==================== pipeline_hazard_controller
**src/rtl/pipeline_hazard_controller.sv**
```systemverilog
// Hazard, flush and halt/drain sequencing for the five-stage LEGv8 pipeline.
// Define PIPELINE_HAZARD_PERF_EN to build the stall/flush performance counters.
module pipeline_hazard_controller #(
    parameter int CNT_WIDTH    = 32,
    parameter int DRAIN_CYCLES = 3
) (
    input  logic                 CLOCK,
    input  logic                 RESET,
    input  logic [4:0]           IFID_rn,
    input  logic [4:0]           IFID_rm,
    input  logic                 IFID_usesRm,
    input  logic                 IDEX_RegWrite,
    input  logic                 EXMEM_RegWrite,
    input  logic                 MEMWB_RegWrite,
    input  logic [4:0]           IDEX_WriteReg,
    input  logic [4:0]           EXMEM_WriteReg,
    input  logic [4:0]           MEMWB_WriteReg,
    input  logic                 EXMEM_takeBranch,
    input  logic                 haltReq,
    output logic                 PCwrite,
    output logic                 IFIDwrite,
    output logic                 IDEXbubble,
    output logic                 IFIDflush,
    output logic                 IDEXflush,
    output logic                 EXMEMflush,
    output logic                 haltAck,
    output logic [CNT_WIDTH-1:0] stallCycles,
    output logic [CNT_WIDTH-1:0] flushCount
);

    localparam int DW = $clog2(DRAIN_CYCLES + 1);
    localparam logic [DW-1:0] DRAIN_LOAD = DW'(DRAIN_CYCLES - 1);
    localparam logic [4:0] XZR = 5'd31;

    typedef enum logic [1:0] {
        ST_RUN,
        ST_DRAIN,
        ST_HALTED
    } state_e;

    state_e          state_q, state_d;
    logic [DW-1:0]   drain_cnt_q, drain_cnt_d;
    logic            halt_ack_q, halt_ack_d;
    logic            raw_haz;
    logic            branch;

    // XZR reads are constant zero, so a write to it never needs to be waited on.
    function automatic logic writer_hits(
        input logic       we,
        input logic [4:0] wr,
        input logic [4:0] rn,
        input logic [4:0] rm,
        input logic       uses_rm
    );
        return we && (wr != XZR) && ((wr == rn) || (uses_rm && (wr == rm)));
    endfunction

    assign branch = EXMEM_takeBranch;

    always_comb begin
        raw_haz = writer_hits(IDEX_RegWrite,  IDEX_WriteReg,  IFID_rn, IFID_rm, IFID_usesRm)
               || writer_hits(EXMEM_RegWrite, EXMEM_WriteReg, IFID_rn, IFID_rm, IFID_usesRm)
               || writer_hits(MEMWB_RegWrite, MEMWB_WriteReg, IFID_rn, IFID_rm, IFID_usesRm);
    end

    always_comb begin
        state_d     = state_q;
        drain_cnt_d = drain_cnt_q;
        case (state_q)
            ST_RUN: begin
                if (haltReq && !branch) begin
                    state_d     = ST_DRAIN;
                    drain_cnt_d = DRAIN_LOAD;
                end
            end
            ST_DRAIN: begin
                if (drain_cnt_q == '0) begin
                    state_d = haltReq ? ST_HALTED : ST_RUN;
                end else begin
                    drain_cnt_d = drain_cnt_q - DW'(1);
                end
            end
            ST_HALTED: begin
                if (!haltReq) begin
                    state_d = ST_RUN;
                end
            end
            default: begin
                state_d     = ST_RUN;
                drain_cnt_d = '0;
            end
        endcase
        halt_ack_d = (state_d == ST_HALTED);
    end

    // A taken branch always wins: the wrong-path instructions must go even while draining.
    always_comb begin
        PCwrite    = 1'b1;
        IFIDwrite  = 1'b1;
        IDEXbubble = 1'b0;
        IFIDflush  = 1'b0;
        IDEXflush  = 1'b0;
        EXMEMflush = 1'b0;
        if (branch) begin
            IFIDflush  = 1'b1;
            IDEXflush  = 1'b1;
            EXMEMflush = 1'b1;
        end else if (state_q != ST_RUN || raw_haz) begin
            PCwrite    = 1'b0;
            IFIDwrite  = 1'b0;
            IDEXbubble = 1'b1;
        end
    end

    always_ff @(posedge CLOCK or posedge RESET) begin
        if (RESET) begin
            state_q     <= ST_RUN;
            drain_cnt_q <= '0;
            halt_ack_q  <= 1'b0;
        end else begin
            state_q     <= state_d;
            drain_cnt_q <= drain_cnt_d;
            halt_ack_q  <= halt_ack_d;
        end
    end

    assign haltAck = halt_ack_q;

`ifdef PIPELINE_HAZARD_PERF_EN
    logic [CNT_WIDTH-1:0] stall_cnt_q, stall_cnt_d;
    logic [CNT_WIDTH-1:0] flush_cnt_q, flush_cnt_d;

    // Both counters stick at all-ones instead of wrapping.
    always_comb begin
        stall_cnt_d = stall_cnt_q;
        flush_cnt_d = flush_cnt_q;
        if (state_q == ST_RUN && raw_haz && !branch && stall_cnt_q != '1) begin
            stall_cnt_d = stall_cnt_q + CNT_WIDTH'(1);
        end
        if (branch && flush_cnt_q != '1) begin
            flush_cnt_d = flush_cnt_q + CNT_WIDTH'(1);
        end
    end

    always_ff @(posedge CLOCK or posedge RESET) begin
        if (RESET) begin
            stall_cnt_q <= '0;
            flush_cnt_q <= '0;
        end else begin
            stall_cnt_q <= stall_cnt_d;
            flush_cnt_q <= flush_cnt_d;
        end
    end

    assign stallCycles = stall_cnt_q;
    assign flushCount  = flush_cnt_q;
`else
    assign stallCycles = '0;
    assign flushCount  = '0;
`endif

endmodule

```
**config.mk**
```make
export PLATFORM = sky130hd
export DESIGN_NAME = pipeline_hazard_controller
export DESIGN_NICKNAME = d
export VERILOG_FILES = /design/src/rtl/pipeline_hazard_controller.sv
export SDC_FILE = /design/constraint.sdc
export NUM_CORES = 1
export LEC_CHECK = 0
export CAP_MARGIN = 15
export CORE_MARGIN = 2
export CORE_UTILIZATION = 32
export CTS_CLUSTER_DIAMETER = 40
export DETAILED_ROUTE_END_ITERATION = 8
export PLACE_DENSITY = 0.89
export SLEW_MARGIN = 20
export SYNTH_ARGS = -nofsm -noshare
export SYNTH_HDL_FRONTEND = slang
export SYNTH_SLANG_ARGS = --single-unit
```
**constraint.sdc**
```tcl
create_clock -name CLOCK -period 2.36 [get_ports CLOCK]
set_clock_uncertainty 0.15 [all_clocks]
set_input_delay 0.472 -clock CLOCK [delete_from_list [all_inputs] [get_ports CLOCK]]
set_output_delay 0.472 -clock CLOCK [all_outputs]
set_load 0.1 [all_outputs]
```
==================== i2c_target_regs_flat
[config.mk]
export PLATFORM = sky130hd
export DESIGN_NAME = i2c_target_regs_flat
export DESIGN_NICKNAME = d
export VERILOG_FILES = /design/src/rtl/i2c_pkg.sv /design/src/rtl/i2c_target_regs_if.sv /design/src/rtl/i2c_input_filter.sv /design/src/rtl/i2c_target_regs.sv /design/src/flat_wrapper.sv
export SDC_FILE = /design/constraint.sdc
export NUM_CORES = 1
export LEC_CHECK = 0
export CORE_ASPECT_RATIO = 1.5
export CORE_MARGIN = 10
export CORE_UTILIZATION = 54
export CTS_BUF_LIST = sky130_fd_sc_hd__clkbuf_8 sky130_fd_sc_hd__clkbuf_16
export DETAILED_ROUTE_END_ITERATION = 10
export HOLD_SLACK_MARGIN = 0.08
export PLACE_DENSITY = 0.87
export SETUP_SLACK_MARGIN = 0.5
export SYNTH_ARGS = -nofsm -noshare
export SYNTH_HDL_FRONTEND = slang
export SYNTH_SLANG_ARGS = --single-unit
[constraint.sdc]
create_clock -name clk -period 2.6 [get_ports clk]
set_input_delay 0.65 -clock clk [delete_from_list [all_inputs] [get_ports clk]]
set_output_delay 0.65 -clock clk [all_outputs]
set_load 0.05 [all_outputs]
[src/rtl/i2c_pkg.sv]
// ============================================================================
// Module   : i2c_pkg
// Purpose  : Shared types and constants for the I2C register target.
//            Optional read states exist only with I2C_TARGET_READ_EN.
// Revision : 1.0
// ============================================================================
`default_nettype none

package i2c_pkg;

    localparam int   BYTE_W  = 8;
    localparam logic I2C_ACK = 1'b0;
    localparam logic I2C_NAK = 1'b1;

    typedef enum logic [3:0] {
        ST_IDLE      = 4'd0,
        ST_ADDR      = 4'd1,
        ST_ADDR_ACK  = 4'd2,
        ST_SUB       = 4'd3,
        ST_SUB_ACK   = 4'd4,
        ST_WDATA     = 4'd5,
        ST_WDATA_ACK = 4'd6,
`ifdef I2C_TARGET_READ_EN
        ST_RDATA     = 4'd7,
        ST_RDATA_ACK = 4'd8,
`endif
        ST_IGNORE    = 4'd9
    } state_e;

endpackage

`default_nettype wire

[src/rtl/i2c_target_regs_if.sv]
// ============================================================================
// Module   : i2c_target_regs_if
// Purpose  : Byte-wide register access port between the I2C target and the
//            register file it serves.
// Revision : 1.0
// ============================================================================
`default_nettype none

interface i2c_target_regs_if;
    import i2c_pkg::*;

    logic              wr_en;
    logic [BYTE_W-1:0] wr_addr;
    logic [BYTE_W-1:0] wr_data;
    logic [BYTE_W-1:0] rd_addr;
    logic [BYTE_W-1:0] rd_data;
    logic              busy;

    modport master (
        output wr_en,
        output wr_addr,
        output wr_data,
        output rd_addr,
        output busy,
        input  rd_data
    );

    modport slave (
        input  wr_en,
        input  wr_addr,
        input  wr_data,
        input  rd_addr,
        input  busy,
        output rd_data
    );

endinterface

`default_nettype wire

[src/rtl/i2c_input_filter.sv]
// ============================================================================
// Module   : i2c_input_filter
// Purpose  : Two-flop synchronizer plus stability filter for one I2C line,
//            with single-cycle rise/fall pulses aligned to the level change.
// Revision : 1.0
// ============================================================================
`default_nettype none

module i2c_input_filter #(
    parameter int FILTER_LEN = 4
) (
    input  logic clk,
    input  logic rst,
    input  logic pin_in,
    output logic level,
    output logic rise,
    output logic fall
);

    localparam logic [3:0] LAST_CNT = 4'(FILTER_LEN - 1);

    logic       sync1_q;
    logic       sync2_q;
    logic       level_q, level_d;
    logic       rise_q,  rise_d;
    logic       fall_q,  fall_d;
    logic [3:0] cnt_q,   cnt_d;

    // cnt_q counts consecutive synchronized samples that disagree with the
    // accepted level; any agreeing sample restarts the count.
    always_comb begin
        level_d = level_q;
        rise_d  = 1'b0;
        fall_d  = 1'b0;
        cnt_d   = 4'd0;
        if (sync2_q != level_q) begin
            if (cnt_q == LAST_CNT) begin
                level_d = sync2_q;
                rise_d  = sync2_q;
                fall_d  = ~sync2_q;
            end else begin
                cnt_d = cnt_q + 4'd1;
            end
        end
    end

    always_ff @(posedge clk) begin
        if (rst) begin
            sync1_q <= 1'b1;
            sync2_q <= 1'b1;
            level_q <= 1'b1;
            rise_q  <= 1'b0;
            fall_q  <= 1'b0;
            cnt_q   <= 4'd0;
        end else begin
            sync1_q <= pin_in;
            sync2_q <= sync1_q;
            level_q <= level_d;
            rise_q  <= rise_d;
            fall_q  <= fall_d;
            cnt_q   <= cnt_d;
        end
    end

    assign level = level_q;
    assign rise  = rise_q;
    assign fall  = fall_q;

endmodule

`default_nettype wire

[src/rtl/i2c_target_regs.sv]
// ============================================================================
// Module   : i2c_target_regs
// Purpose  : I2C target turning sub-addressed bus writes (and, when
//            I2C_TARGET_READ_EN is defined, combined-format reads) into a
//            byte-wide register port with an auto-incrementing pointer.
// Revision : 1.0
// ============================================================================
`default_nettype none

module i2c_target_regs
    import i2c_pkg::*;
#(
    parameter logic [6:0] TARGET_ADDR = 7'h42,
    parameter int         FILTER_LEN  = 4
) (
    input  logic              clk,
    input  logic              rst,
    input  logic              scl_in,
    input  logic              sda_in,
    output logic              sda_oe,
    i2c_target_regs_if.master regs
);

    logic scl_lvl, scl_rise, scl_fall;
    logic sda_lvl, sda_rise, sda_fall;

    i2c_input_filter #(.FILTER_LEN(FILTER_LEN)) u_scl_filter (
        .clk    (clk),
        .rst    (rst),
        .pin_in (scl_in),
        .level  (scl_lvl),
        .rise   (scl_rise),
        .fall   (scl_fall)
    );

    i2c_input_filter #(.FILTER_LEN(FILTER_LEN)) u_sda_filter (
        .clk    (clk),
        .rst    (rst),
        .pin_in (sda_in),
        .level  (sda_lvl),
        .rise   (sda_rise),
        .fall   (sda_fall)
    );

    state_e            state_q,   state_d;
    logic [3:0]        bit_cnt_q, bit_cnt_d;
    logic [BYTE_W-1:0] shift_q,   shift_d;
    logic [BYTE_W-1:0] ptr_q,     ptr_d;
    logic              sda_oe_q,  sda_oe_d;
    logic              wr_en_q,   wr_en_d;
    logic [BYTE_W-1:0] wr_addr_q, wr_addr_d;
    logic [BYTE_W-1:0] wr_data_q, wr_data_d;
    logic              busy_q,    busy_d;

    logic start_det;
    logic stop_det;
    logic byte_done;
    logic addr_ok;

    assign start_det = sda_fall & scl_lvl;
    assign stop_det  = sda_rise & scl_lvl;
    assign byte_done = scl_fall && (bit_cnt_q == 4'd8);

`ifdef I2C_TARGET_READ_EN
    assign addr_ok      = (shift_q[BYTE_W-1:1] == TARGET_ADDR);
    assign regs.rd_addr = ptr_q;
`else
    logic [BYTE_W-1:0] unused_rd_data;
    assign addr_ok        = (shift_q[BYTE_W-1:1] == TARGET_ADDR) && !shift_q[0];
    assign regs.rd_addr   = '0;
    assign unused_rd_data = regs.rd_data;
`endif

    always_comb begin
        state_d   = state_q;
        bit_cnt_d = bit_cnt_q;
        shift_d   = shift_q;
        ptr_d     = ptr_q;
        sda_oe_d  = sda_oe_q;
        wr_en_d   = 1'b0;
        wr_addr_d = wr_addr_q;
        wr_data_d = wr_data_q;
        busy_d    = busy_q;

        if (start_det) begin
            state_d   = ST_ADDR;
            bit_cnt_d = 4'd0;
            sda_oe_d  = 1'b0;
            busy_d    = 1'b1;
        end else if (stop_det) begin
            state_d   = ST_IDLE;
            bit_cnt_d = 4'd0;
            sda_oe_d  = 1'b0;
            busy_d    = 1'b0;
        end else begin
            case (state_q)
                ST_ADDR, ST_SUB, ST_WDATA: begin
                    if (scl_rise) begin
                        shift_d   = {shift_q[BYTE_W-2:0], sda_lvl};
                        bit_cnt_d = bit_cnt_q + 4'd1;
                    end else if (byte_done) begin
                        bit_cnt_d = 4'd0;
                        if (state_q == ST_ADDR) begin
                            if (addr_ok) begin
                                state_d  = ST_ADDR_ACK;
                                sda_oe_d = ~I2C_ACK;
                            end else begin
                                state_d  = ST_IGNORE;
                            end
                        end else if (state_q == ST_SUB) begin
                            ptr_d    = shift_q;
                            state_d  = ST_SUB_ACK;
                            sda_oe_d = ~I2C_ACK;
                        end else begin
                            wr_en_d   = 1'b1;
                            wr_addr_d = ptr_q;
                            wr_data_d = shift_q;
                            ptr_d     = ptr_q + 8'd1;
                            state_d   = ST_WDATA_ACK;
                            sda_oe_d  = ~I2C_ACK;
                        end
                    end
                end

                ST_ADDR_ACK: begin
                    if (scl_fall) begin
                        sda_oe_d = 1'b0;
                        state_d  = ST_SUB;
`ifdef I2C_TARGET_READ_EN
                        // R/W bit is still in the shift register's LSB.
                        if (shift_q[0]) begin
                            state_d  = ST_RDATA;
                            shift_d  = regs.rd_data;
                            sda_oe_d = ~regs.rd_data[BYTE_W-1];
                        end
`endif
                    end
                end

                ST_SUB_ACK, ST_WDATA_ACK: begin
                    if (scl_fall) begin
                        sda_oe_d = 1'b0;
                        state_d  = ST_WDATA;
                    end
                end

`ifdef I2C_TARGET_READ_EN
                ST_RDATA: begin
                    if (scl_rise) begin
                        bit_cnt_d = bit_cnt_q + 4'd1;
                    end else if (byte_done) begin
                        bit_cnt_d = 4'd0;
                        sda_oe_d  = 1'b0;
                        state_d   = ST_RDATA_ACK;
                    end else if (scl_fall) begin
                        shift_d  = {shift_q[BYTE_W-2:0], 1'b0};
                        sda_oe_d = ~shift_q[BYTE_W-2];
                    end
                end

                // The shifted-out byte is spent, so its LSB holds the
                // controller's ACK/NAK until the closing SCL fall.
                ST_RDATA_ACK: begin
                    if (scl_rise) begin
                        shift_d[0] = sda_lvl;
                        if (sda_lvl == I2C_ACK) begin
                            ptr_d = ptr_q + 8'd1;
                        end
                    end else if (scl_fall) begin
                        if (shift_q[0] == I2C_ACK) begin
                            state_d  = ST_RDATA;
                            shift_d  = regs.rd_data;
                            sda_oe_d = ~regs.rd_data[BYTE_W-1];
                        end else begin
                            state_d  = ST_IGNORE;
                        end
                    end
                end
`endif

                default: begin
                    state_d = state_q;
                end
            endcase
        end
    end

    always_ff @(posedge clk) begin
        if (rst) begin
            state_q   <= ST_IDLE;
            bit_cnt_q <= 4'd0;
            shift_q   <= '0;
            ptr_q     <= '0;
            sda_oe_q  <= 1'b0;
            wr_en_q   <= 1'b0;
            wr_addr_q <= '0;
            wr_data_q <= '0;
            busy_q    <= 1'b0;
        end else begin
            state_q   <= state_d;
            bit_cnt_q <= bit_cnt_d;
            shift_q   <= shift_d;
            ptr_q     <= ptr_d;
            sda_oe_q  <= sda_oe_d;
            wr_en_q   <= wr_en_d;
            wr_addr_q <= wr_addr_d;
            wr_data_q <= wr_data_d;
            busy_q    <= busy_d;
        end
    end

    assign sda_oe       = sda_oe_q;
    assign regs.wr_en   = wr_en_q;
    assign regs.wr_addr = wr_addr_q;
    assign regs.wr_data = wr_data_q;
    assign regs.busy    = busy_q;

endmodule

`default_nettype wire

[src/flat_wrapper.sv]
// flat-port wrapper written by rule: the top's interface ports become plain ports
module i2c_target_regs_flat import i2c_pkg::*;
#(
    parameter logic [6:0] TARGET_ADDR = 7'h42,
    parameter int         FILTER_LEN  = 4
)
  (clk, rst, scl_in, sda_in, sda_oe, regs_wr_en, regs_wr_addr, regs_wr_data, regs_rd_addr, regs_busy, regs_rd_data);
  i2c_target_regs_if regs_i ();
  input  logic clk;
  input  logic rst;
  input  logic scl_in;
  input  logic sda_in;
  output logic sda_oe;
  output wire logic [$bits(regs_i.wr_en)-1:0] regs_wr_en;
  output wire logic [$bits(regs_i.wr_addr)-1:0] regs_wr_addr;
  output wire logic [$bits(regs_i.wr_data)-1:0] regs_wr_data;
  output wire logic [$bits(regs_i.rd_addr)-1:0] regs_rd_addr;
  output wire logic [$bits(regs_i.busy)-1:0] regs_busy;
  input wire logic [$bits(regs_i.rd_data)-1:0] regs_rd_data;
  assign regs_wr_en = regs_i.wr_en;
  assign regs_wr_addr = regs_i.wr_addr;
  assign regs_wr_data = regs_i.wr_data;
  assign regs_rd_addr = regs_i.rd_addr;
  assign regs_busy = regs_i.busy;
  assign regs_i.rd_data = regs_rd_data;
  i2c_target_regs #(.TARGET_ADDR(TARGET_ADDR), .FILTER_LEN(FILTER_LEN)) u_core (.clk(clk), .rst(rst), .scl_in(scl_in), .sda_in(sda_in), .sda_oe(sda_oe), .regs(regs_i));
endmodule
==================== serial_add_ctrl
<file path="src/rtl/serial_add_ctrl_pkg.sv">
// Shared definitions for the bit-serial adder: FSM state encoding and default operand width.
package serial_add_ctrl_pkg;

  localparam int DEFAULT_WIDTH = 8;

  typedef enum logic [1:0] {
    IDLE = 2'd0,
    ADD  = 2'd1,
    DONE = 2'd2
  } state_t;

endpackage

</file>
<file path="src/rtl/fa_cell.sv">
// Full-adder cell composed of two half-adders; the two partial carries can never both be set, so OR merges them.
module fa_cell (
  input  logic a,
  input  logic b,
  input  logic cin,
  output logic s,
  output logic cout
);

  logic s0;
  logic c0;
  logic c1;

  half_adder u_ha0 (.a(a),  .b(b),   .s(s0), .c(c0));
  half_adder u_ha1 (.a(s0), .b(cin), .s(s),  .c(c1));

  assign cout = c0 | c1;

endmodule

</file>
<file path="src/rtl/half_adder.sv">
// Basic half-adder cell, the building block for the full-adder.
module half_adder (
  input  logic a,
  input  logic b,
  output logic s,
  output logic c
);

  assign s = a ^ b;
  assign c = a & b;

endmodule

</file>
<file path="src/rtl/serial_add_ctrl.sv">
// Bit-serial adder: operands shift out LSB first through one shared full-adder cell,
// result bits shift into the sum register from the MSB side; done pulses once the last bit is in.
module serial_add_ctrl
  import serial_add_ctrl_pkg::*;
#(
  parameter int WIDTH = DEFAULT_WIDTH
) (
  input  logic             clk,
  input  logic             rst,
  input  logic             start,
  input  logic [WIDTH-1:0] a,
  input  logic [WIDTH-1:0] b,
  output logic [WIDTH-1:0] sum,
  output logic             cout,
  output logic             busy,
  output logic             done
);

  localparam int CNT_W = $clog2(WIDTH + 1);
  localparam logic [CNT_W-1:0] LAST_BIT = CNT_W'(WIDTH - 1);

  state_t state;
  state_t state_next;

  logic [WIDTH-1:0] a_sh;
  logic [WIDTH-1:0] b_sh;
  logic [WIDTH-1:0] sum_shift;
  logic             carry;
  logic [CNT_W-1:0] count;
  logic             cell_s;
  logic             cell_c;

  fa_cell u_fa (
    .a   (a_sh[0]),
    .b   (b_sh[0]),
    .cin (carry),
    .s   (cell_s),
    .cout(cell_c)
  );

  always_comb begin
    state_next = state;
    busy       = (state != IDLE);
    done       = (state == DONE);
    case (state)
      IDLE:    if (start) state_next = ADD;
      ADD:     if (count == LAST_BIT) state_next = DONE;
      DONE:    state_next = IDLE;
      default: state_next = IDLE;
    endcase
  end

  // Written as shift-then-overwrite so a 1-bit sum register needs no special case.
  always_comb begin
    sum_shift            = sum >> 1;
    sum_shift[WIDTH-1]   = cell_s;
  end

  always_ff @(posedge clk) begin
    if (rst) state <= IDLE;
    else     state <= state_next;
  end

  always_ff @(posedge clk) begin
    if (rst) begin
      a_sh  <= '0;
      b_sh  <= '0;
      sum   <= '0;
      cout  <= 1'b0;
      carry <= 1'b0;
      count <= '0;
    end else begin
      case (state)
        IDLE: begin
          if (start) begin
            a_sh  <= a;
            b_sh  <= b;
            carry <= 1'b0;
            count <= '0;
          end
        end
        ADD: begin
          a_sh  <= a_sh >> 1;
          b_sh  <= b_sh >> 1;
          sum   <= sum_shift;
          carry <= cell_c;
          count <= count + CNT_W'(1);
          if (count == LAST_BIT) cout <= cell_c;
        end
        default: ;
      endcase
    end
  end

endmodule

</file>
<file path="config.mk">
export PLATFORM = sky130hd
export DESIGN_NAME = serial_add_ctrl
export DESIGN_NICKNAME = d
export VERILOG_FILES = /design/src/rtl/serial_add_ctrl_pkg.sv /design/src/rtl/fa_cell.sv /design/src/rtl/half_adder.sv /design/src/rtl/serial_add_ctrl.sv
export SDC_FILE = /design/constraint.sdc
export NUM_CORES = 1
export LEC_CHECK = 0
export ABC_AREA = 1
export CAP_MARGIN = 0
export CORE_MARGIN = 1
export CORE_UTILIZATION = 41
export CTS_BUF_LIST = sky130_fd_sc_hd__clkbuf_16
export CTS_CLUSTER_DIAMETER = 80
export DETAILED_ROUTE_END_ITERATION = 16
export PLACE_DENSITY = 0.71
export SLEW_MARGIN = 25
export SYNTH_ARGS = -nofsm -noshare
export SYNTH_HDL_FRONTEND = slang
export SYNTH_HIERARCHICAL = 1
export SYNTH_SLANG_ARGS = --single-unit
</file>
<file path="constraint.sdc">
create_clock -name clk -period 2.1 [get_ports clk]
set_input_delay 0.42 -clock clk [delete_from_list [all_inputs] [get_ports clk]]
set_output_delay 0.42 -clock clk [all_outputs]
set_load 0.01 [all_outputs]
</file>
Fig. 1: pipeline_hazard_controller, congestion heat map
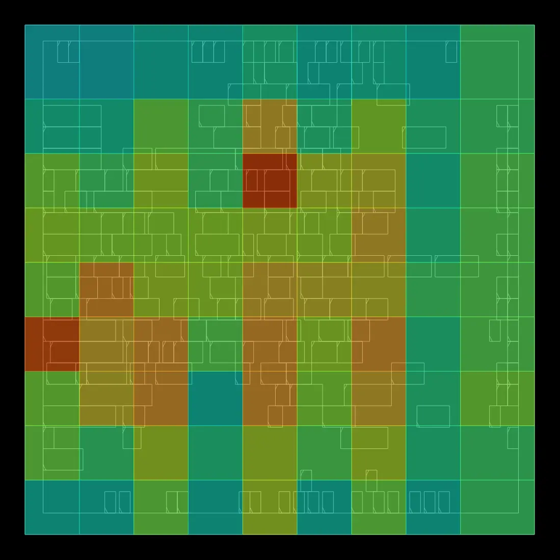
GRT Overall Usage: 0.118
GRT met1 Usage: 0.120
grt met2 use: 0.220

==> run_results.csv, pipeline_hazard_controller <==
group,metric,value,unit
run_status,status,"finished with violations",
yosys,ys_sh_simple,0.122,
clock_tree,numCtsBuffers,3,
critical_path,cpPeakStageDelay,330,ps
placed_design,io_buffers,39,
sta,fin_crit,2520,ps
yosys,ys_dominant_reg_cell,"dfrtp_1",
clock_tree,cts_root_buffer,"clkbuf_8",
yosys,ys_sh_xor,0.224,
floorplanning,tap_cells,48,
yosys,syn-cell-area,1170,um2
yosys,top_area_frac,0.435,
critical_path,path_cells,"buf_8 > xor2_1 > nor4_1 > and3_1 > o221ai_2 > a41o_4 > buf_12",
placed_design,gp_congestion,0.816,
critical_path,path_depth,7,
pwr,p_seq_frac,0.114,
yosys,synth_cell_types,27,
route,first_pass_iters,2,
cells_and_area,nNonClkBuffers,48,
clock_tree,clockBufferDepth,2,
sta,setup_viol,3,
critical_path,critPathLaunchType,"input port",
sta,min_period_over_period,1.07,
cells_and_area,fillers,372,
critical_path,r2r_start,"state_q[0]$_DFF_PP0_",
critical_path,critPathCapture,"PCwrite",
placed_design,placed_area,1500,um2
sta,fmax,397,MHz
yosys,synthMuxAreaShare,0.00852,
flow_run,log.warning_count,29,
yosys,edf_count,0,
pwr,max-vdd-ir-drop,0.490,mV
pwr,power_switching_share,0.637,
cells_and_area,seqCellArea,125,um2
pwr,leakagePower,0.777,nW
route,dr.first_iter.drc_count,4,
cells_and_area,clockNetworkAreaShare,0.0281,
run_status,failed_checks,"setup timing",
hold_path,hold_class,"in -> async",
sta,setup_slack,-157,ps
floorplanning,fp_util,0.326,
route,wl_per_cell,10.6,um
[pipeline_hazard_controller: layer usage]
metal,vias to the layer above,track usage
met3,2,0.0451
li1,431,-
met1,432,0.120
met5,-,0
met2,60,0.220
met4,0,0.0399
[pipeline_hazard_controller: registers in the layout, indices dropped and copies added, names as in the netlist]
signal and cells:
drain_cnt_q 2, haltAck 1, state_q 2
[pipeline_hazard_controller: worst reg2reg max path, delay by kind of cell, from the launching register on]
kind            cells  cell delay, ps
flops               1             430
simple gates        1             410
compound gates      2             340
mux                 1              90
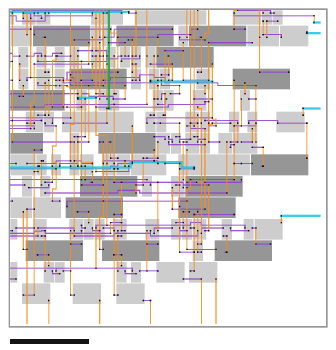
Fig. 2. Zoomed window (serial_add_ctrl).
Scale bar: 10 um. Window x 22 to 62, y 0 to 40 um. Cells in grey, sequential cells in the stronger grey; small squares are vias.
Key: purple = M1; cyan = M3; green = M4; orange = M2
Netlist names of flops here include sum (6), count (4), b_sh (3). Most frequent: nor2_1 (27), nand2_1 (17), dfxtp_1 (17). 106 logic cells have their middle in the window. Sequential cells in the window: 17.

==> run_results.csv, serial_add_ctrl <==
group,metric,value,unit
cells_and_area,nNonClkBuffers,32,
yosys,adder_share,0.0258,
floorplanning,fp_util,0.433,
yosys,yosysMostFrequentCell,"nand2_1",
route,wl,3.06,mm
hold_path,min_to,"cout$_SDFFE_PP0P_",
yosys,ys_area,1460,um2
pwr,power_switching_share,0.241,
yosys,synthTopCellsByCount,"nand2_1 (53), nor2_1 (51), dfxtp_1 (32)",
route,met1Wirelength,1.46,mm
placed_design,gp_congestion,0.729,
yosys,yosysWarnings,6,
yosys,top_logic_kind,"simple AND/OR/NAND/NOR gates",
global_route,grt_pass1_wl,4.80,mm
critical_path,critPathArrivalTime,1390,ps
yosys,top_area_cell,"dfxtp_1",
run_status,status,"complete, no violations",
floorplanning,die_height,61.6,um
route,highest_layer,"met4",
cells_and_area,n_clock_buffer,5,
cells_and_area,comb_cells,152,
clock_tree,clockBufferDepth,2,
cells_and_area,fin_area,1900,um2
yosys,ys_cells,212,
sta,fmax,552,MHz
cells_and_area,syn_to_final_growth,30.3,%
critical_path,crit_family,"buffers and inverters",
global_route,top_usage_layer,"met2",
flow_run,maxCapViolCount,0,
## serial_add_ctrl: sequential cells by signal, summed over array words and instances (netlist names)
signal and flops:
carry 1, b_sh 8, count 4, state 2, a_sh 8, cout 1
sum 8
## serial_add_ctrl: cells in the final DEF (no fill, tap or decap), types with 2 or more instances in the layout
master	synthesis	final
dfxtp_1	32	32
nand2_1	53	53
ha_1	3	3
nand2_4	3	3
inv_1	17	18
clkdlybuf4s50_1	0	29
buf_4	0	3
clkbuf_16	0	5
nor2_1	51	51
o21ai_0	12	12
a21oi_1	5	5
inv_2	2	2
nand3_1	21	21
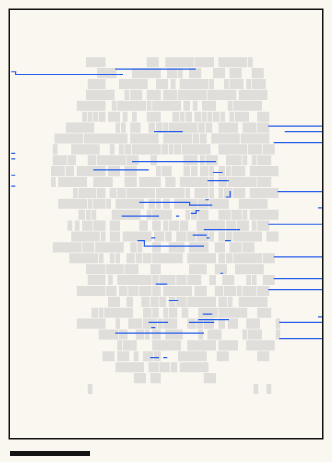
Fig. 3. The metal 3 layer (i2c_target_regs_flat).
Scale bar: 20 um.
The wires run mostly horizontal. The longest straight run is 26.7 um. The layer holds 5.5% of the routed length. 34 nets have wire on it.

==> run_results.csv, i2c_target_regs_flat <==
group,metric,value,unit
run_status,status,"complete, no violations",
clock_tree,clock-sinks,61,
floorplanning,tap_cells,66,
pwr,p_total,0.00189,W
critical_path,required,2880,ps
yosys,syn-cell-area,2720,um2
clock_tree,numCtsBuffers,9,
yosys,synthArstFlopShare,0,
pwr,pg_seq,0.000940,W
cells_and_area,syn_to_final_growth,17.4,%
critical_path,critPathCapture,"u_core.ptr_q[0]$_SDFFE_PP0P_",
sta,holdWs,418,ps
cells_and_area,clockNetworkAreaShare,0.0686,
global_route,track_usage,0.148,
pwr,p_seq_frac,0.497,
cells_and_area,antennaDiodeCount,0,
pwr,power_switching,0.000419,W
yosys,ys_seq_frac,0.449,
pwr,max-vdd-ir-drop,0.544,mV
yosys,synthAoiAreaFrac,0.134,
route,num_vias,2277,
critical_path,cpPeakStageDelay,520,ps
critical_path,startpoint,"u_core.bit_cnt_q[0]$_SDFFE_PP0P_",
-- i2c_target_regs_flat: state kept, by name (all words and copies together) (netlist names), 4 cells and up --
register	count
u_core.regs.wr_data	8
u_core.u_sda_filter.cnt_q	4
u_core.ptr_q	8
u_core.regs.wr_addr	8
u_core.bit_cnt_q	4
u_core.state_q	4
u_core.shift_q	8
u_core.u_scl_filter.cnt_q	4
-- i2c_target_regs_flat: critical path: cells and delay by family, from the launching register on --
family,cells,cell delay (ps)
compound gates,1,170
flops,1,320
simple gates,3,1070
buf+inv,1,90
fa+ha+maj,1,210

==================== uart_tx_arbiter
Fig. 4: uart_tx_arbiter, gate-type map
Scale bar: 20 um.
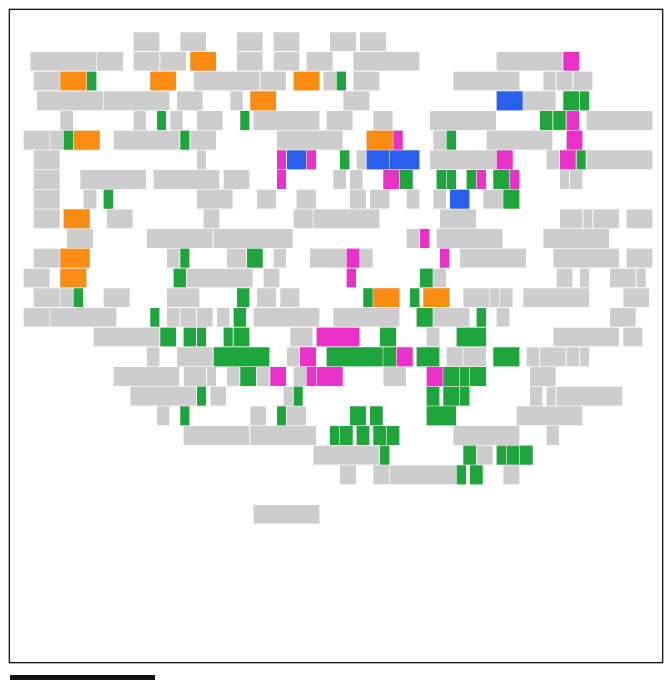

File: src/rtl/uart_tx_arbiter.sv
// Round-robin arbiter that shares one UART transmitter between two byte-stream requesters.
// A packet holds the grant until its last byte is sent; start stalls and lock stalls set sticky errors.
module uart_tx_arbiter #(
    parameter int unsigned pStartTimeout = 16,
    parameter int unsigned pLockTimeout  = 480000
) (
    input  logic       clk_i,
    input  logic       rst_i,
    input  logic       req0_valid_i,
    input  logic [7:0] req0_data_i,
    input  logic       req0_last_i,
    output logic       req0_ready_o,
    input  logic       req1_valid_i,
    input  logic [7:0] req1_data_i,
    input  logic       req1_last_i,
    output logic       req1_ready_o,
    output logic       uart_transmit_o,
    output logic [7:0] uart_tx_byte_o,
    input  logic       uart_is_transmitting_i,
    output logic       owner_o,
    output logic       locked_o,
    output logic       busy_o,
    output logic       err_start_to_o,
    output logic       err_lock_to_o,
    input  logic       err_clr_i
);

    localparam int unsigned StartW = $clog2(pStartTimeout + 1);
    localparam int unsigned LockW  = $clog2(pLockTimeout + 1);
    localparam logic [StartW-1:0] StartMax = StartW'(pStartTimeout - 1);
    localparam logic [LockW-1:0]  LockMax  = LockW'(pLockTimeout - 1);

    typedef enum logic [1:0] {StIdle, StWaitStart, StWaitDone} state_e;

    state_e              state_q;
    logic                owner_q;
    logic                locked_q;
    logic                rr_q;
    logic                tx_q;
    logic [7:0]          tx_byte_q;
    logic                err_start_q;
    logic                err_lock_q;
    logic [StartW-1:0]   start_cnt_q;
    logic [LockW-1:0]    lock_cnt_q;

    logic       sel;
    logic       any_eligible;
    logic       take;
    logic       owner_valid;
    logic [7:0] sel_data;
    logic       sel_last;

    always_comb begin
        sel          = 1'b0;
        any_eligible = 1'b0;
        owner_valid  = owner_q ? req1_valid_i : req0_valid_i;
        if (locked_q) begin
            sel          = owner_q;
            any_eligible = owner_valid;
        end else if (req0_valid_i && req1_valid_i) begin
            sel          = rr_q;
            any_eligible = 1'b1;
        end else begin
            sel          = req1_valid_i;
            any_eligible = req0_valid_i | req1_valid_i;
        end
        take         = (state_q == StIdle) && any_eligible;
        req0_ready_o = take && !sel;
        req1_ready_o = take && sel;
        sel_data     = sel ? req1_data_i : req0_data_i;
        sel_last     = sel ? req1_last_i : req0_last_i;
    end

    always_ff @(posedge clk_i or posedge rst_i) begin
        if (rst_i) begin
            state_q     <= StIdle;
            owner_q     <= 1'b0;
            locked_q    <= 1'b0;
            rr_q        <= 1'b0;
            tx_q        <= 1'b0;
            tx_byte_q   <= 8'h00;
            err_start_q <= 1'b0;
            err_lock_q  <= 1'b0;
            start_cnt_q <= '0;
            lock_cnt_q  <= '0;
        end else begin
            tx_q <= 1'b0;
            // Clear first so an error raised on the same edge overrides it.
            if (err_clr_i) begin
                err_start_q <= 1'b0;
                err_lock_q  <= 1'b0;
            end
            unique case (state_q)
                StIdle: begin
                    if (take) begin
                        tx_byte_q   <= sel_data;
                        tx_q        <= 1'b1;
                        owner_q     <= sel;
                        rr_q        <= ~sel;
                        locked_q    <= ~sel_last;
                        start_cnt_q <= '0;
                        lock_cnt_q  <= '0;
                        state_q     <= StWaitStart;
                    end else if (locked_q && !owner_valid) begin
                        if (lock_cnt_q == LockMax) begin
                            locked_q   <= 1'b0;
                            err_lock_q <= 1'b1;
                            lock_cnt_q <= '0;
                        end else begin
                            lock_cnt_q <= lock_cnt_q + 1'b1;
                        end
                    end
                end
                StWaitStart: begin
                    if (uart_is_transmitting_i) begin
                        state_q <= StWaitDone;
                    end else if (start_cnt_q == StartMax) begin
                        // Byte is dropped; the requester already saw its ready.
                        err_start_q <= 1'b1;
                        locked_q    <= 1'b0;
                        start_cnt_q <= '0;
                        state_q     <= StIdle;
                    end else begin
                        start_cnt_q <= start_cnt_q + 1'b1;
                    end
                end
                StWaitDone: begin
                    if (!uart_is_transmitting_i) begin
                        state_q <= StIdle;
                    end
                end
                default: state_q <= StIdle;
            endcase
        end
    end

    assign uart_transmit_o = tx_q;
    assign uart_tx_byte_o  = tx_byte_q;
    assign owner_o         = owner_q;
    assign locked_o        = locked_q;
    assign busy_o          = (state_q != StIdle);
    assign err_start_to_o  = err_start_q;
    assign err_lock_to_o   = err_lock_q;

endmodule
File: config.mk
export PLATFORM = sky130hd
export DESIGN_NAME = uart_tx_arbiter
export DESIGN_NICKNAME = d
export VERILOG_FILES = /design/src/rtl/uart_tx_arbiter.sv
export SDC_FILE = /design/constraint.sdc
export NUM_CORES = 1
export LEC_CHECK = 0
export CAP_MARGIN = 25
export CORE_UTILIZATION = 28
export DETAILED_ROUTE_END_ITERATION = 7
export GPL_ROUTABILITY_DRIVEN = 0
export PLACE_DENSITY_LB_ADDON = 0.3
export REMOVE_ABC_BUFFERS = 1
export SETUP_SLACK_MARGIN = 0.05
export SYNTH_ARGS = -nofsm -noshare
export SYNTH_HDL_FRONTEND = slang
export SYNTH_SLANG_ARGS = --single-unit
export TNS_END_PERCENT = 1
File: constraint.sdc
create_clock -name clk_i -period 3.9 [get_ports clk_i]
set_input_delay 0.585 -clock clk_i [delete_from_list [all_inputs] [get_ports clk_i]]
set_output_delay 0.585 -clock clk_i [all_outputs]
set_load 0.02 [all_outputs]
==================== hazard_flat
===== src/rtl/hazard_pkg.sv =====
// Shared types for the decode-stage hazard controller: register address type,
// forwarding select encoding, scoreboard entry layout and scoreboard depth.
package hazard_pkg;

    localparam int ADDR_W   = 5;
    localparam int SB_DEPTH = 3;

    typedef logic [ADDR_W-1:0] addr_t;

    // Forwarding source for a decode operand.
    typedef enum logic [1:0] {
        SEL_ALU = 2'd0,
        SEL_EXE = 2'd1,
        SEL_MEM = 2'd2,
        SEL_REG = 2'd3
    } rs_t;

    // One in-flight producer: S0 = ALU, S1 = EXE, S2 = MEM.
    typedef struct packed {
        logic  valid;
        addr_t rd;
        logic  load;
    } sb_entry_t;

    // Youngest matching stage wins; no match reads the register file.
    function automatic rs_t sel_from_match(input logic [SB_DEPTH-1:0] m);
        rs_t sel;
        if (m[0])      sel = SEL_ALU;
        else if (m[1]) sel = SEL_EXE;
        else if (m[2]) sel = SEL_MEM;
        else           sel = SEL_REG;
        return sel;
    endfunction

endpackage


===== src/rtl/hazard_if.sv =====
// Decode-stage <-> hazard controller bundle. Decode (master) presents the
// instruction it holds; the hazard controller (slave) returns forwarding
// selects and the stall request.
interface hazard_if;
    import hazard_pkg::*;

    logic  advance;
    logic  id_valid;
    logic  flush;
    addr_t rs1_addr;
    addr_t rs2_addr;
    logic  rs1_used;
    logic  rs2_used;
    addr_t rd_addr;
    logic  rd_wr;
    logic  rd_load;
    rs_t   rs1_sel;
    rs_t   rs2_sel;
    logic  stall;

    modport master (
        output advance, id_valid, flush,
        output rs1_addr, rs2_addr, rs1_used, rs2_used,
        output rd_addr, rd_wr, rd_load,
        input  rs1_sel, rs2_sel, stall
    );

    modport slave (
        input  advance, id_valid, flush,
        input  rs1_addr, rs2_addr, rs1_used, rs2_used,
        input  rd_addr, rd_wr, rd_load,
        output rs1_sel, rs2_sel, stall
    );

endinterface


===== src/rtl/hazard_match.sv =====
// Compares one decode source register against every scoreboard entry and
// returns a per-stage match vector (bit k set = entry Sk produces this source).
// x0 and unused sources never match.
module hazard_match
    import hazard_pkg::*;
(
    input  addr_t                      addr_i,
    input  logic                       used_i,
    input  sb_entry_t [SB_DEPTH-1:0]   sb_i,
    output logic      [SB_DEPTH-1:0]   match_o
);

    // Per-stage address compare, gated by valid, use and non-zero address.
    always_comb begin
        match_o = '0;
        for (int k = 0; k < SB_DEPTH; k++) begin
            match_o[k] = used_i && (addr_i != '0) && sb_i[k].valid && (sb_i[k].rd == addr_i);
        end
    end

endmodule


===== src/rtl/hazard.sv =====
// Decode-stage pipeline hazard controller. Tracks destinations of the
// instructions in ALU/EXE/MEM and produces forwarding selects and a stall.
// Build option: HAZARD_FORWARD_EN -- when defined, results are forwarded from
// ALU/EXE/MEM and only load-use stalls; when undefined, selects are tied to
// REG and any dependency on an in-flight producer stalls until it leaves MEM.
module hazard
    import hazard_pkg::*;
(
    input  logic     aclk,
    input  logic     aresetn,
    hazard_if.slave  bus
);

    sb_entry_t [SB_DEPTH-1:0] sb_q;
    sb_entry_t [SB_DEPTH-1:0] sb_d;
    logic      [SB_DEPTH-1:0] m1;
    logic      [SB_DEPTH-1:0] m2;
    logic                     hazard_w;
    logic                     stall_w;
    logic                     issue_w;

    hazard_match u_match_rs1 (
        .addr_i  (bus.rs1_addr),
        .used_i  (bus.rs1_used),
        .sb_i    (sb_q),
        .match_o (m1)
    );

    hazard_match u_match_rs2 (
        .addr_i  (bus.rs2_addr),
        .used_i  (bus.rs2_used),
        .sb_i    (sb_q),
        .match_o (m2)
    );

`ifdef HAZARD_FORWARD_EN
    // A load result exists only at MEM, so a match on a load in ALU or EXE
    // cannot be forwarded yet.
    logic [1:0] ld_young;
    logic       unused_ld;
    assign ld_young  = {sb_q[1].load, sb_q[0].load};
    assign hazard_w  = |(m1[1:0] & ld_young) | |(m2[1:0] & ld_young);
    assign unused_ld = sb_q[2].load;

    assign bus.rs1_sel = sel_from_match(m1);
    assign bus.rs2_sel = sel_from_match(m2);
`else
    // Without forwarding the operand is only valid once the producer has
    // written the register file, i.e. after it leaves MEM.
    logic unused_ld;
    assign hazard_w  = |m1 | |m2;
    assign unused_ld = ^{sb_q[2].load, sb_q[1].load, sb_q[0].load};

    assign bus.rs1_sel = SEL_REG;
    assign bus.rs2_sel = SEL_REG;
`endif

    // A flushed instruction never stalls; flush wins over any hazard.
    assign stall_w   = bus.id_valid & ~bus.flush & hazard_w;
    assign bus.stall = stall_w;

    // Only real, non-squashed, non-stalled writers of a non-zero register enter S0.
    assign issue_w = bus.id_valid & bus.rd_wr & ~stall_w & ~bus.flush & (bus.rd_addr != '0);

    // Next scoreboard: shift down one stage when the pipeline advances, else hold.
    always_comb begin
        sb_d = sb_q;
        if (bus.advance) begin
            for (int k = SB_DEPTH - 1; k > 0; k--) begin
                sb_d[k] = sb_q[k-1];
            end
            sb_d[0].valid = issue_w;
            sb_d[0].rd    = bus.rd_addr;
            sb_d[0].load  = bus.rd_load;
        end
    end

    // Scoreboard register; reset only clears valid bits, payload is don't-care.
    always_ff @(posedge aclk) begin
        if (!aresetn) begin
            for (int k = 0; k < SB_DEPTH; k++) begin
                sb_q[k].valid <= 1'b0;
            end
        end else begin
            sb_q <= sb_d;
        end
    end

endmodule


===== src/flat_wrapper.sv =====
// flat-port wrapper written by rule: the top's interface ports become plain ports
module hazard_flat import hazard_pkg::*;
  (aclk, aresetn, bus_advance, bus_id_valid, bus_flush, bus_rs1_addr, bus_rs2_addr, bus_rs1_used, bus_rs2_used, bus_rd_addr, bus_rd_wr, bus_rd_load, bus_rs1_sel, bus_rs2_sel, bus_stall);
  hazard_if bus_i ();
  input  logic aclk;
  input  logic aresetn;
  input wire logic [$bits(bus_i.advance)-1:0] bus_advance;
  input wire logic [$bits(bus_i.id_valid)-1:0] bus_id_valid;
  input wire logic [$bits(bus_i.flush)-1:0] bus_flush;
  input wire logic [$bits(bus_i.rs1_addr)-1:0] bus_rs1_addr;
  input wire logic [$bits(bus_i.rs2_addr)-1:0] bus_rs2_addr;
  input wire logic [$bits(bus_i.rs1_used)-1:0] bus_rs1_used;
  input wire logic [$bits(bus_i.rs2_used)-1:0] bus_rs2_used;
  input wire logic [$bits(bus_i.rd_addr)-1:0] bus_rd_addr;
  input wire logic [$bits(bus_i.rd_wr)-1:0] bus_rd_wr;
  input wire logic [$bits(bus_i.rd_load)-1:0] bus_rd_load;
  output wire logic [$bits(bus_i.rs1_sel)-1:0] bus_rs1_sel;
  output wire logic [$bits(bus_i.rs2_sel)-1:0] bus_rs2_sel;
  output wire logic [$bits(bus_i.stall)-1:0] bus_stall;
  assign bus_i.advance = bus_advance;
  assign bus_i.id_valid = bus_id_valid;
  assign bus_i.flush = bus_flush;
  assign bus_i.rs1_addr = bus_rs1_addr;
  assign bus_i.rs2_addr = bus_rs2_addr;
  assign bus_i.rs1_used = bus_rs1_used;
  assign bus_i.rs2_used = bus_rs2_used;
  assign bus_i.rd_addr = bus_rd_addr;
  assign bus_i.rd_wr = bus_rd_wr;
  assign bus_i.rd_load = bus_rd_load;
  assign bus_rs1_sel = bus_i.rs1_sel;
  assign bus_rs2_sel = bus_i.rs2_sel;
  assign bus_stall = bus_i.stall;
  hazard u_core (.aclk(aclk), .aresetn(aresetn), .bus(bus_i));
endmodule

===== config.mk =====
export PLATFORM = sky130hd
export DESIGN_NAME = hazard_flat
export DESIGN_NICKNAME = d
export VERILOG_FILES = /design/src/rtl/hazard_pkg.sv /design/src/rtl/hazard_if.sv /design/src/rtl/hazard_match.sv /design/src/rtl/hazard.sv /design/src/flat_wrapper.sv
export SDC_FILE = /design/constraint.sdc
export NUM_CORES = 1
export LEC_CHECK = 0
export CAP_MARGIN = 20
export CORE_ASPECT_RATIO = 1.4
export CORE_MARGIN = 3
export CORE_UTILIZATION = 50
export DETAILED_ROUTE_END_ITERATION = 10
export GPL_ROUTABILITY_DRIVEN = 1
export PLACE_DENSITY = 0.83
export REMOVE_ABC_BUFFERS = 1
export SYNTH_ARGS = -nofsm -noshare
export SYNTH_HDL_FRONTEND = slang
export SYNTH_SLANG_ARGS = --single-unit

===== constraint.sdc =====
create_clock -name aclk -period 2.45 [get_ports aclk]
set_clock_uncertainty 0.2 [all_clocks]
set_input_delay 0.245 -clock aclk [delete_from_list [all_inputs] [get_ports aclk]]
set_output_delay 0.245 -clock aclk [all_outputs]
set_load 0.005 [all_outputs]

==================== gardner_ted_core_flat
==> src/rtl/gardner_ted_core_if.sv <==
// Sample-in / error-out bundle for the Gardner timing-error detector.
// Ports: clr_i, i_in, q_in, in_valid_i, sym_valid_i (towards the detector);
//        e_out_o, e_valid_o, sat_o (back from the detector).
interface gardner_ted_core_if #(
   parameter int WIQ  = 16,
   parameter int WERR = 18
);
   logic                   clr_i;
   logic signed [WIQ-1:0]  i_in;
   logic signed [WIQ-1:0]  q_in;
   logic                   in_valid_i;
   logic                   sym_valid_i;
   logic signed [WERR-1:0] e_out_o;
   logic                   e_valid_o;
   logic                   sat_o;

   // master: interpolator / stimulus side, slave: the detector
   modport master (
      output clr_i, i_in, q_in, in_valid_i, sym_valid_i,
      input  e_out_o, e_valid_o, sat_o
   );
   modport slave (
      input  clr_i, i_in, q_in, in_valid_i, sym_valid_i,
      output e_out_o, e_valid_o, sat_o
   );
endinterface

==> src/rtl/gardner_ted_core.sv <==
// Gardner timing-error detector: e = Ih*(Ic-Ip) + Qh*(Qc-Qp), scaled by >>>SHIFT and saturated to WERR bits.
// Latency: strobe captured on edge t, e_valid_o pulses in the cycle after edge t+2 (3 register stages).
// Backpressure: none; fully pipelined, one result per accepted strobe. Ports: clk, reset, ted (slave modport).
module gardner_ted_core #(
   parameter int OSF   = 20,
   parameter int WIQ   = 16,
   parameter int WERR  = 18,
   parameter int SHIFT = WIQ + $clog2(OSF) - WERR,
   parameter int MODE  = 0
)(
   input  logic              clk,
   input  logic              reset,
   gardner_ted_core_if.slave ted
);
   localparam int HALF = OSF / 2;
   localparam int FW   = $clog2(OSF + 1);
   localparam int PW   = 2 * WIQ + 1;
   localparam int SW   = 2 * WIQ + 2;
   localparam logic signed [SW-1:0] EMAX = {{(SW-WERR+1){1'b0}}, {(WERR-1){1'b1}}};
   localparam logic signed [SW-1:0] EMIN = {{(SW-WERR+1){1'b1}}, {(WERR-1){1'b0}}};

   // Delay line: index 0 holds sample n-1, index OSF-1 holds sample n-OSF.
   logic signed [WIQ-1:0] dl_i [OSF];
   logic signed [WIQ-1:0] dl_q [OSF];
   logic [FW-1:0]         fill_cnt;

   logic                  accept;
   logic                  strobe;

   logic                  s1_vld;
   logic signed [WIQ-1:0] s1_ic, s1_ih, s1_ip, s1_qc, s1_qh, s1_qp;
   logic                  s2_vld;
   logic signed [PW-1:0]  s2_prod_i, s2_prod_q;

   logic signed [WIQ:0]    d_i, d_q;
   logic signed [PW-1:0]   prod_i_nxt, prod_q_nxt;
   logic signed [SW-1:0]   sum, sum_sh;
   logic signed [WERR-1:0] e_nxt;
   logic                   clip;

   // clr_i wins over in_valid_i: the sample presented with it is discarded.
   assign accept = ted.in_valid_i & ~ted.clr_i;
   // Warm-up gate compares the count before this sample's own increment.
   assign strobe = accept & ted.sym_valid_i & (fill_cnt == FW'(OSF));

   // Data-only storage; anything stale is masked by the warm-up gate.
   always_ff @(posedge clk) begin
      if (accept) begin
         dl_i[0] <= ted.i_in;
         dl_q[0] <= ted.q_in;
         for (int k = 1; k < OSF; k++) begin
            dl_i[k] <= dl_i[k-1];
            dl_q[k] <= dl_q[k-1];
         end
      end
   end

   always_ff @(posedge clk or posedge reset) begin
      if (reset) begin
         fill_cnt <= '0;
      end else if (ted.clr_i) begin
         fill_cnt <= '0;
      end else if (accept && fill_cnt != FW'(OSF)) begin
         fill_cnt <= fill_cnt + FW'(1);
      end
   end

   // Stage 1: tap capture. Ic/Qc come straight from the port.
   always_ff @(posedge clk or posedge reset) begin
      if (reset) begin
         s1_vld <= 1'b0;
         s1_ic  <= '0;
         s1_ih  <= '0;
         s1_ip  <= '0;
         s1_qc  <= '0;
         s1_qh  <= '0;
         s1_qp  <= '0;
      end else begin
         s1_vld <= strobe;
         if (strobe) begin
            s1_ic <= ted.i_in;
            s1_ih <= dl_i[HALF-1];
            s1_ip <= dl_i[OSF-1];
            s1_qc <= ted.q_in;
            s1_qh <= dl_q[HALF-1];
            s1_qp <= dl_q[OSF-1];
         end
      end
   end

   always_comb begin
      d_i        = (WIQ+1)'(s1_ic) - (WIQ+1)'(s1_ip);
      d_q        = (WIQ+1)'(s1_qc) - (WIQ+1)'(s1_qp);
      prod_i_nxt = PW'(s1_ih) * PW'(d_i);
      prod_q_nxt = (MODE == 1) ? '0 : PW'(s1_qh) * PW'(d_q);
   end

   // Stage 2: products.
   always_ff @(posedge clk or posedge reset) begin
      if (reset) begin
         s2_vld    <= 1'b0;
         s2_prod_i <= '0;
         s2_prod_q <= '0;
      end else begin
         s2_vld <= s1_vld & ~ted.clr_i;
         if (s1_vld) begin
            s2_prod_i <= prod_i_nxt;
            s2_prod_q <= prod_q_nxt;
         end
      end
   end

   // Sum is one bit wider than the products, so it cannot wrap; the shift floors.
   always_comb begin
      sum    = SW'(s2_prod_i) + SW'(s2_prod_q);
      sum_sh = sum >>> SHIFT;
      clip   = 1'b0;
      e_nxt  = sum_sh[WERR-1:0];
      if (sum_sh > EMAX) begin
         e_nxt = EMAX[WERR-1:0];
         clip  = 1'b1;
      end else if (sum_sh < EMIN) begin
         e_nxt = EMIN[WERR-1:0];
         clip  = 1'b1;
      end
   end

   // Stage 3: output. e_out_o holds between pulses; sat_o only qualifies a pulse.
   always_ff @(posedge clk or posedge reset) begin
      if (reset) begin
         ted.e_out_o   <= '0;
         ted.e_valid_o <= 1'b0;
         ted.sat_o     <= 1'b0;
      end else begin
         ted.e_valid_o <= s2_vld & ~ted.clr_i;
         ted.sat_o     <= s2_vld & ~ted.clr_i & clip;
         if (s2_vld && !ted.clr_i) begin
            ted.e_out_o <= e_nxt;
         end
      end
   end
endmodule

==> src/flat_wrapper.sv <==
// flat-port wrapper written by rule: the top's interface ports become plain ports
module gardner_ted_core_flat 
#(
   parameter int OSF   = 20,
   parameter int WIQ   = 16,
   parameter int WERR  = 18,
   parameter int SHIFT = WIQ + $clog2(OSF) - WERR,
   parameter int MODE  = 0
)
  (clk, reset, ted_clr_i, ted_i_in, ted_q_in, ted_in_valid_i, ted_sym_valid_i, ted_e_out_o, ted_e_valid_o, ted_sat_o);
  gardner_ted_core_if #(.WIQ(WIQ), .WERR(WERR)) ted_i ();
  input  logic clk;
  input  logic reset;
  input wire logic [$bits(ted_i.clr_i)-1:0] ted_clr_i;
  input wire logic [$bits(ted_i.i_in)-1:0] ted_i_in;
  input wire logic [$bits(ted_i.q_in)-1:0] ted_q_in;
  input wire logic [$bits(ted_i.in_valid_i)-1:0] ted_in_valid_i;
  input wire logic [$bits(ted_i.sym_valid_i)-1:0] ted_sym_valid_i;
  output wire logic [$bits(ted_i.e_out_o)-1:0] ted_e_out_o;
  output wire logic [$bits(ted_i.e_valid_o)-1:0] ted_e_valid_o;
  output wire logic [$bits(ted_i.sat_o)-1:0] ted_sat_o;
  assign ted_i.clr_i = ted_clr_i;
  assign ted_i.i_in = ted_i_in;
  assign ted_i.q_in = ted_q_in;
  assign ted_i.in_valid_i = ted_in_valid_i;
  assign ted_i.sym_valid_i = ted_sym_valid_i;
  assign ted_e_out_o = ted_i.e_out_o;
  assign ted_e_valid_o = ted_i.e_valid_o;
  assign ted_sat_o = ted_i.sat_o;
  gardner_ted_core #(.OSF(OSF), .WIQ(WIQ), .WERR(WERR), .SHIFT(SHIFT), .MODE(MODE)) u_core (.clk(clk), .reset(reset), .ted(ted_i));
endmodule
==> config.mk <==
export PLATFORM = sky130hd
export DESIGN_NAME = gardner_ted_core_flat
export DESIGN_NICKNAME = d
export VERILOG_FILES = /design/src/rtl/gardner_ted_core_if.sv /design/src/rtl/gardner_ted_core.sv /design/src/flat_wrapper.sv
export SDC_FILE = /design/constraint.sdc
export NUM_CORES = 2
export LEC_CHECK = 0
export CAP_MARGIN = 20
export CORE_UTILIZATION = 25
export CTS_CLUSTER_DIAMETER = 80
export DETAILED_ROUTE_END_ITERATION = 8
export HOLD_SLACK_MARGIN = 0.12
export PLACE_DENSITY = 0.47
export SLEW_MARGIN = 40
export SYNTH_ARGS = -nofsm -noshare
export SYNTH_HDL_FRONTEND = slang
export SYNTH_SLANG_ARGS = --single-unit
export TNS_END_PERCENT = 50
==> constraint.sdc <==
create_clock -name clk -period 12.1 [get_ports clk]
set_input_delay 3.63 -clock clk [delete_from_list [all_inputs] [get_ports clk]]
set_output_delay 3.63 -clock clk [all_outputs]
set_load 0.03 [all_outputs]
==================== regfile_sb_module
File: config.mk
export PLATFORM = sky130hd
export DESIGN_NAME = regfile_sb_module
export DESIGN_NICKNAME = d
export VERILOG_FILES = /design/src/rtl/regfile_sb_module_pkg.sv /design/src/rtl/regfile_scoreboard.sv /design/src/rtl/regfile_sb_module.sv
export SDC_FILE = /design/constraint.sdc
export NUM_CORES = 2
export LEC_CHECK = 0
export CAP_MARGIN = 20
export CORE_MARGIN = 1
export CORE_UTILIZATION = 25
export DETAILED_ROUTE_END_ITERATION = 16
export PLACE_DENSITY = 0.47
export SLEW_MARGIN = 20
export SYNTH_ARGS = -nofsm -noshare
export SYNTH_HDL_FRONTEND = slang
export SYNTH_SLANG_ARGS = --single-unit
File: constraint.sdc
create_clock -name clk -period 4.8 [get_ports clk]
set_clock_uncertainty 0.1 [all_clocks]
set_input_delay 1.2 -clock clk [delete_from_list [all_inputs] [get_ports clk]]
set_output_delay 1.2 -clock clk [all_outputs]
set_load 0.01 [all_outputs]
File: src/rtl/regfile_sb_module_pkg.sv
// Shared RV32 register-file definitions: architectural register numbers
// and address helpers used by the register array and the scoreboard.
package regfile_sb_module_pkg;

  localparam int XLEN_RV32 = 32;
  localparam int REG_ZERO  = 0;
  localparam int REG_SP    = 2;

  // True when a zero-extended address selects an implemented register.
  function automatic logic in_range(input int unsigned addr, input int unsigned nregs);
    return addr < nregs;
  endfunction

endpackage

File: src/rtl/regfile_scoreboard.sv
// Per-register busy scoreboard: tracks outstanding writes between issue and
// writeback, drives issue back-pressure, per-port busy flags and a busy count.
module regfile_scoreboard
  import regfile_sb_module_pkg::*;
#(
  parameter int NREGS  = 32,
  parameter int NRP    = 2,
  parameter bit BYPASS = 1'b1,
  localparam int AW    = $clog2(NREGS)
) (
  input  logic              clk,
  input  logic              reset,
  input  logic [NRP*AW-1:0] ra,
  output logic [NRP-1:0]    rbusy,
  input  logic              iss_valid,
  input  logic [AW-1:0]     iss_rd,
  output logic              iss_ready,
  input  logic              wb_valid,
  input  logic [AW-1:0]     wb_addr,
  output logic [AW:0]       busy_cnt,
  output logic              err_wb
);

  localparam logic [AW:0] CNT_ONE = (AW+1)'(1);

  logic [NREGS-1:0] busy;
  logic [NREGS-1:0] busy_nxt;
  logic             iss_in;
  logic             wb_in;
  logic             iss_busy;
  logic             wb_busy;
  logic             iss_acc;
  logic             wb_act;
  logic             inc;
  logic             dec;

  assign iss_in   = in_range(32'(iss_rd), NREGS);
  assign wb_in    = in_range(32'(wb_addr), NREGS);
  assign iss_busy = iss_in ? busy[iss_rd] : 1'b0;
  assign wb_busy  = wb_in ? busy[wb_addr] : 1'b0;

  // A writeback to the same register frees the slot for an issue in that cycle.
  assign iss_ready = ~iss_busy | (wb_valid & (wb_addr == iss_rd)) | (iss_rd == AW'(REG_ZERO));
  assign iss_acc   = iss_valid & iss_ready & (iss_rd != AW'(REG_ZERO)) & iss_in;
  assign wb_act    = wb_valid & (wb_addr != AW'(REG_ZERO)) & wb_in;

  // Count moves only when the population of set bits actually changes.
  assign inc = iss_acc & (~iss_busy | (wb_act & (wb_addr == iss_rd)));
  assign dec = wb_act & wb_busy;

  always_comb begin
    busy_nxt = busy;
    if (wb_act) busy_nxt[wb_addr] = 1'b0;
    if (iss_acc) busy_nxt[iss_rd] = 1'b1;
  end

  always_ff @(posedge clk) begin
    if (reset) begin
      busy     <= '0;
      busy_cnt <= '0;
      err_wb   <= 1'b0;
    end else begin
      busy <= busy_nxt;
      if (inc && !dec) busy_cnt <= busy_cnt + CNT_ONE;
      else if (dec && !inc) busy_cnt <= busy_cnt - CNT_ONE;
      if (wb_act && !wb_busy) err_wb <= 1'b1;
    end
  end

  for (genvar k = 0; k < NRP; k++) begin : g_rbusy
    logic [AW-1:0] a;
    logic          a_busy;
    assign a        = ra[k*AW +: AW];
    assign a_busy   = in_range(32'(a), NREGS) ? busy[a] : 1'b0;
    assign rbusy[k] = a_busy & ~(BYPASS & wb_valid & (wb_addr == a));
  end

endmodule

File: src/rtl/regfile_sb_module.sv
// RV32 integer register file: NRP combinational read ports with optional
// writeback bypass, one writeback port, a debug preload port and a scoreboard.
module regfile_sb_module
  import regfile_sb_module_pkg::*;
#(
  parameter int              XLEN    = XLEN_RV32,
  parameter int              NREGS   = 32,
  parameter int              NRP     = 2,
  parameter bit              BYPASS  = 1'b1,
  parameter logic [XLEN-1:0] SP_INIT = '0,
  localparam int             AW      = $clog2(NREGS)
) (
  input  logic                clk,
  input  logic                reset,
  input  logic [NRP*AW-1:0]   ra,
  output logic [NRP*XLEN-1:0] rdata,
  output logic [NRP-1:0]      rbusy,
  input  logic                iss_valid,
  input  logic [AW-1:0]       iss_rd,
  output logic                iss_ready,
  input  logic                wb_valid,
  input  logic [AW-1:0]       wb_addr,
  input  logic [XLEN-1:0]     wb_data,
  input  logic                dbg_we,
  input  logic [AW-1:0]       dbg_addr,
  input  logic [XLEN-1:0]     dbg_data,
  output logic [AW:0]         busy_cnt,
  output logic                err_wb
);

  logic [XLEN-1:0] regs [NREGS];
  logic            wb_act;
  logic            dbg_act;

  assign wb_act  = wb_valid & (wb_addr != AW'(REG_ZERO)) & in_range(32'(wb_addr), NREGS);
  // Writeback owns the port when both target the same register.
  assign dbg_act = dbg_we & (dbg_addr != AW'(REG_ZERO)) & in_range(32'(dbg_addr), NREGS)
                 & ~(wb_valid & (wb_addr == dbg_addr));

  always_ff @(posedge clk) begin
    if (reset) begin
      for (int i = 0; i < NREGS; i++) regs[i] <= (i == REG_SP) ? SP_INIT : '0;
    end else begin
      if (dbg_act) regs[dbg_addr] <= dbg_data;
      if (wb_act) regs[wb_addr] <= wb_data;
    end
  end

  for (genvar k = 0; k < NRP; k++) begin : g_rd
    logic [AW-1:0]   a;
    logic            hit;
    logic [XLEN-1:0] rd;
    assign a   = ra[k*AW +: AW];
    assign hit = BYPASS & wb_valid & (wb_addr == a);
    always_comb begin
      rd = '0;
      if (a != AW'(REG_ZERO) && in_range(32'(a), NREGS)) rd = hit ? wb_data : regs[a];
    end
    assign rdata[k*XLEN +: XLEN] = rd;
  end

  regfile_scoreboard #(
    .NREGS  (NREGS),
    .NRP    (NRP),
    .BYPASS (BYPASS)
  ) u_sb (
    .clk       (clk),
    .reset     (reset),
    .ra        (ra),
    .rbusy     (rbusy),
    .iss_valid (iss_valid),
    .iss_rd    (iss_rd),
    .iss_ready (iss_ready),
    .wb_valid  (wb_valid),
    .wb_addr   (wb_addr),
    .busy_cnt  (busy_cnt),
    .err_wb    (err_wb)
  );

endmodule


==> layout pictures side by side <==
Congestion heat map.
Plate I
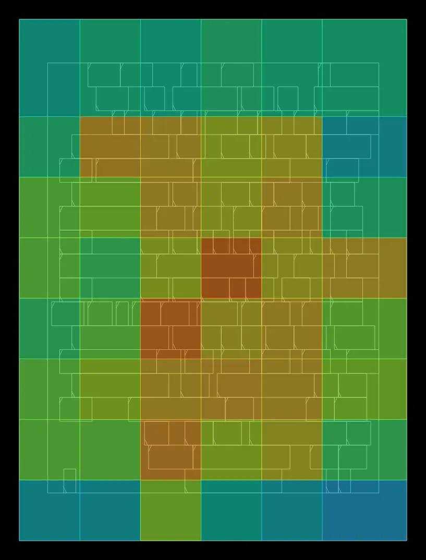
Plate II
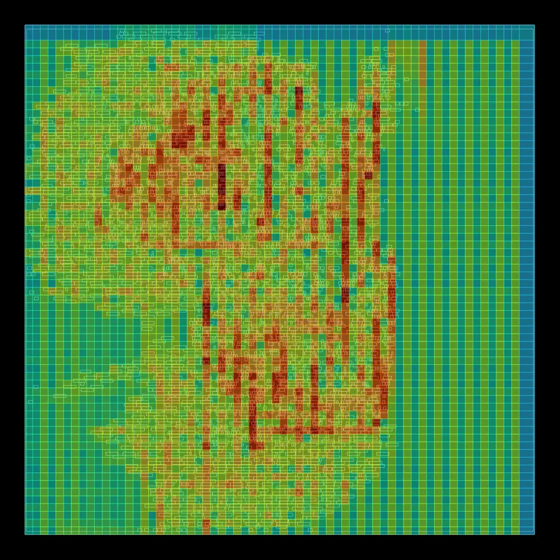
Plate III
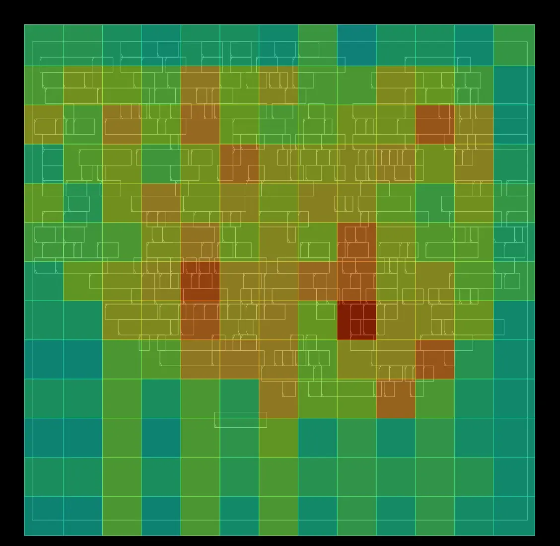
Plate IV
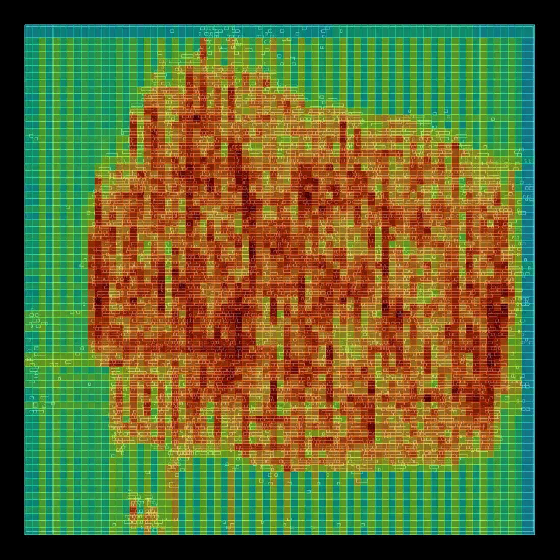
Plate IV: regfile_sb_module
Plate II: gardner_ted_core_flat
Plate I: hazard_flat
Plate III: uart_tx_arbiter
The one with the lowest track usage is Plate II.
The one with the most wire per cell is Plate IV.

Fig. 5: hazard_flat, gate-type map
Scale bar: 10 um.
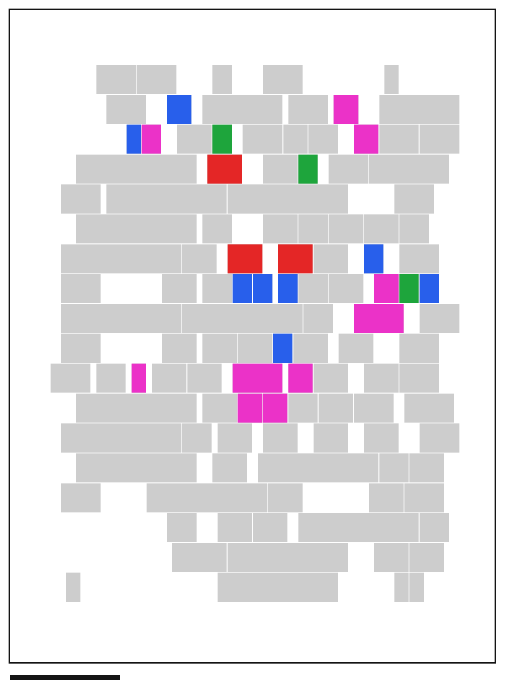
Key: red = non-inverting ao/oa cells [cells 3]; magenta = nor cells [cells 10]; blue = nand cells [cells 8]; green = aoi and oai cells [cells 3]

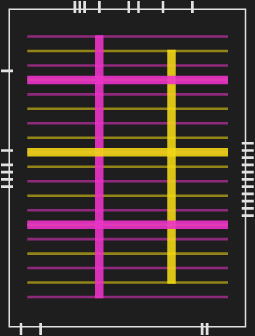
Fig. 6. Supply network (hazard_flat).
Pins as bars on the die edge.
Key: yellow = VDD; magenta = VSS
The core has 18 rows. 2 straps on met4. 29 signal pins sit on the boundary. 3 straps on met5. 19 met1 rails follow the rows.
Max IR drop VDD: 0.416 mV
die width: 44.1 um
CORE AREA: 1850 um2
Die Y: 59.4 um

==> run_results.csv, hazard_flat <==
group,metric,value,unit
run_status,status,"complete, no violations",
yosys,top_area_frac,0.443,
cells_and_area,instances_no_fill,137,
route,dr_wl_met3,90,um
cells_and_area,layout-drive-gt1-share,0.128,
yosys,top_area_cell,"edfxtp_1",
global_route,grt_pass1_vias,785,
pwr,p_total,0.000646,W
route,dr.first_iter.drc_count,12,
cells_and_area,antennaDiodeCount,0,
cells_and_area,clockNetworkAreaShare,0.0271,
critical_path,critPathKind,"in -> out",
cells_and_area,fin_area,1340,um2
sta,holdWs,321,ps
yosys,yosysMostFrequentCell,"xor2_1",
placed_design,dp_slack,-285,ps
cells_and_area,lay_top_count,"xor2_1",
route,wl,2.12,mm
hold_path,hold_class,"reg -> reg",
pwr,pwr-share-clk,0.278,
sta,setup_slack,152,ps
floorplanning,io_pins,29,
floorplanning,fp_util,0.551,
cells_and_area,post-route-util,0.725,
global_route,top_usage_layer,"met2",
pwr,p_seq_frac,0.552,
clock_tree,clock_latency,290,ps
pwr,leakagePower,0.495,nW
cells_and_area,largest_reg_flops,18,
placed_design,dp_hpwl,1.69,mm
clock_tree,cts_tree,"yes",
sta,finalMaxSlewViolations,0,
clock_tree,clock-sinks,18,
placed_design,placed_cells,132,
clock_tree,cts.clk_slew.worst_paths,90,ps
yosys,edf_count,15,
sta,rsz0062_at_grt,"false",
cells_and_area,n_clock_buffer,4,
yosys,ys_seq_elements,18,
route,drc,0,
cells_and_area,seqCellArea,510,um2
critical_path,cp-end-kind,"output port",
sta,min_period_over_period,0.938,
clock_tree,postCtsHoldBufs,0,
cells_and_area,fillers,136,
yosys,yosysWarnings,0,
critical_path,startpoint,"bus_rs2_addr[4]",
placed_design,io_buffers,23,
route,wl_per_cell,15.5,um
flow_run,log.warning_count,26,
yosys,top_logic_kind,"XOR/XNOR gates",
cells_and_area,fin_nets,142,
global_route,grtUsageMet3,0.0213,
yosys,adder_share,0,
hold_path,whs_path_depth,0,
clock_tree,numCtsBuffers,3,
hazard_flat: power by group through the flow:
stage	registers, W	clock network [W]	logic [W]
2_1_floorplan	0.000361	0	0.0000447
3_3_place_gp	0.000363	0	0.000106
3_5_place_dp	0.000363	0	0.000108
4_1_cts	0.000356	0.000181	0.000109
5_1_grt	0.000358	0.000193	0.000120
6_report	0.000356	0.000180	0.000110
hazard_flat: repair_timing:
| item | in CTS | in global routing |
|---|---|---|
| pin swaps | 1 | 3 |
| gates resized | 4 | 3 |
| hold endpoints to repair | 0 | 0 |
| buffers inserted | 0 | 1 |
| endpoints found under the setup margin | 1 | 1 |
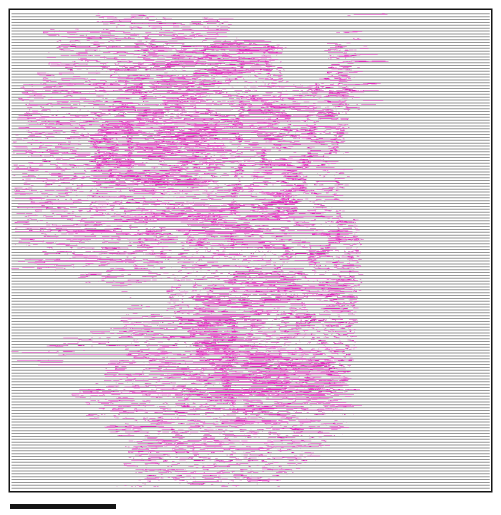
Fig. 7. Signal wires on met1 (gardner_ted_core_flat).
Scale bar: 100 um. Supply wires on this layer in grey.
The layer holds 46% of the routed length. 4661 nets have wire on it. The wires run mostly horizontal.

==> run_results.csv, gardner_ted_core_flat <==
group,metric,value,unit
global_route,top_usage_layer,"met2",
route,drc,0,
clock_tree,cts-htree-levels,3,
yosys,fp_nets,4965,
critical_path,cpPeakStageDelay,580,ps
yosys,synthAoiAreaFrac,0.0559,
yosys,synthTopCellsByArea,"edfxtp_1 (37%), fa_1 (22%), dfrtp_1 (9.2%), ha_1 (5.7%), inv_1 (5.0%)",
sta,finalMaxSlewViolations,0,
pwr,p_seq_frac,0.405,
run_status,status,"complete, no violations",
global_route,track_usage,0.113,
hold_path,whs_path_depth,0,
clock_tree,postCtsHoldBufs,0,
route,highest_layer,"met5",
placed_design,dp_hpwl,81.4,mm
yosys,ys_cells,4140,
yosys,synthArstFlopShare,0.228,
cells_and_area,mi_logic_area,24500,um2
cells_and_area,nNonClkInverters,686,
yosys,synth_cell_types,85,
==> gardner_ted_core_flat: placed cells by master (no fill, tap or decap), drive strengths merged, types with 94 or more instances in the layout <==
| cell | netlist | routed |
|---|---|---|
| and2 | 178 | 178 |
| clkbuf | 166 | 109 |
| dfrtp | 189 | 189 |
| edfxtp | 640 | 640 |
| fa | 554 | 554 |
| ha | 234 | 234 |
| inv | 683 | 691 |
| mux2 | 105 | 105 |
| nand2 | 364 | 364 |
| nand3 | 137 | 137 |
| nor2 | 116 | 116 |
| o21ai | 94 | 94 |
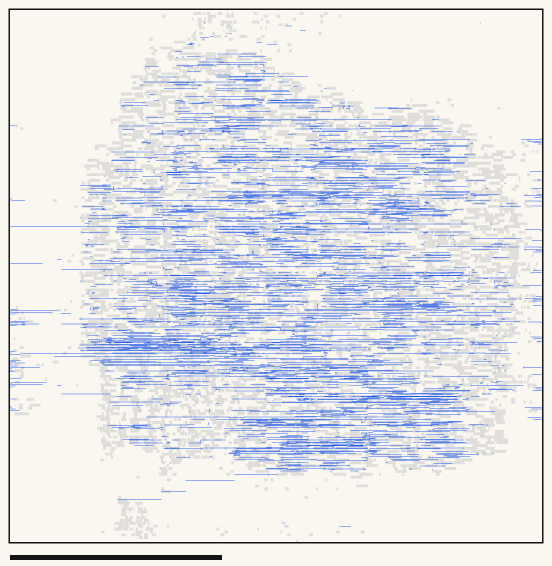
Fig. 8. The metal 3 layer (regfile_sb_module).
Scale bar: 200 um.
The longest straight run is 229 um. 835 nets have wire on it. The layer holds 12% of the routed length. The layer carries 42.0 mm of wire.
met3 Resource Use GR: 0.0754
DRT Wirelength: 345 mm
Vias: 51.8k

==> run_results.csv, regfile_sb_module <==
group,metric,value,unit
global_route,track_usage,0.265,
placed_design,placed_cells,8010,
cells_and_area,final_cell_mix,"edfxtp_1 (1024), a22o_1 (993), buf_4 (499), mux4_2 (419), mux2i_1 (332)",
yosys,edf_count,1024,
yosys,ys_area,62600,um2
clock_tree,cts.clk_slew.worst_paths,70,ps
sta,maxSlewHeadroom,0.190,
clock_tree,cts_setup_buffers,66,
yosys,adder_share,0.00152,
cells_and_area,sh_comb_area,0.369,
pwr,max-vdd-ir-drop,0.311,mV
sta,fmax,207,MHz
yosys,synthTopCellsByCount,"edfxtp_1 (1024), a22o_1 (993), mux4_2 (419)",
cells_and_area,seqCellArea,31500,um2
run_status,status,"finished with violations",
route,wl_per_cell,41.4,um
global_route,use_met2,0.400,
critical_path,critPathCapture,"rdata[21]",
critical_path,startpoint,"ra[0]",
yosys,yosysWarnings,0,
critical_path,crit_family,"multiplexers",
sta,hold_viol_final,0,
run_status,failed_checks,"setup timing",
cells_and_area,mi_logic_area,29300,um2
yosys,ys_cells,4470,
cells_and_area,lay_top_count,"edfxtp_1",
cells_and_area,antennaDiodeCount,3,
yosys,ys_sh_simple,0.0331,
hold_path,whs_path_depth,2,
sta,setup_slack,-36.0,ps
critical_path,crit_fanout,8,
cells_and_area,comb_cells,2755,
sta,setup_viol,6,
critical_path,r2r_start,"u_sb.busy[27]$_SDFF_PP0_",
clock_tree,cts_root_buffer,"clkbuf_16",
sta,min_period_over_period,1.01,
cells_and_area,clockNetworkAreaShare,0.0475,
route,first_pass_iters,8,
placed_design,io_buffers,167,
floorplanning,die_x,502,um
clock_tree,clock_latency,810,ps
cells_and_area,final-nonclk-buf-share,0.134,
floorplanning,tap_cells,3330,
hold_path,min_to,"u_sb.err_wb$_SDFFE_PP0P_",
hold_path,hold_class,"reg -> reg",
critical_path,path_cells,"buf_16 > buf_16 > buf_12 > mux4_2 > mux4_2 > a222oi_1 > buf_4 > inv_2 > buf_6",
global_route,grt_pass1_wl,453,mm
critical_path,r2r_slack,1560,ps
-- regfile_sb_module: state kept, by name, indices dropped and copies added, names as in the netlist --
name,cells
u_sb.err_wb,1
u_sb.busy_cnt,6
u_sb.busy,32
regs,1024
-- regfile_sb_module: through the flow --
| stage | hold slack (ps) | setup WS, ps | util |
|---|---|---|---|
| 2_1_floorplan | 375 | -403 | - |
| 3_3_place_gp | 401 | -1290 | 0.297 |
| 3_5_place_dp | 394 | -1330 | 0.297 |
| 4_1_cts | 413 | -79.2 | 0.318 |
| 5_1_grt | 435 | -49.6 | 0.320 |
| 6_report | 401 | -36.0 | 0.320 |
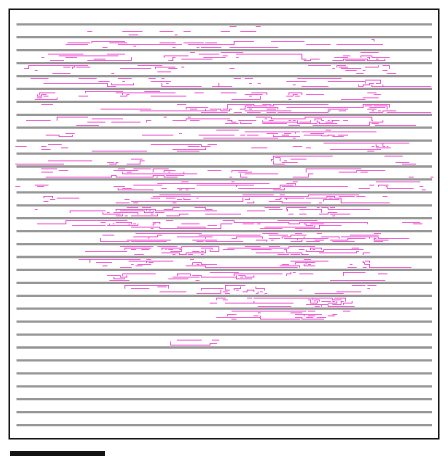
Fig. 9. Signal wires on met1 (uart_tx_arbiter).
Scale bar: 20 um. Supply wires on this layer in grey.
267 nets have wire on it. The wires run mostly horizontal.

Notes on Fig. 4 above:
Key: blue = non-inverting ao/oa cells [cells 5, where top middle]; green = nand cells [cells 70]; magenta = nor cells [cells 23]; orange = mux cells [cells 12]
dominant logic cell type in the layout: dfrtp_1
fin cells: 377
fraction of area in multi-input gates: 0.392

==> run_results.csv, uart_tx_arbiter <==
group,metric,value,unit
sta,fmax,297,MHz
cells_and_area,top_register,"lock_cnt_q",
yosys,ys_sh_simple,0.286,
placed_design,io_buffers,39,
sta,maxSlewHeadroom,0.653,
clock_tree,postCtsHoldBufs,0,
clock_tree,cts_root_buffer,"clkbuf_8",
pwr,internal_power,0.00101,W
cells_and_area,clockNetworkAreaShare,0.0386,
yosys,edf_count,0,
sta,setup_slack,535,ps
clock_tree,clock-sinks,40,
critical_path,path_common_cell,"clkdlybuf4s50_1",
yosys,ys_seq_elements,40,
yosys,syn-cell-area,2170,um2
route,dr.first_iter.drc_count,101,
sta,fin_skew,3.83,ps
yosys,synthAoiAreaFrac,0.150,
run_status,status,"complete, no violations",
global_route,use_met1,0.192,
clock_tree,clock_latency,290,ps
global_route,grt_pass1_vias,1912,
cells_and_area,layout-drive-gt1-share,0.0791,
yosys,top_area_frac,0.461,
clock_tree,cts.clk_slew.worst_paths,80,ps
hold_path,hold_start,"uart_tx_byte_o[6]$_DFFE_PP0P_",
critical_path,crit_buf_inv,3,
global_route,grtUsageMet3,0.0347,
cells_and_area,fin_nets,303,
pwr,power-top-group,"combinational cells",
yosys,synth_cell_types,45,
cells_and_area,nFlopsAndLatches,40,
cells_and_area,nNonClkBuffers,43,
floorplanning,die_area,8110,um2
clock_tree,clockBufferDepth,2,
sta,worst_pin_slew,521,ps
cells_and_area,syn_to_final_growth,28.5,%
cells_and_area,fillers,778,
route,wl,5.01,mm
clock_tree,cts_setup_buffers,0,
cells_and_area,seq_share,0.359,
critical_path,crit_path_top_delay_cell,"clkdlybuf4s50_1",
clock_tree,cts-resized-gates,0,
yosys,ys_cells,234,
yosys,synthMuxAreaShare,0.0559,
yosys,yosysMostFrequentCell,"dfrtp_1",
route,first_pass_iters,5,
clock_tree,numCtsBuffers,5,
sta,timing.setup.tns,0,ps
cells_and_area,largest_reg_flops,19,
route,num_vias,1881,
global_route,top_usage_layer,"met2",
route,dr_wl_met3,234,um
flow_run,log.warning_count,25,
route,wl_per_cell,13.3,um
pwr,power.density,595,nW/um2
cells_and_area,mi_logic_area,1090,um2
placed_design,placed_cells,369,
clock_tree,cts-htree-levels,2,
yosys,synthArstFlopShare,1.00,
[uart_tx_arbiter: cells in the final DEF, fill, tap and decap left out, types with 2 or more instances in the layout]
cell type,instances
dfrtp_1,40
clkdlybuf4s50_1,39
nand2_1,32
nand3_1,19
o21ai_1,17
mux2i_1,11
inv_1,10
nor2_1,10
a21oi_1,10
nand2b_1,8
o21ai_0,8
nand4_1,5
clkbuf_8,5
or3_1,4
o31ai_1,4
and3_1,4
nor2b_1,4
buf_4,4
nor4_1,3
or4b_1,3
o22ai_1,3
nand4_4,2
nand4bb_1,2
nor2_2,2
and4_1,2
nor3_1,2
a22oi_1,2
ha_1,2


==> layout pictures side by side <==
Zoomed window.
image #1
Scale bar: 10 um. Window x 38 to 78, y 7 to 47 um. Cells in grey, sequential cells in the stronger grey; small squares are vias.
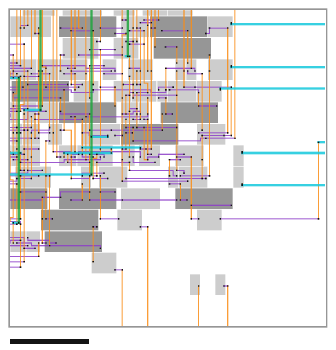
image #2
Scale bar: 10 um. Window x 25 to 65, y 0 to 40 um. Cells in grey, sequential cells in the stronger grey; small squares are vias.
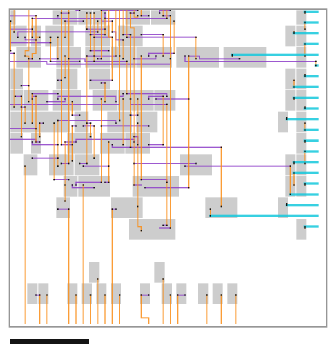
image #3
Scale bar: 10 um. Window x 321 to 361, y 94 to 134 um. Cells in grey, sequential cells in the stronger grey; small squares are vias.
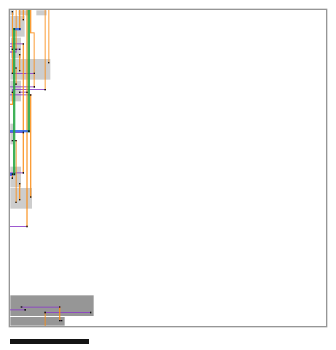
image #4
Scale bar: 10 um. Window x 48 to 88, y 3 to 43 um. Cells in grey, sequential cells in the stronger grey; small squares are vias.
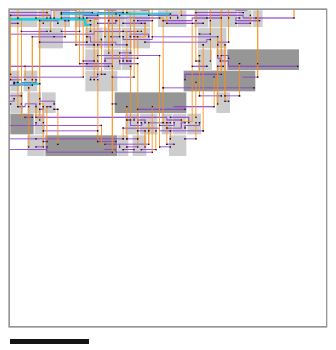
image #5
Scale bar: 10 um. Window x 357 to 397, y 106 to 146 um. Cells in grey, sequential cells in the stronger grey; small squares are vias.
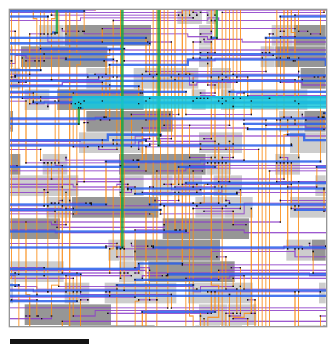
- largest die: image #5
- smallest die: image #2
| picture | from |
|---|---|
| image #4 | uart_tx_arbiter |
| image #1 | i2c_target_regs_flat |
| image #3 | gardner_ted_core_flat |
| image #5 | regfile_sb_module |
| image #2 | pipeline_hazard_controller |


==> gallery <==
Signal wires on met1.
shot_01.png
Scale bar: 20 um. Supply wires on this layer in grey.
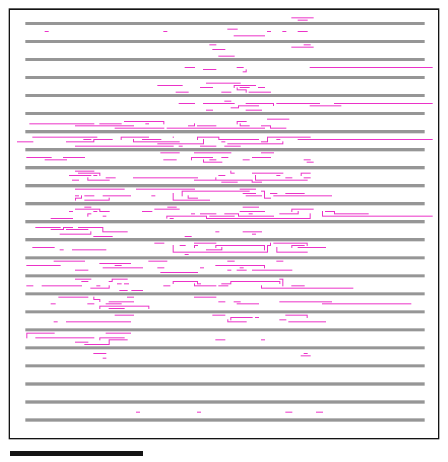
shot_02.png
Scale bar: 200 um. Supply wires on this layer in grey.
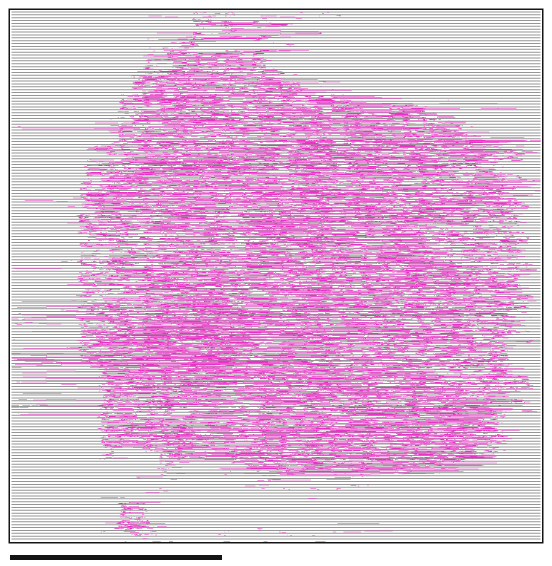
shot_03.png
Scale bar: 10 um. Supply wires on this layer in grey.
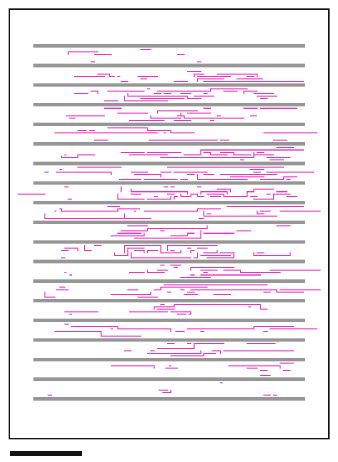
shot_04.png
Scale bar: 20 um. Supply wires on this layer in grey.
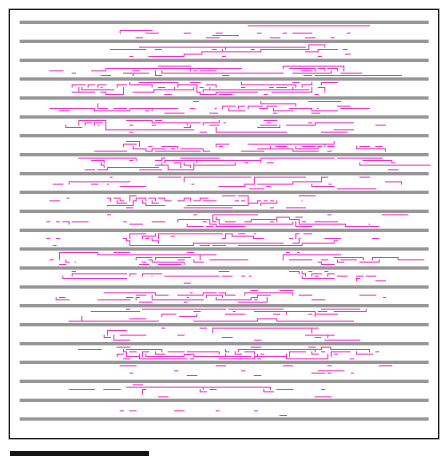
shot_05.png
Scale bar: 20 um. Supply wires on this layer in grey.
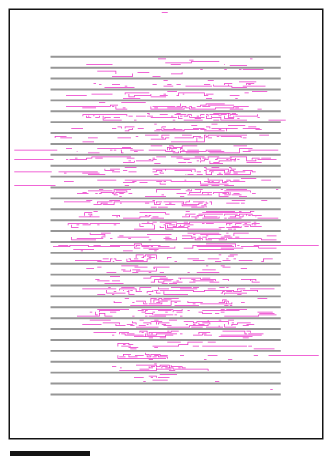
shot_05.png comes from i2c_target_regs_flat.
shot_04.png comes from serial_add_ctrl.
shot_03.png comes from hazard_flat.
shot_02.png comes from regfile_sb_module.
shot_01.png comes from pipeline_hazard_controller.

Key to shot_02.png:
The wires run mostly horizontal. The longest straight run is 107 um.

No activity file was given, so power comes from the tool's default toggle rates.
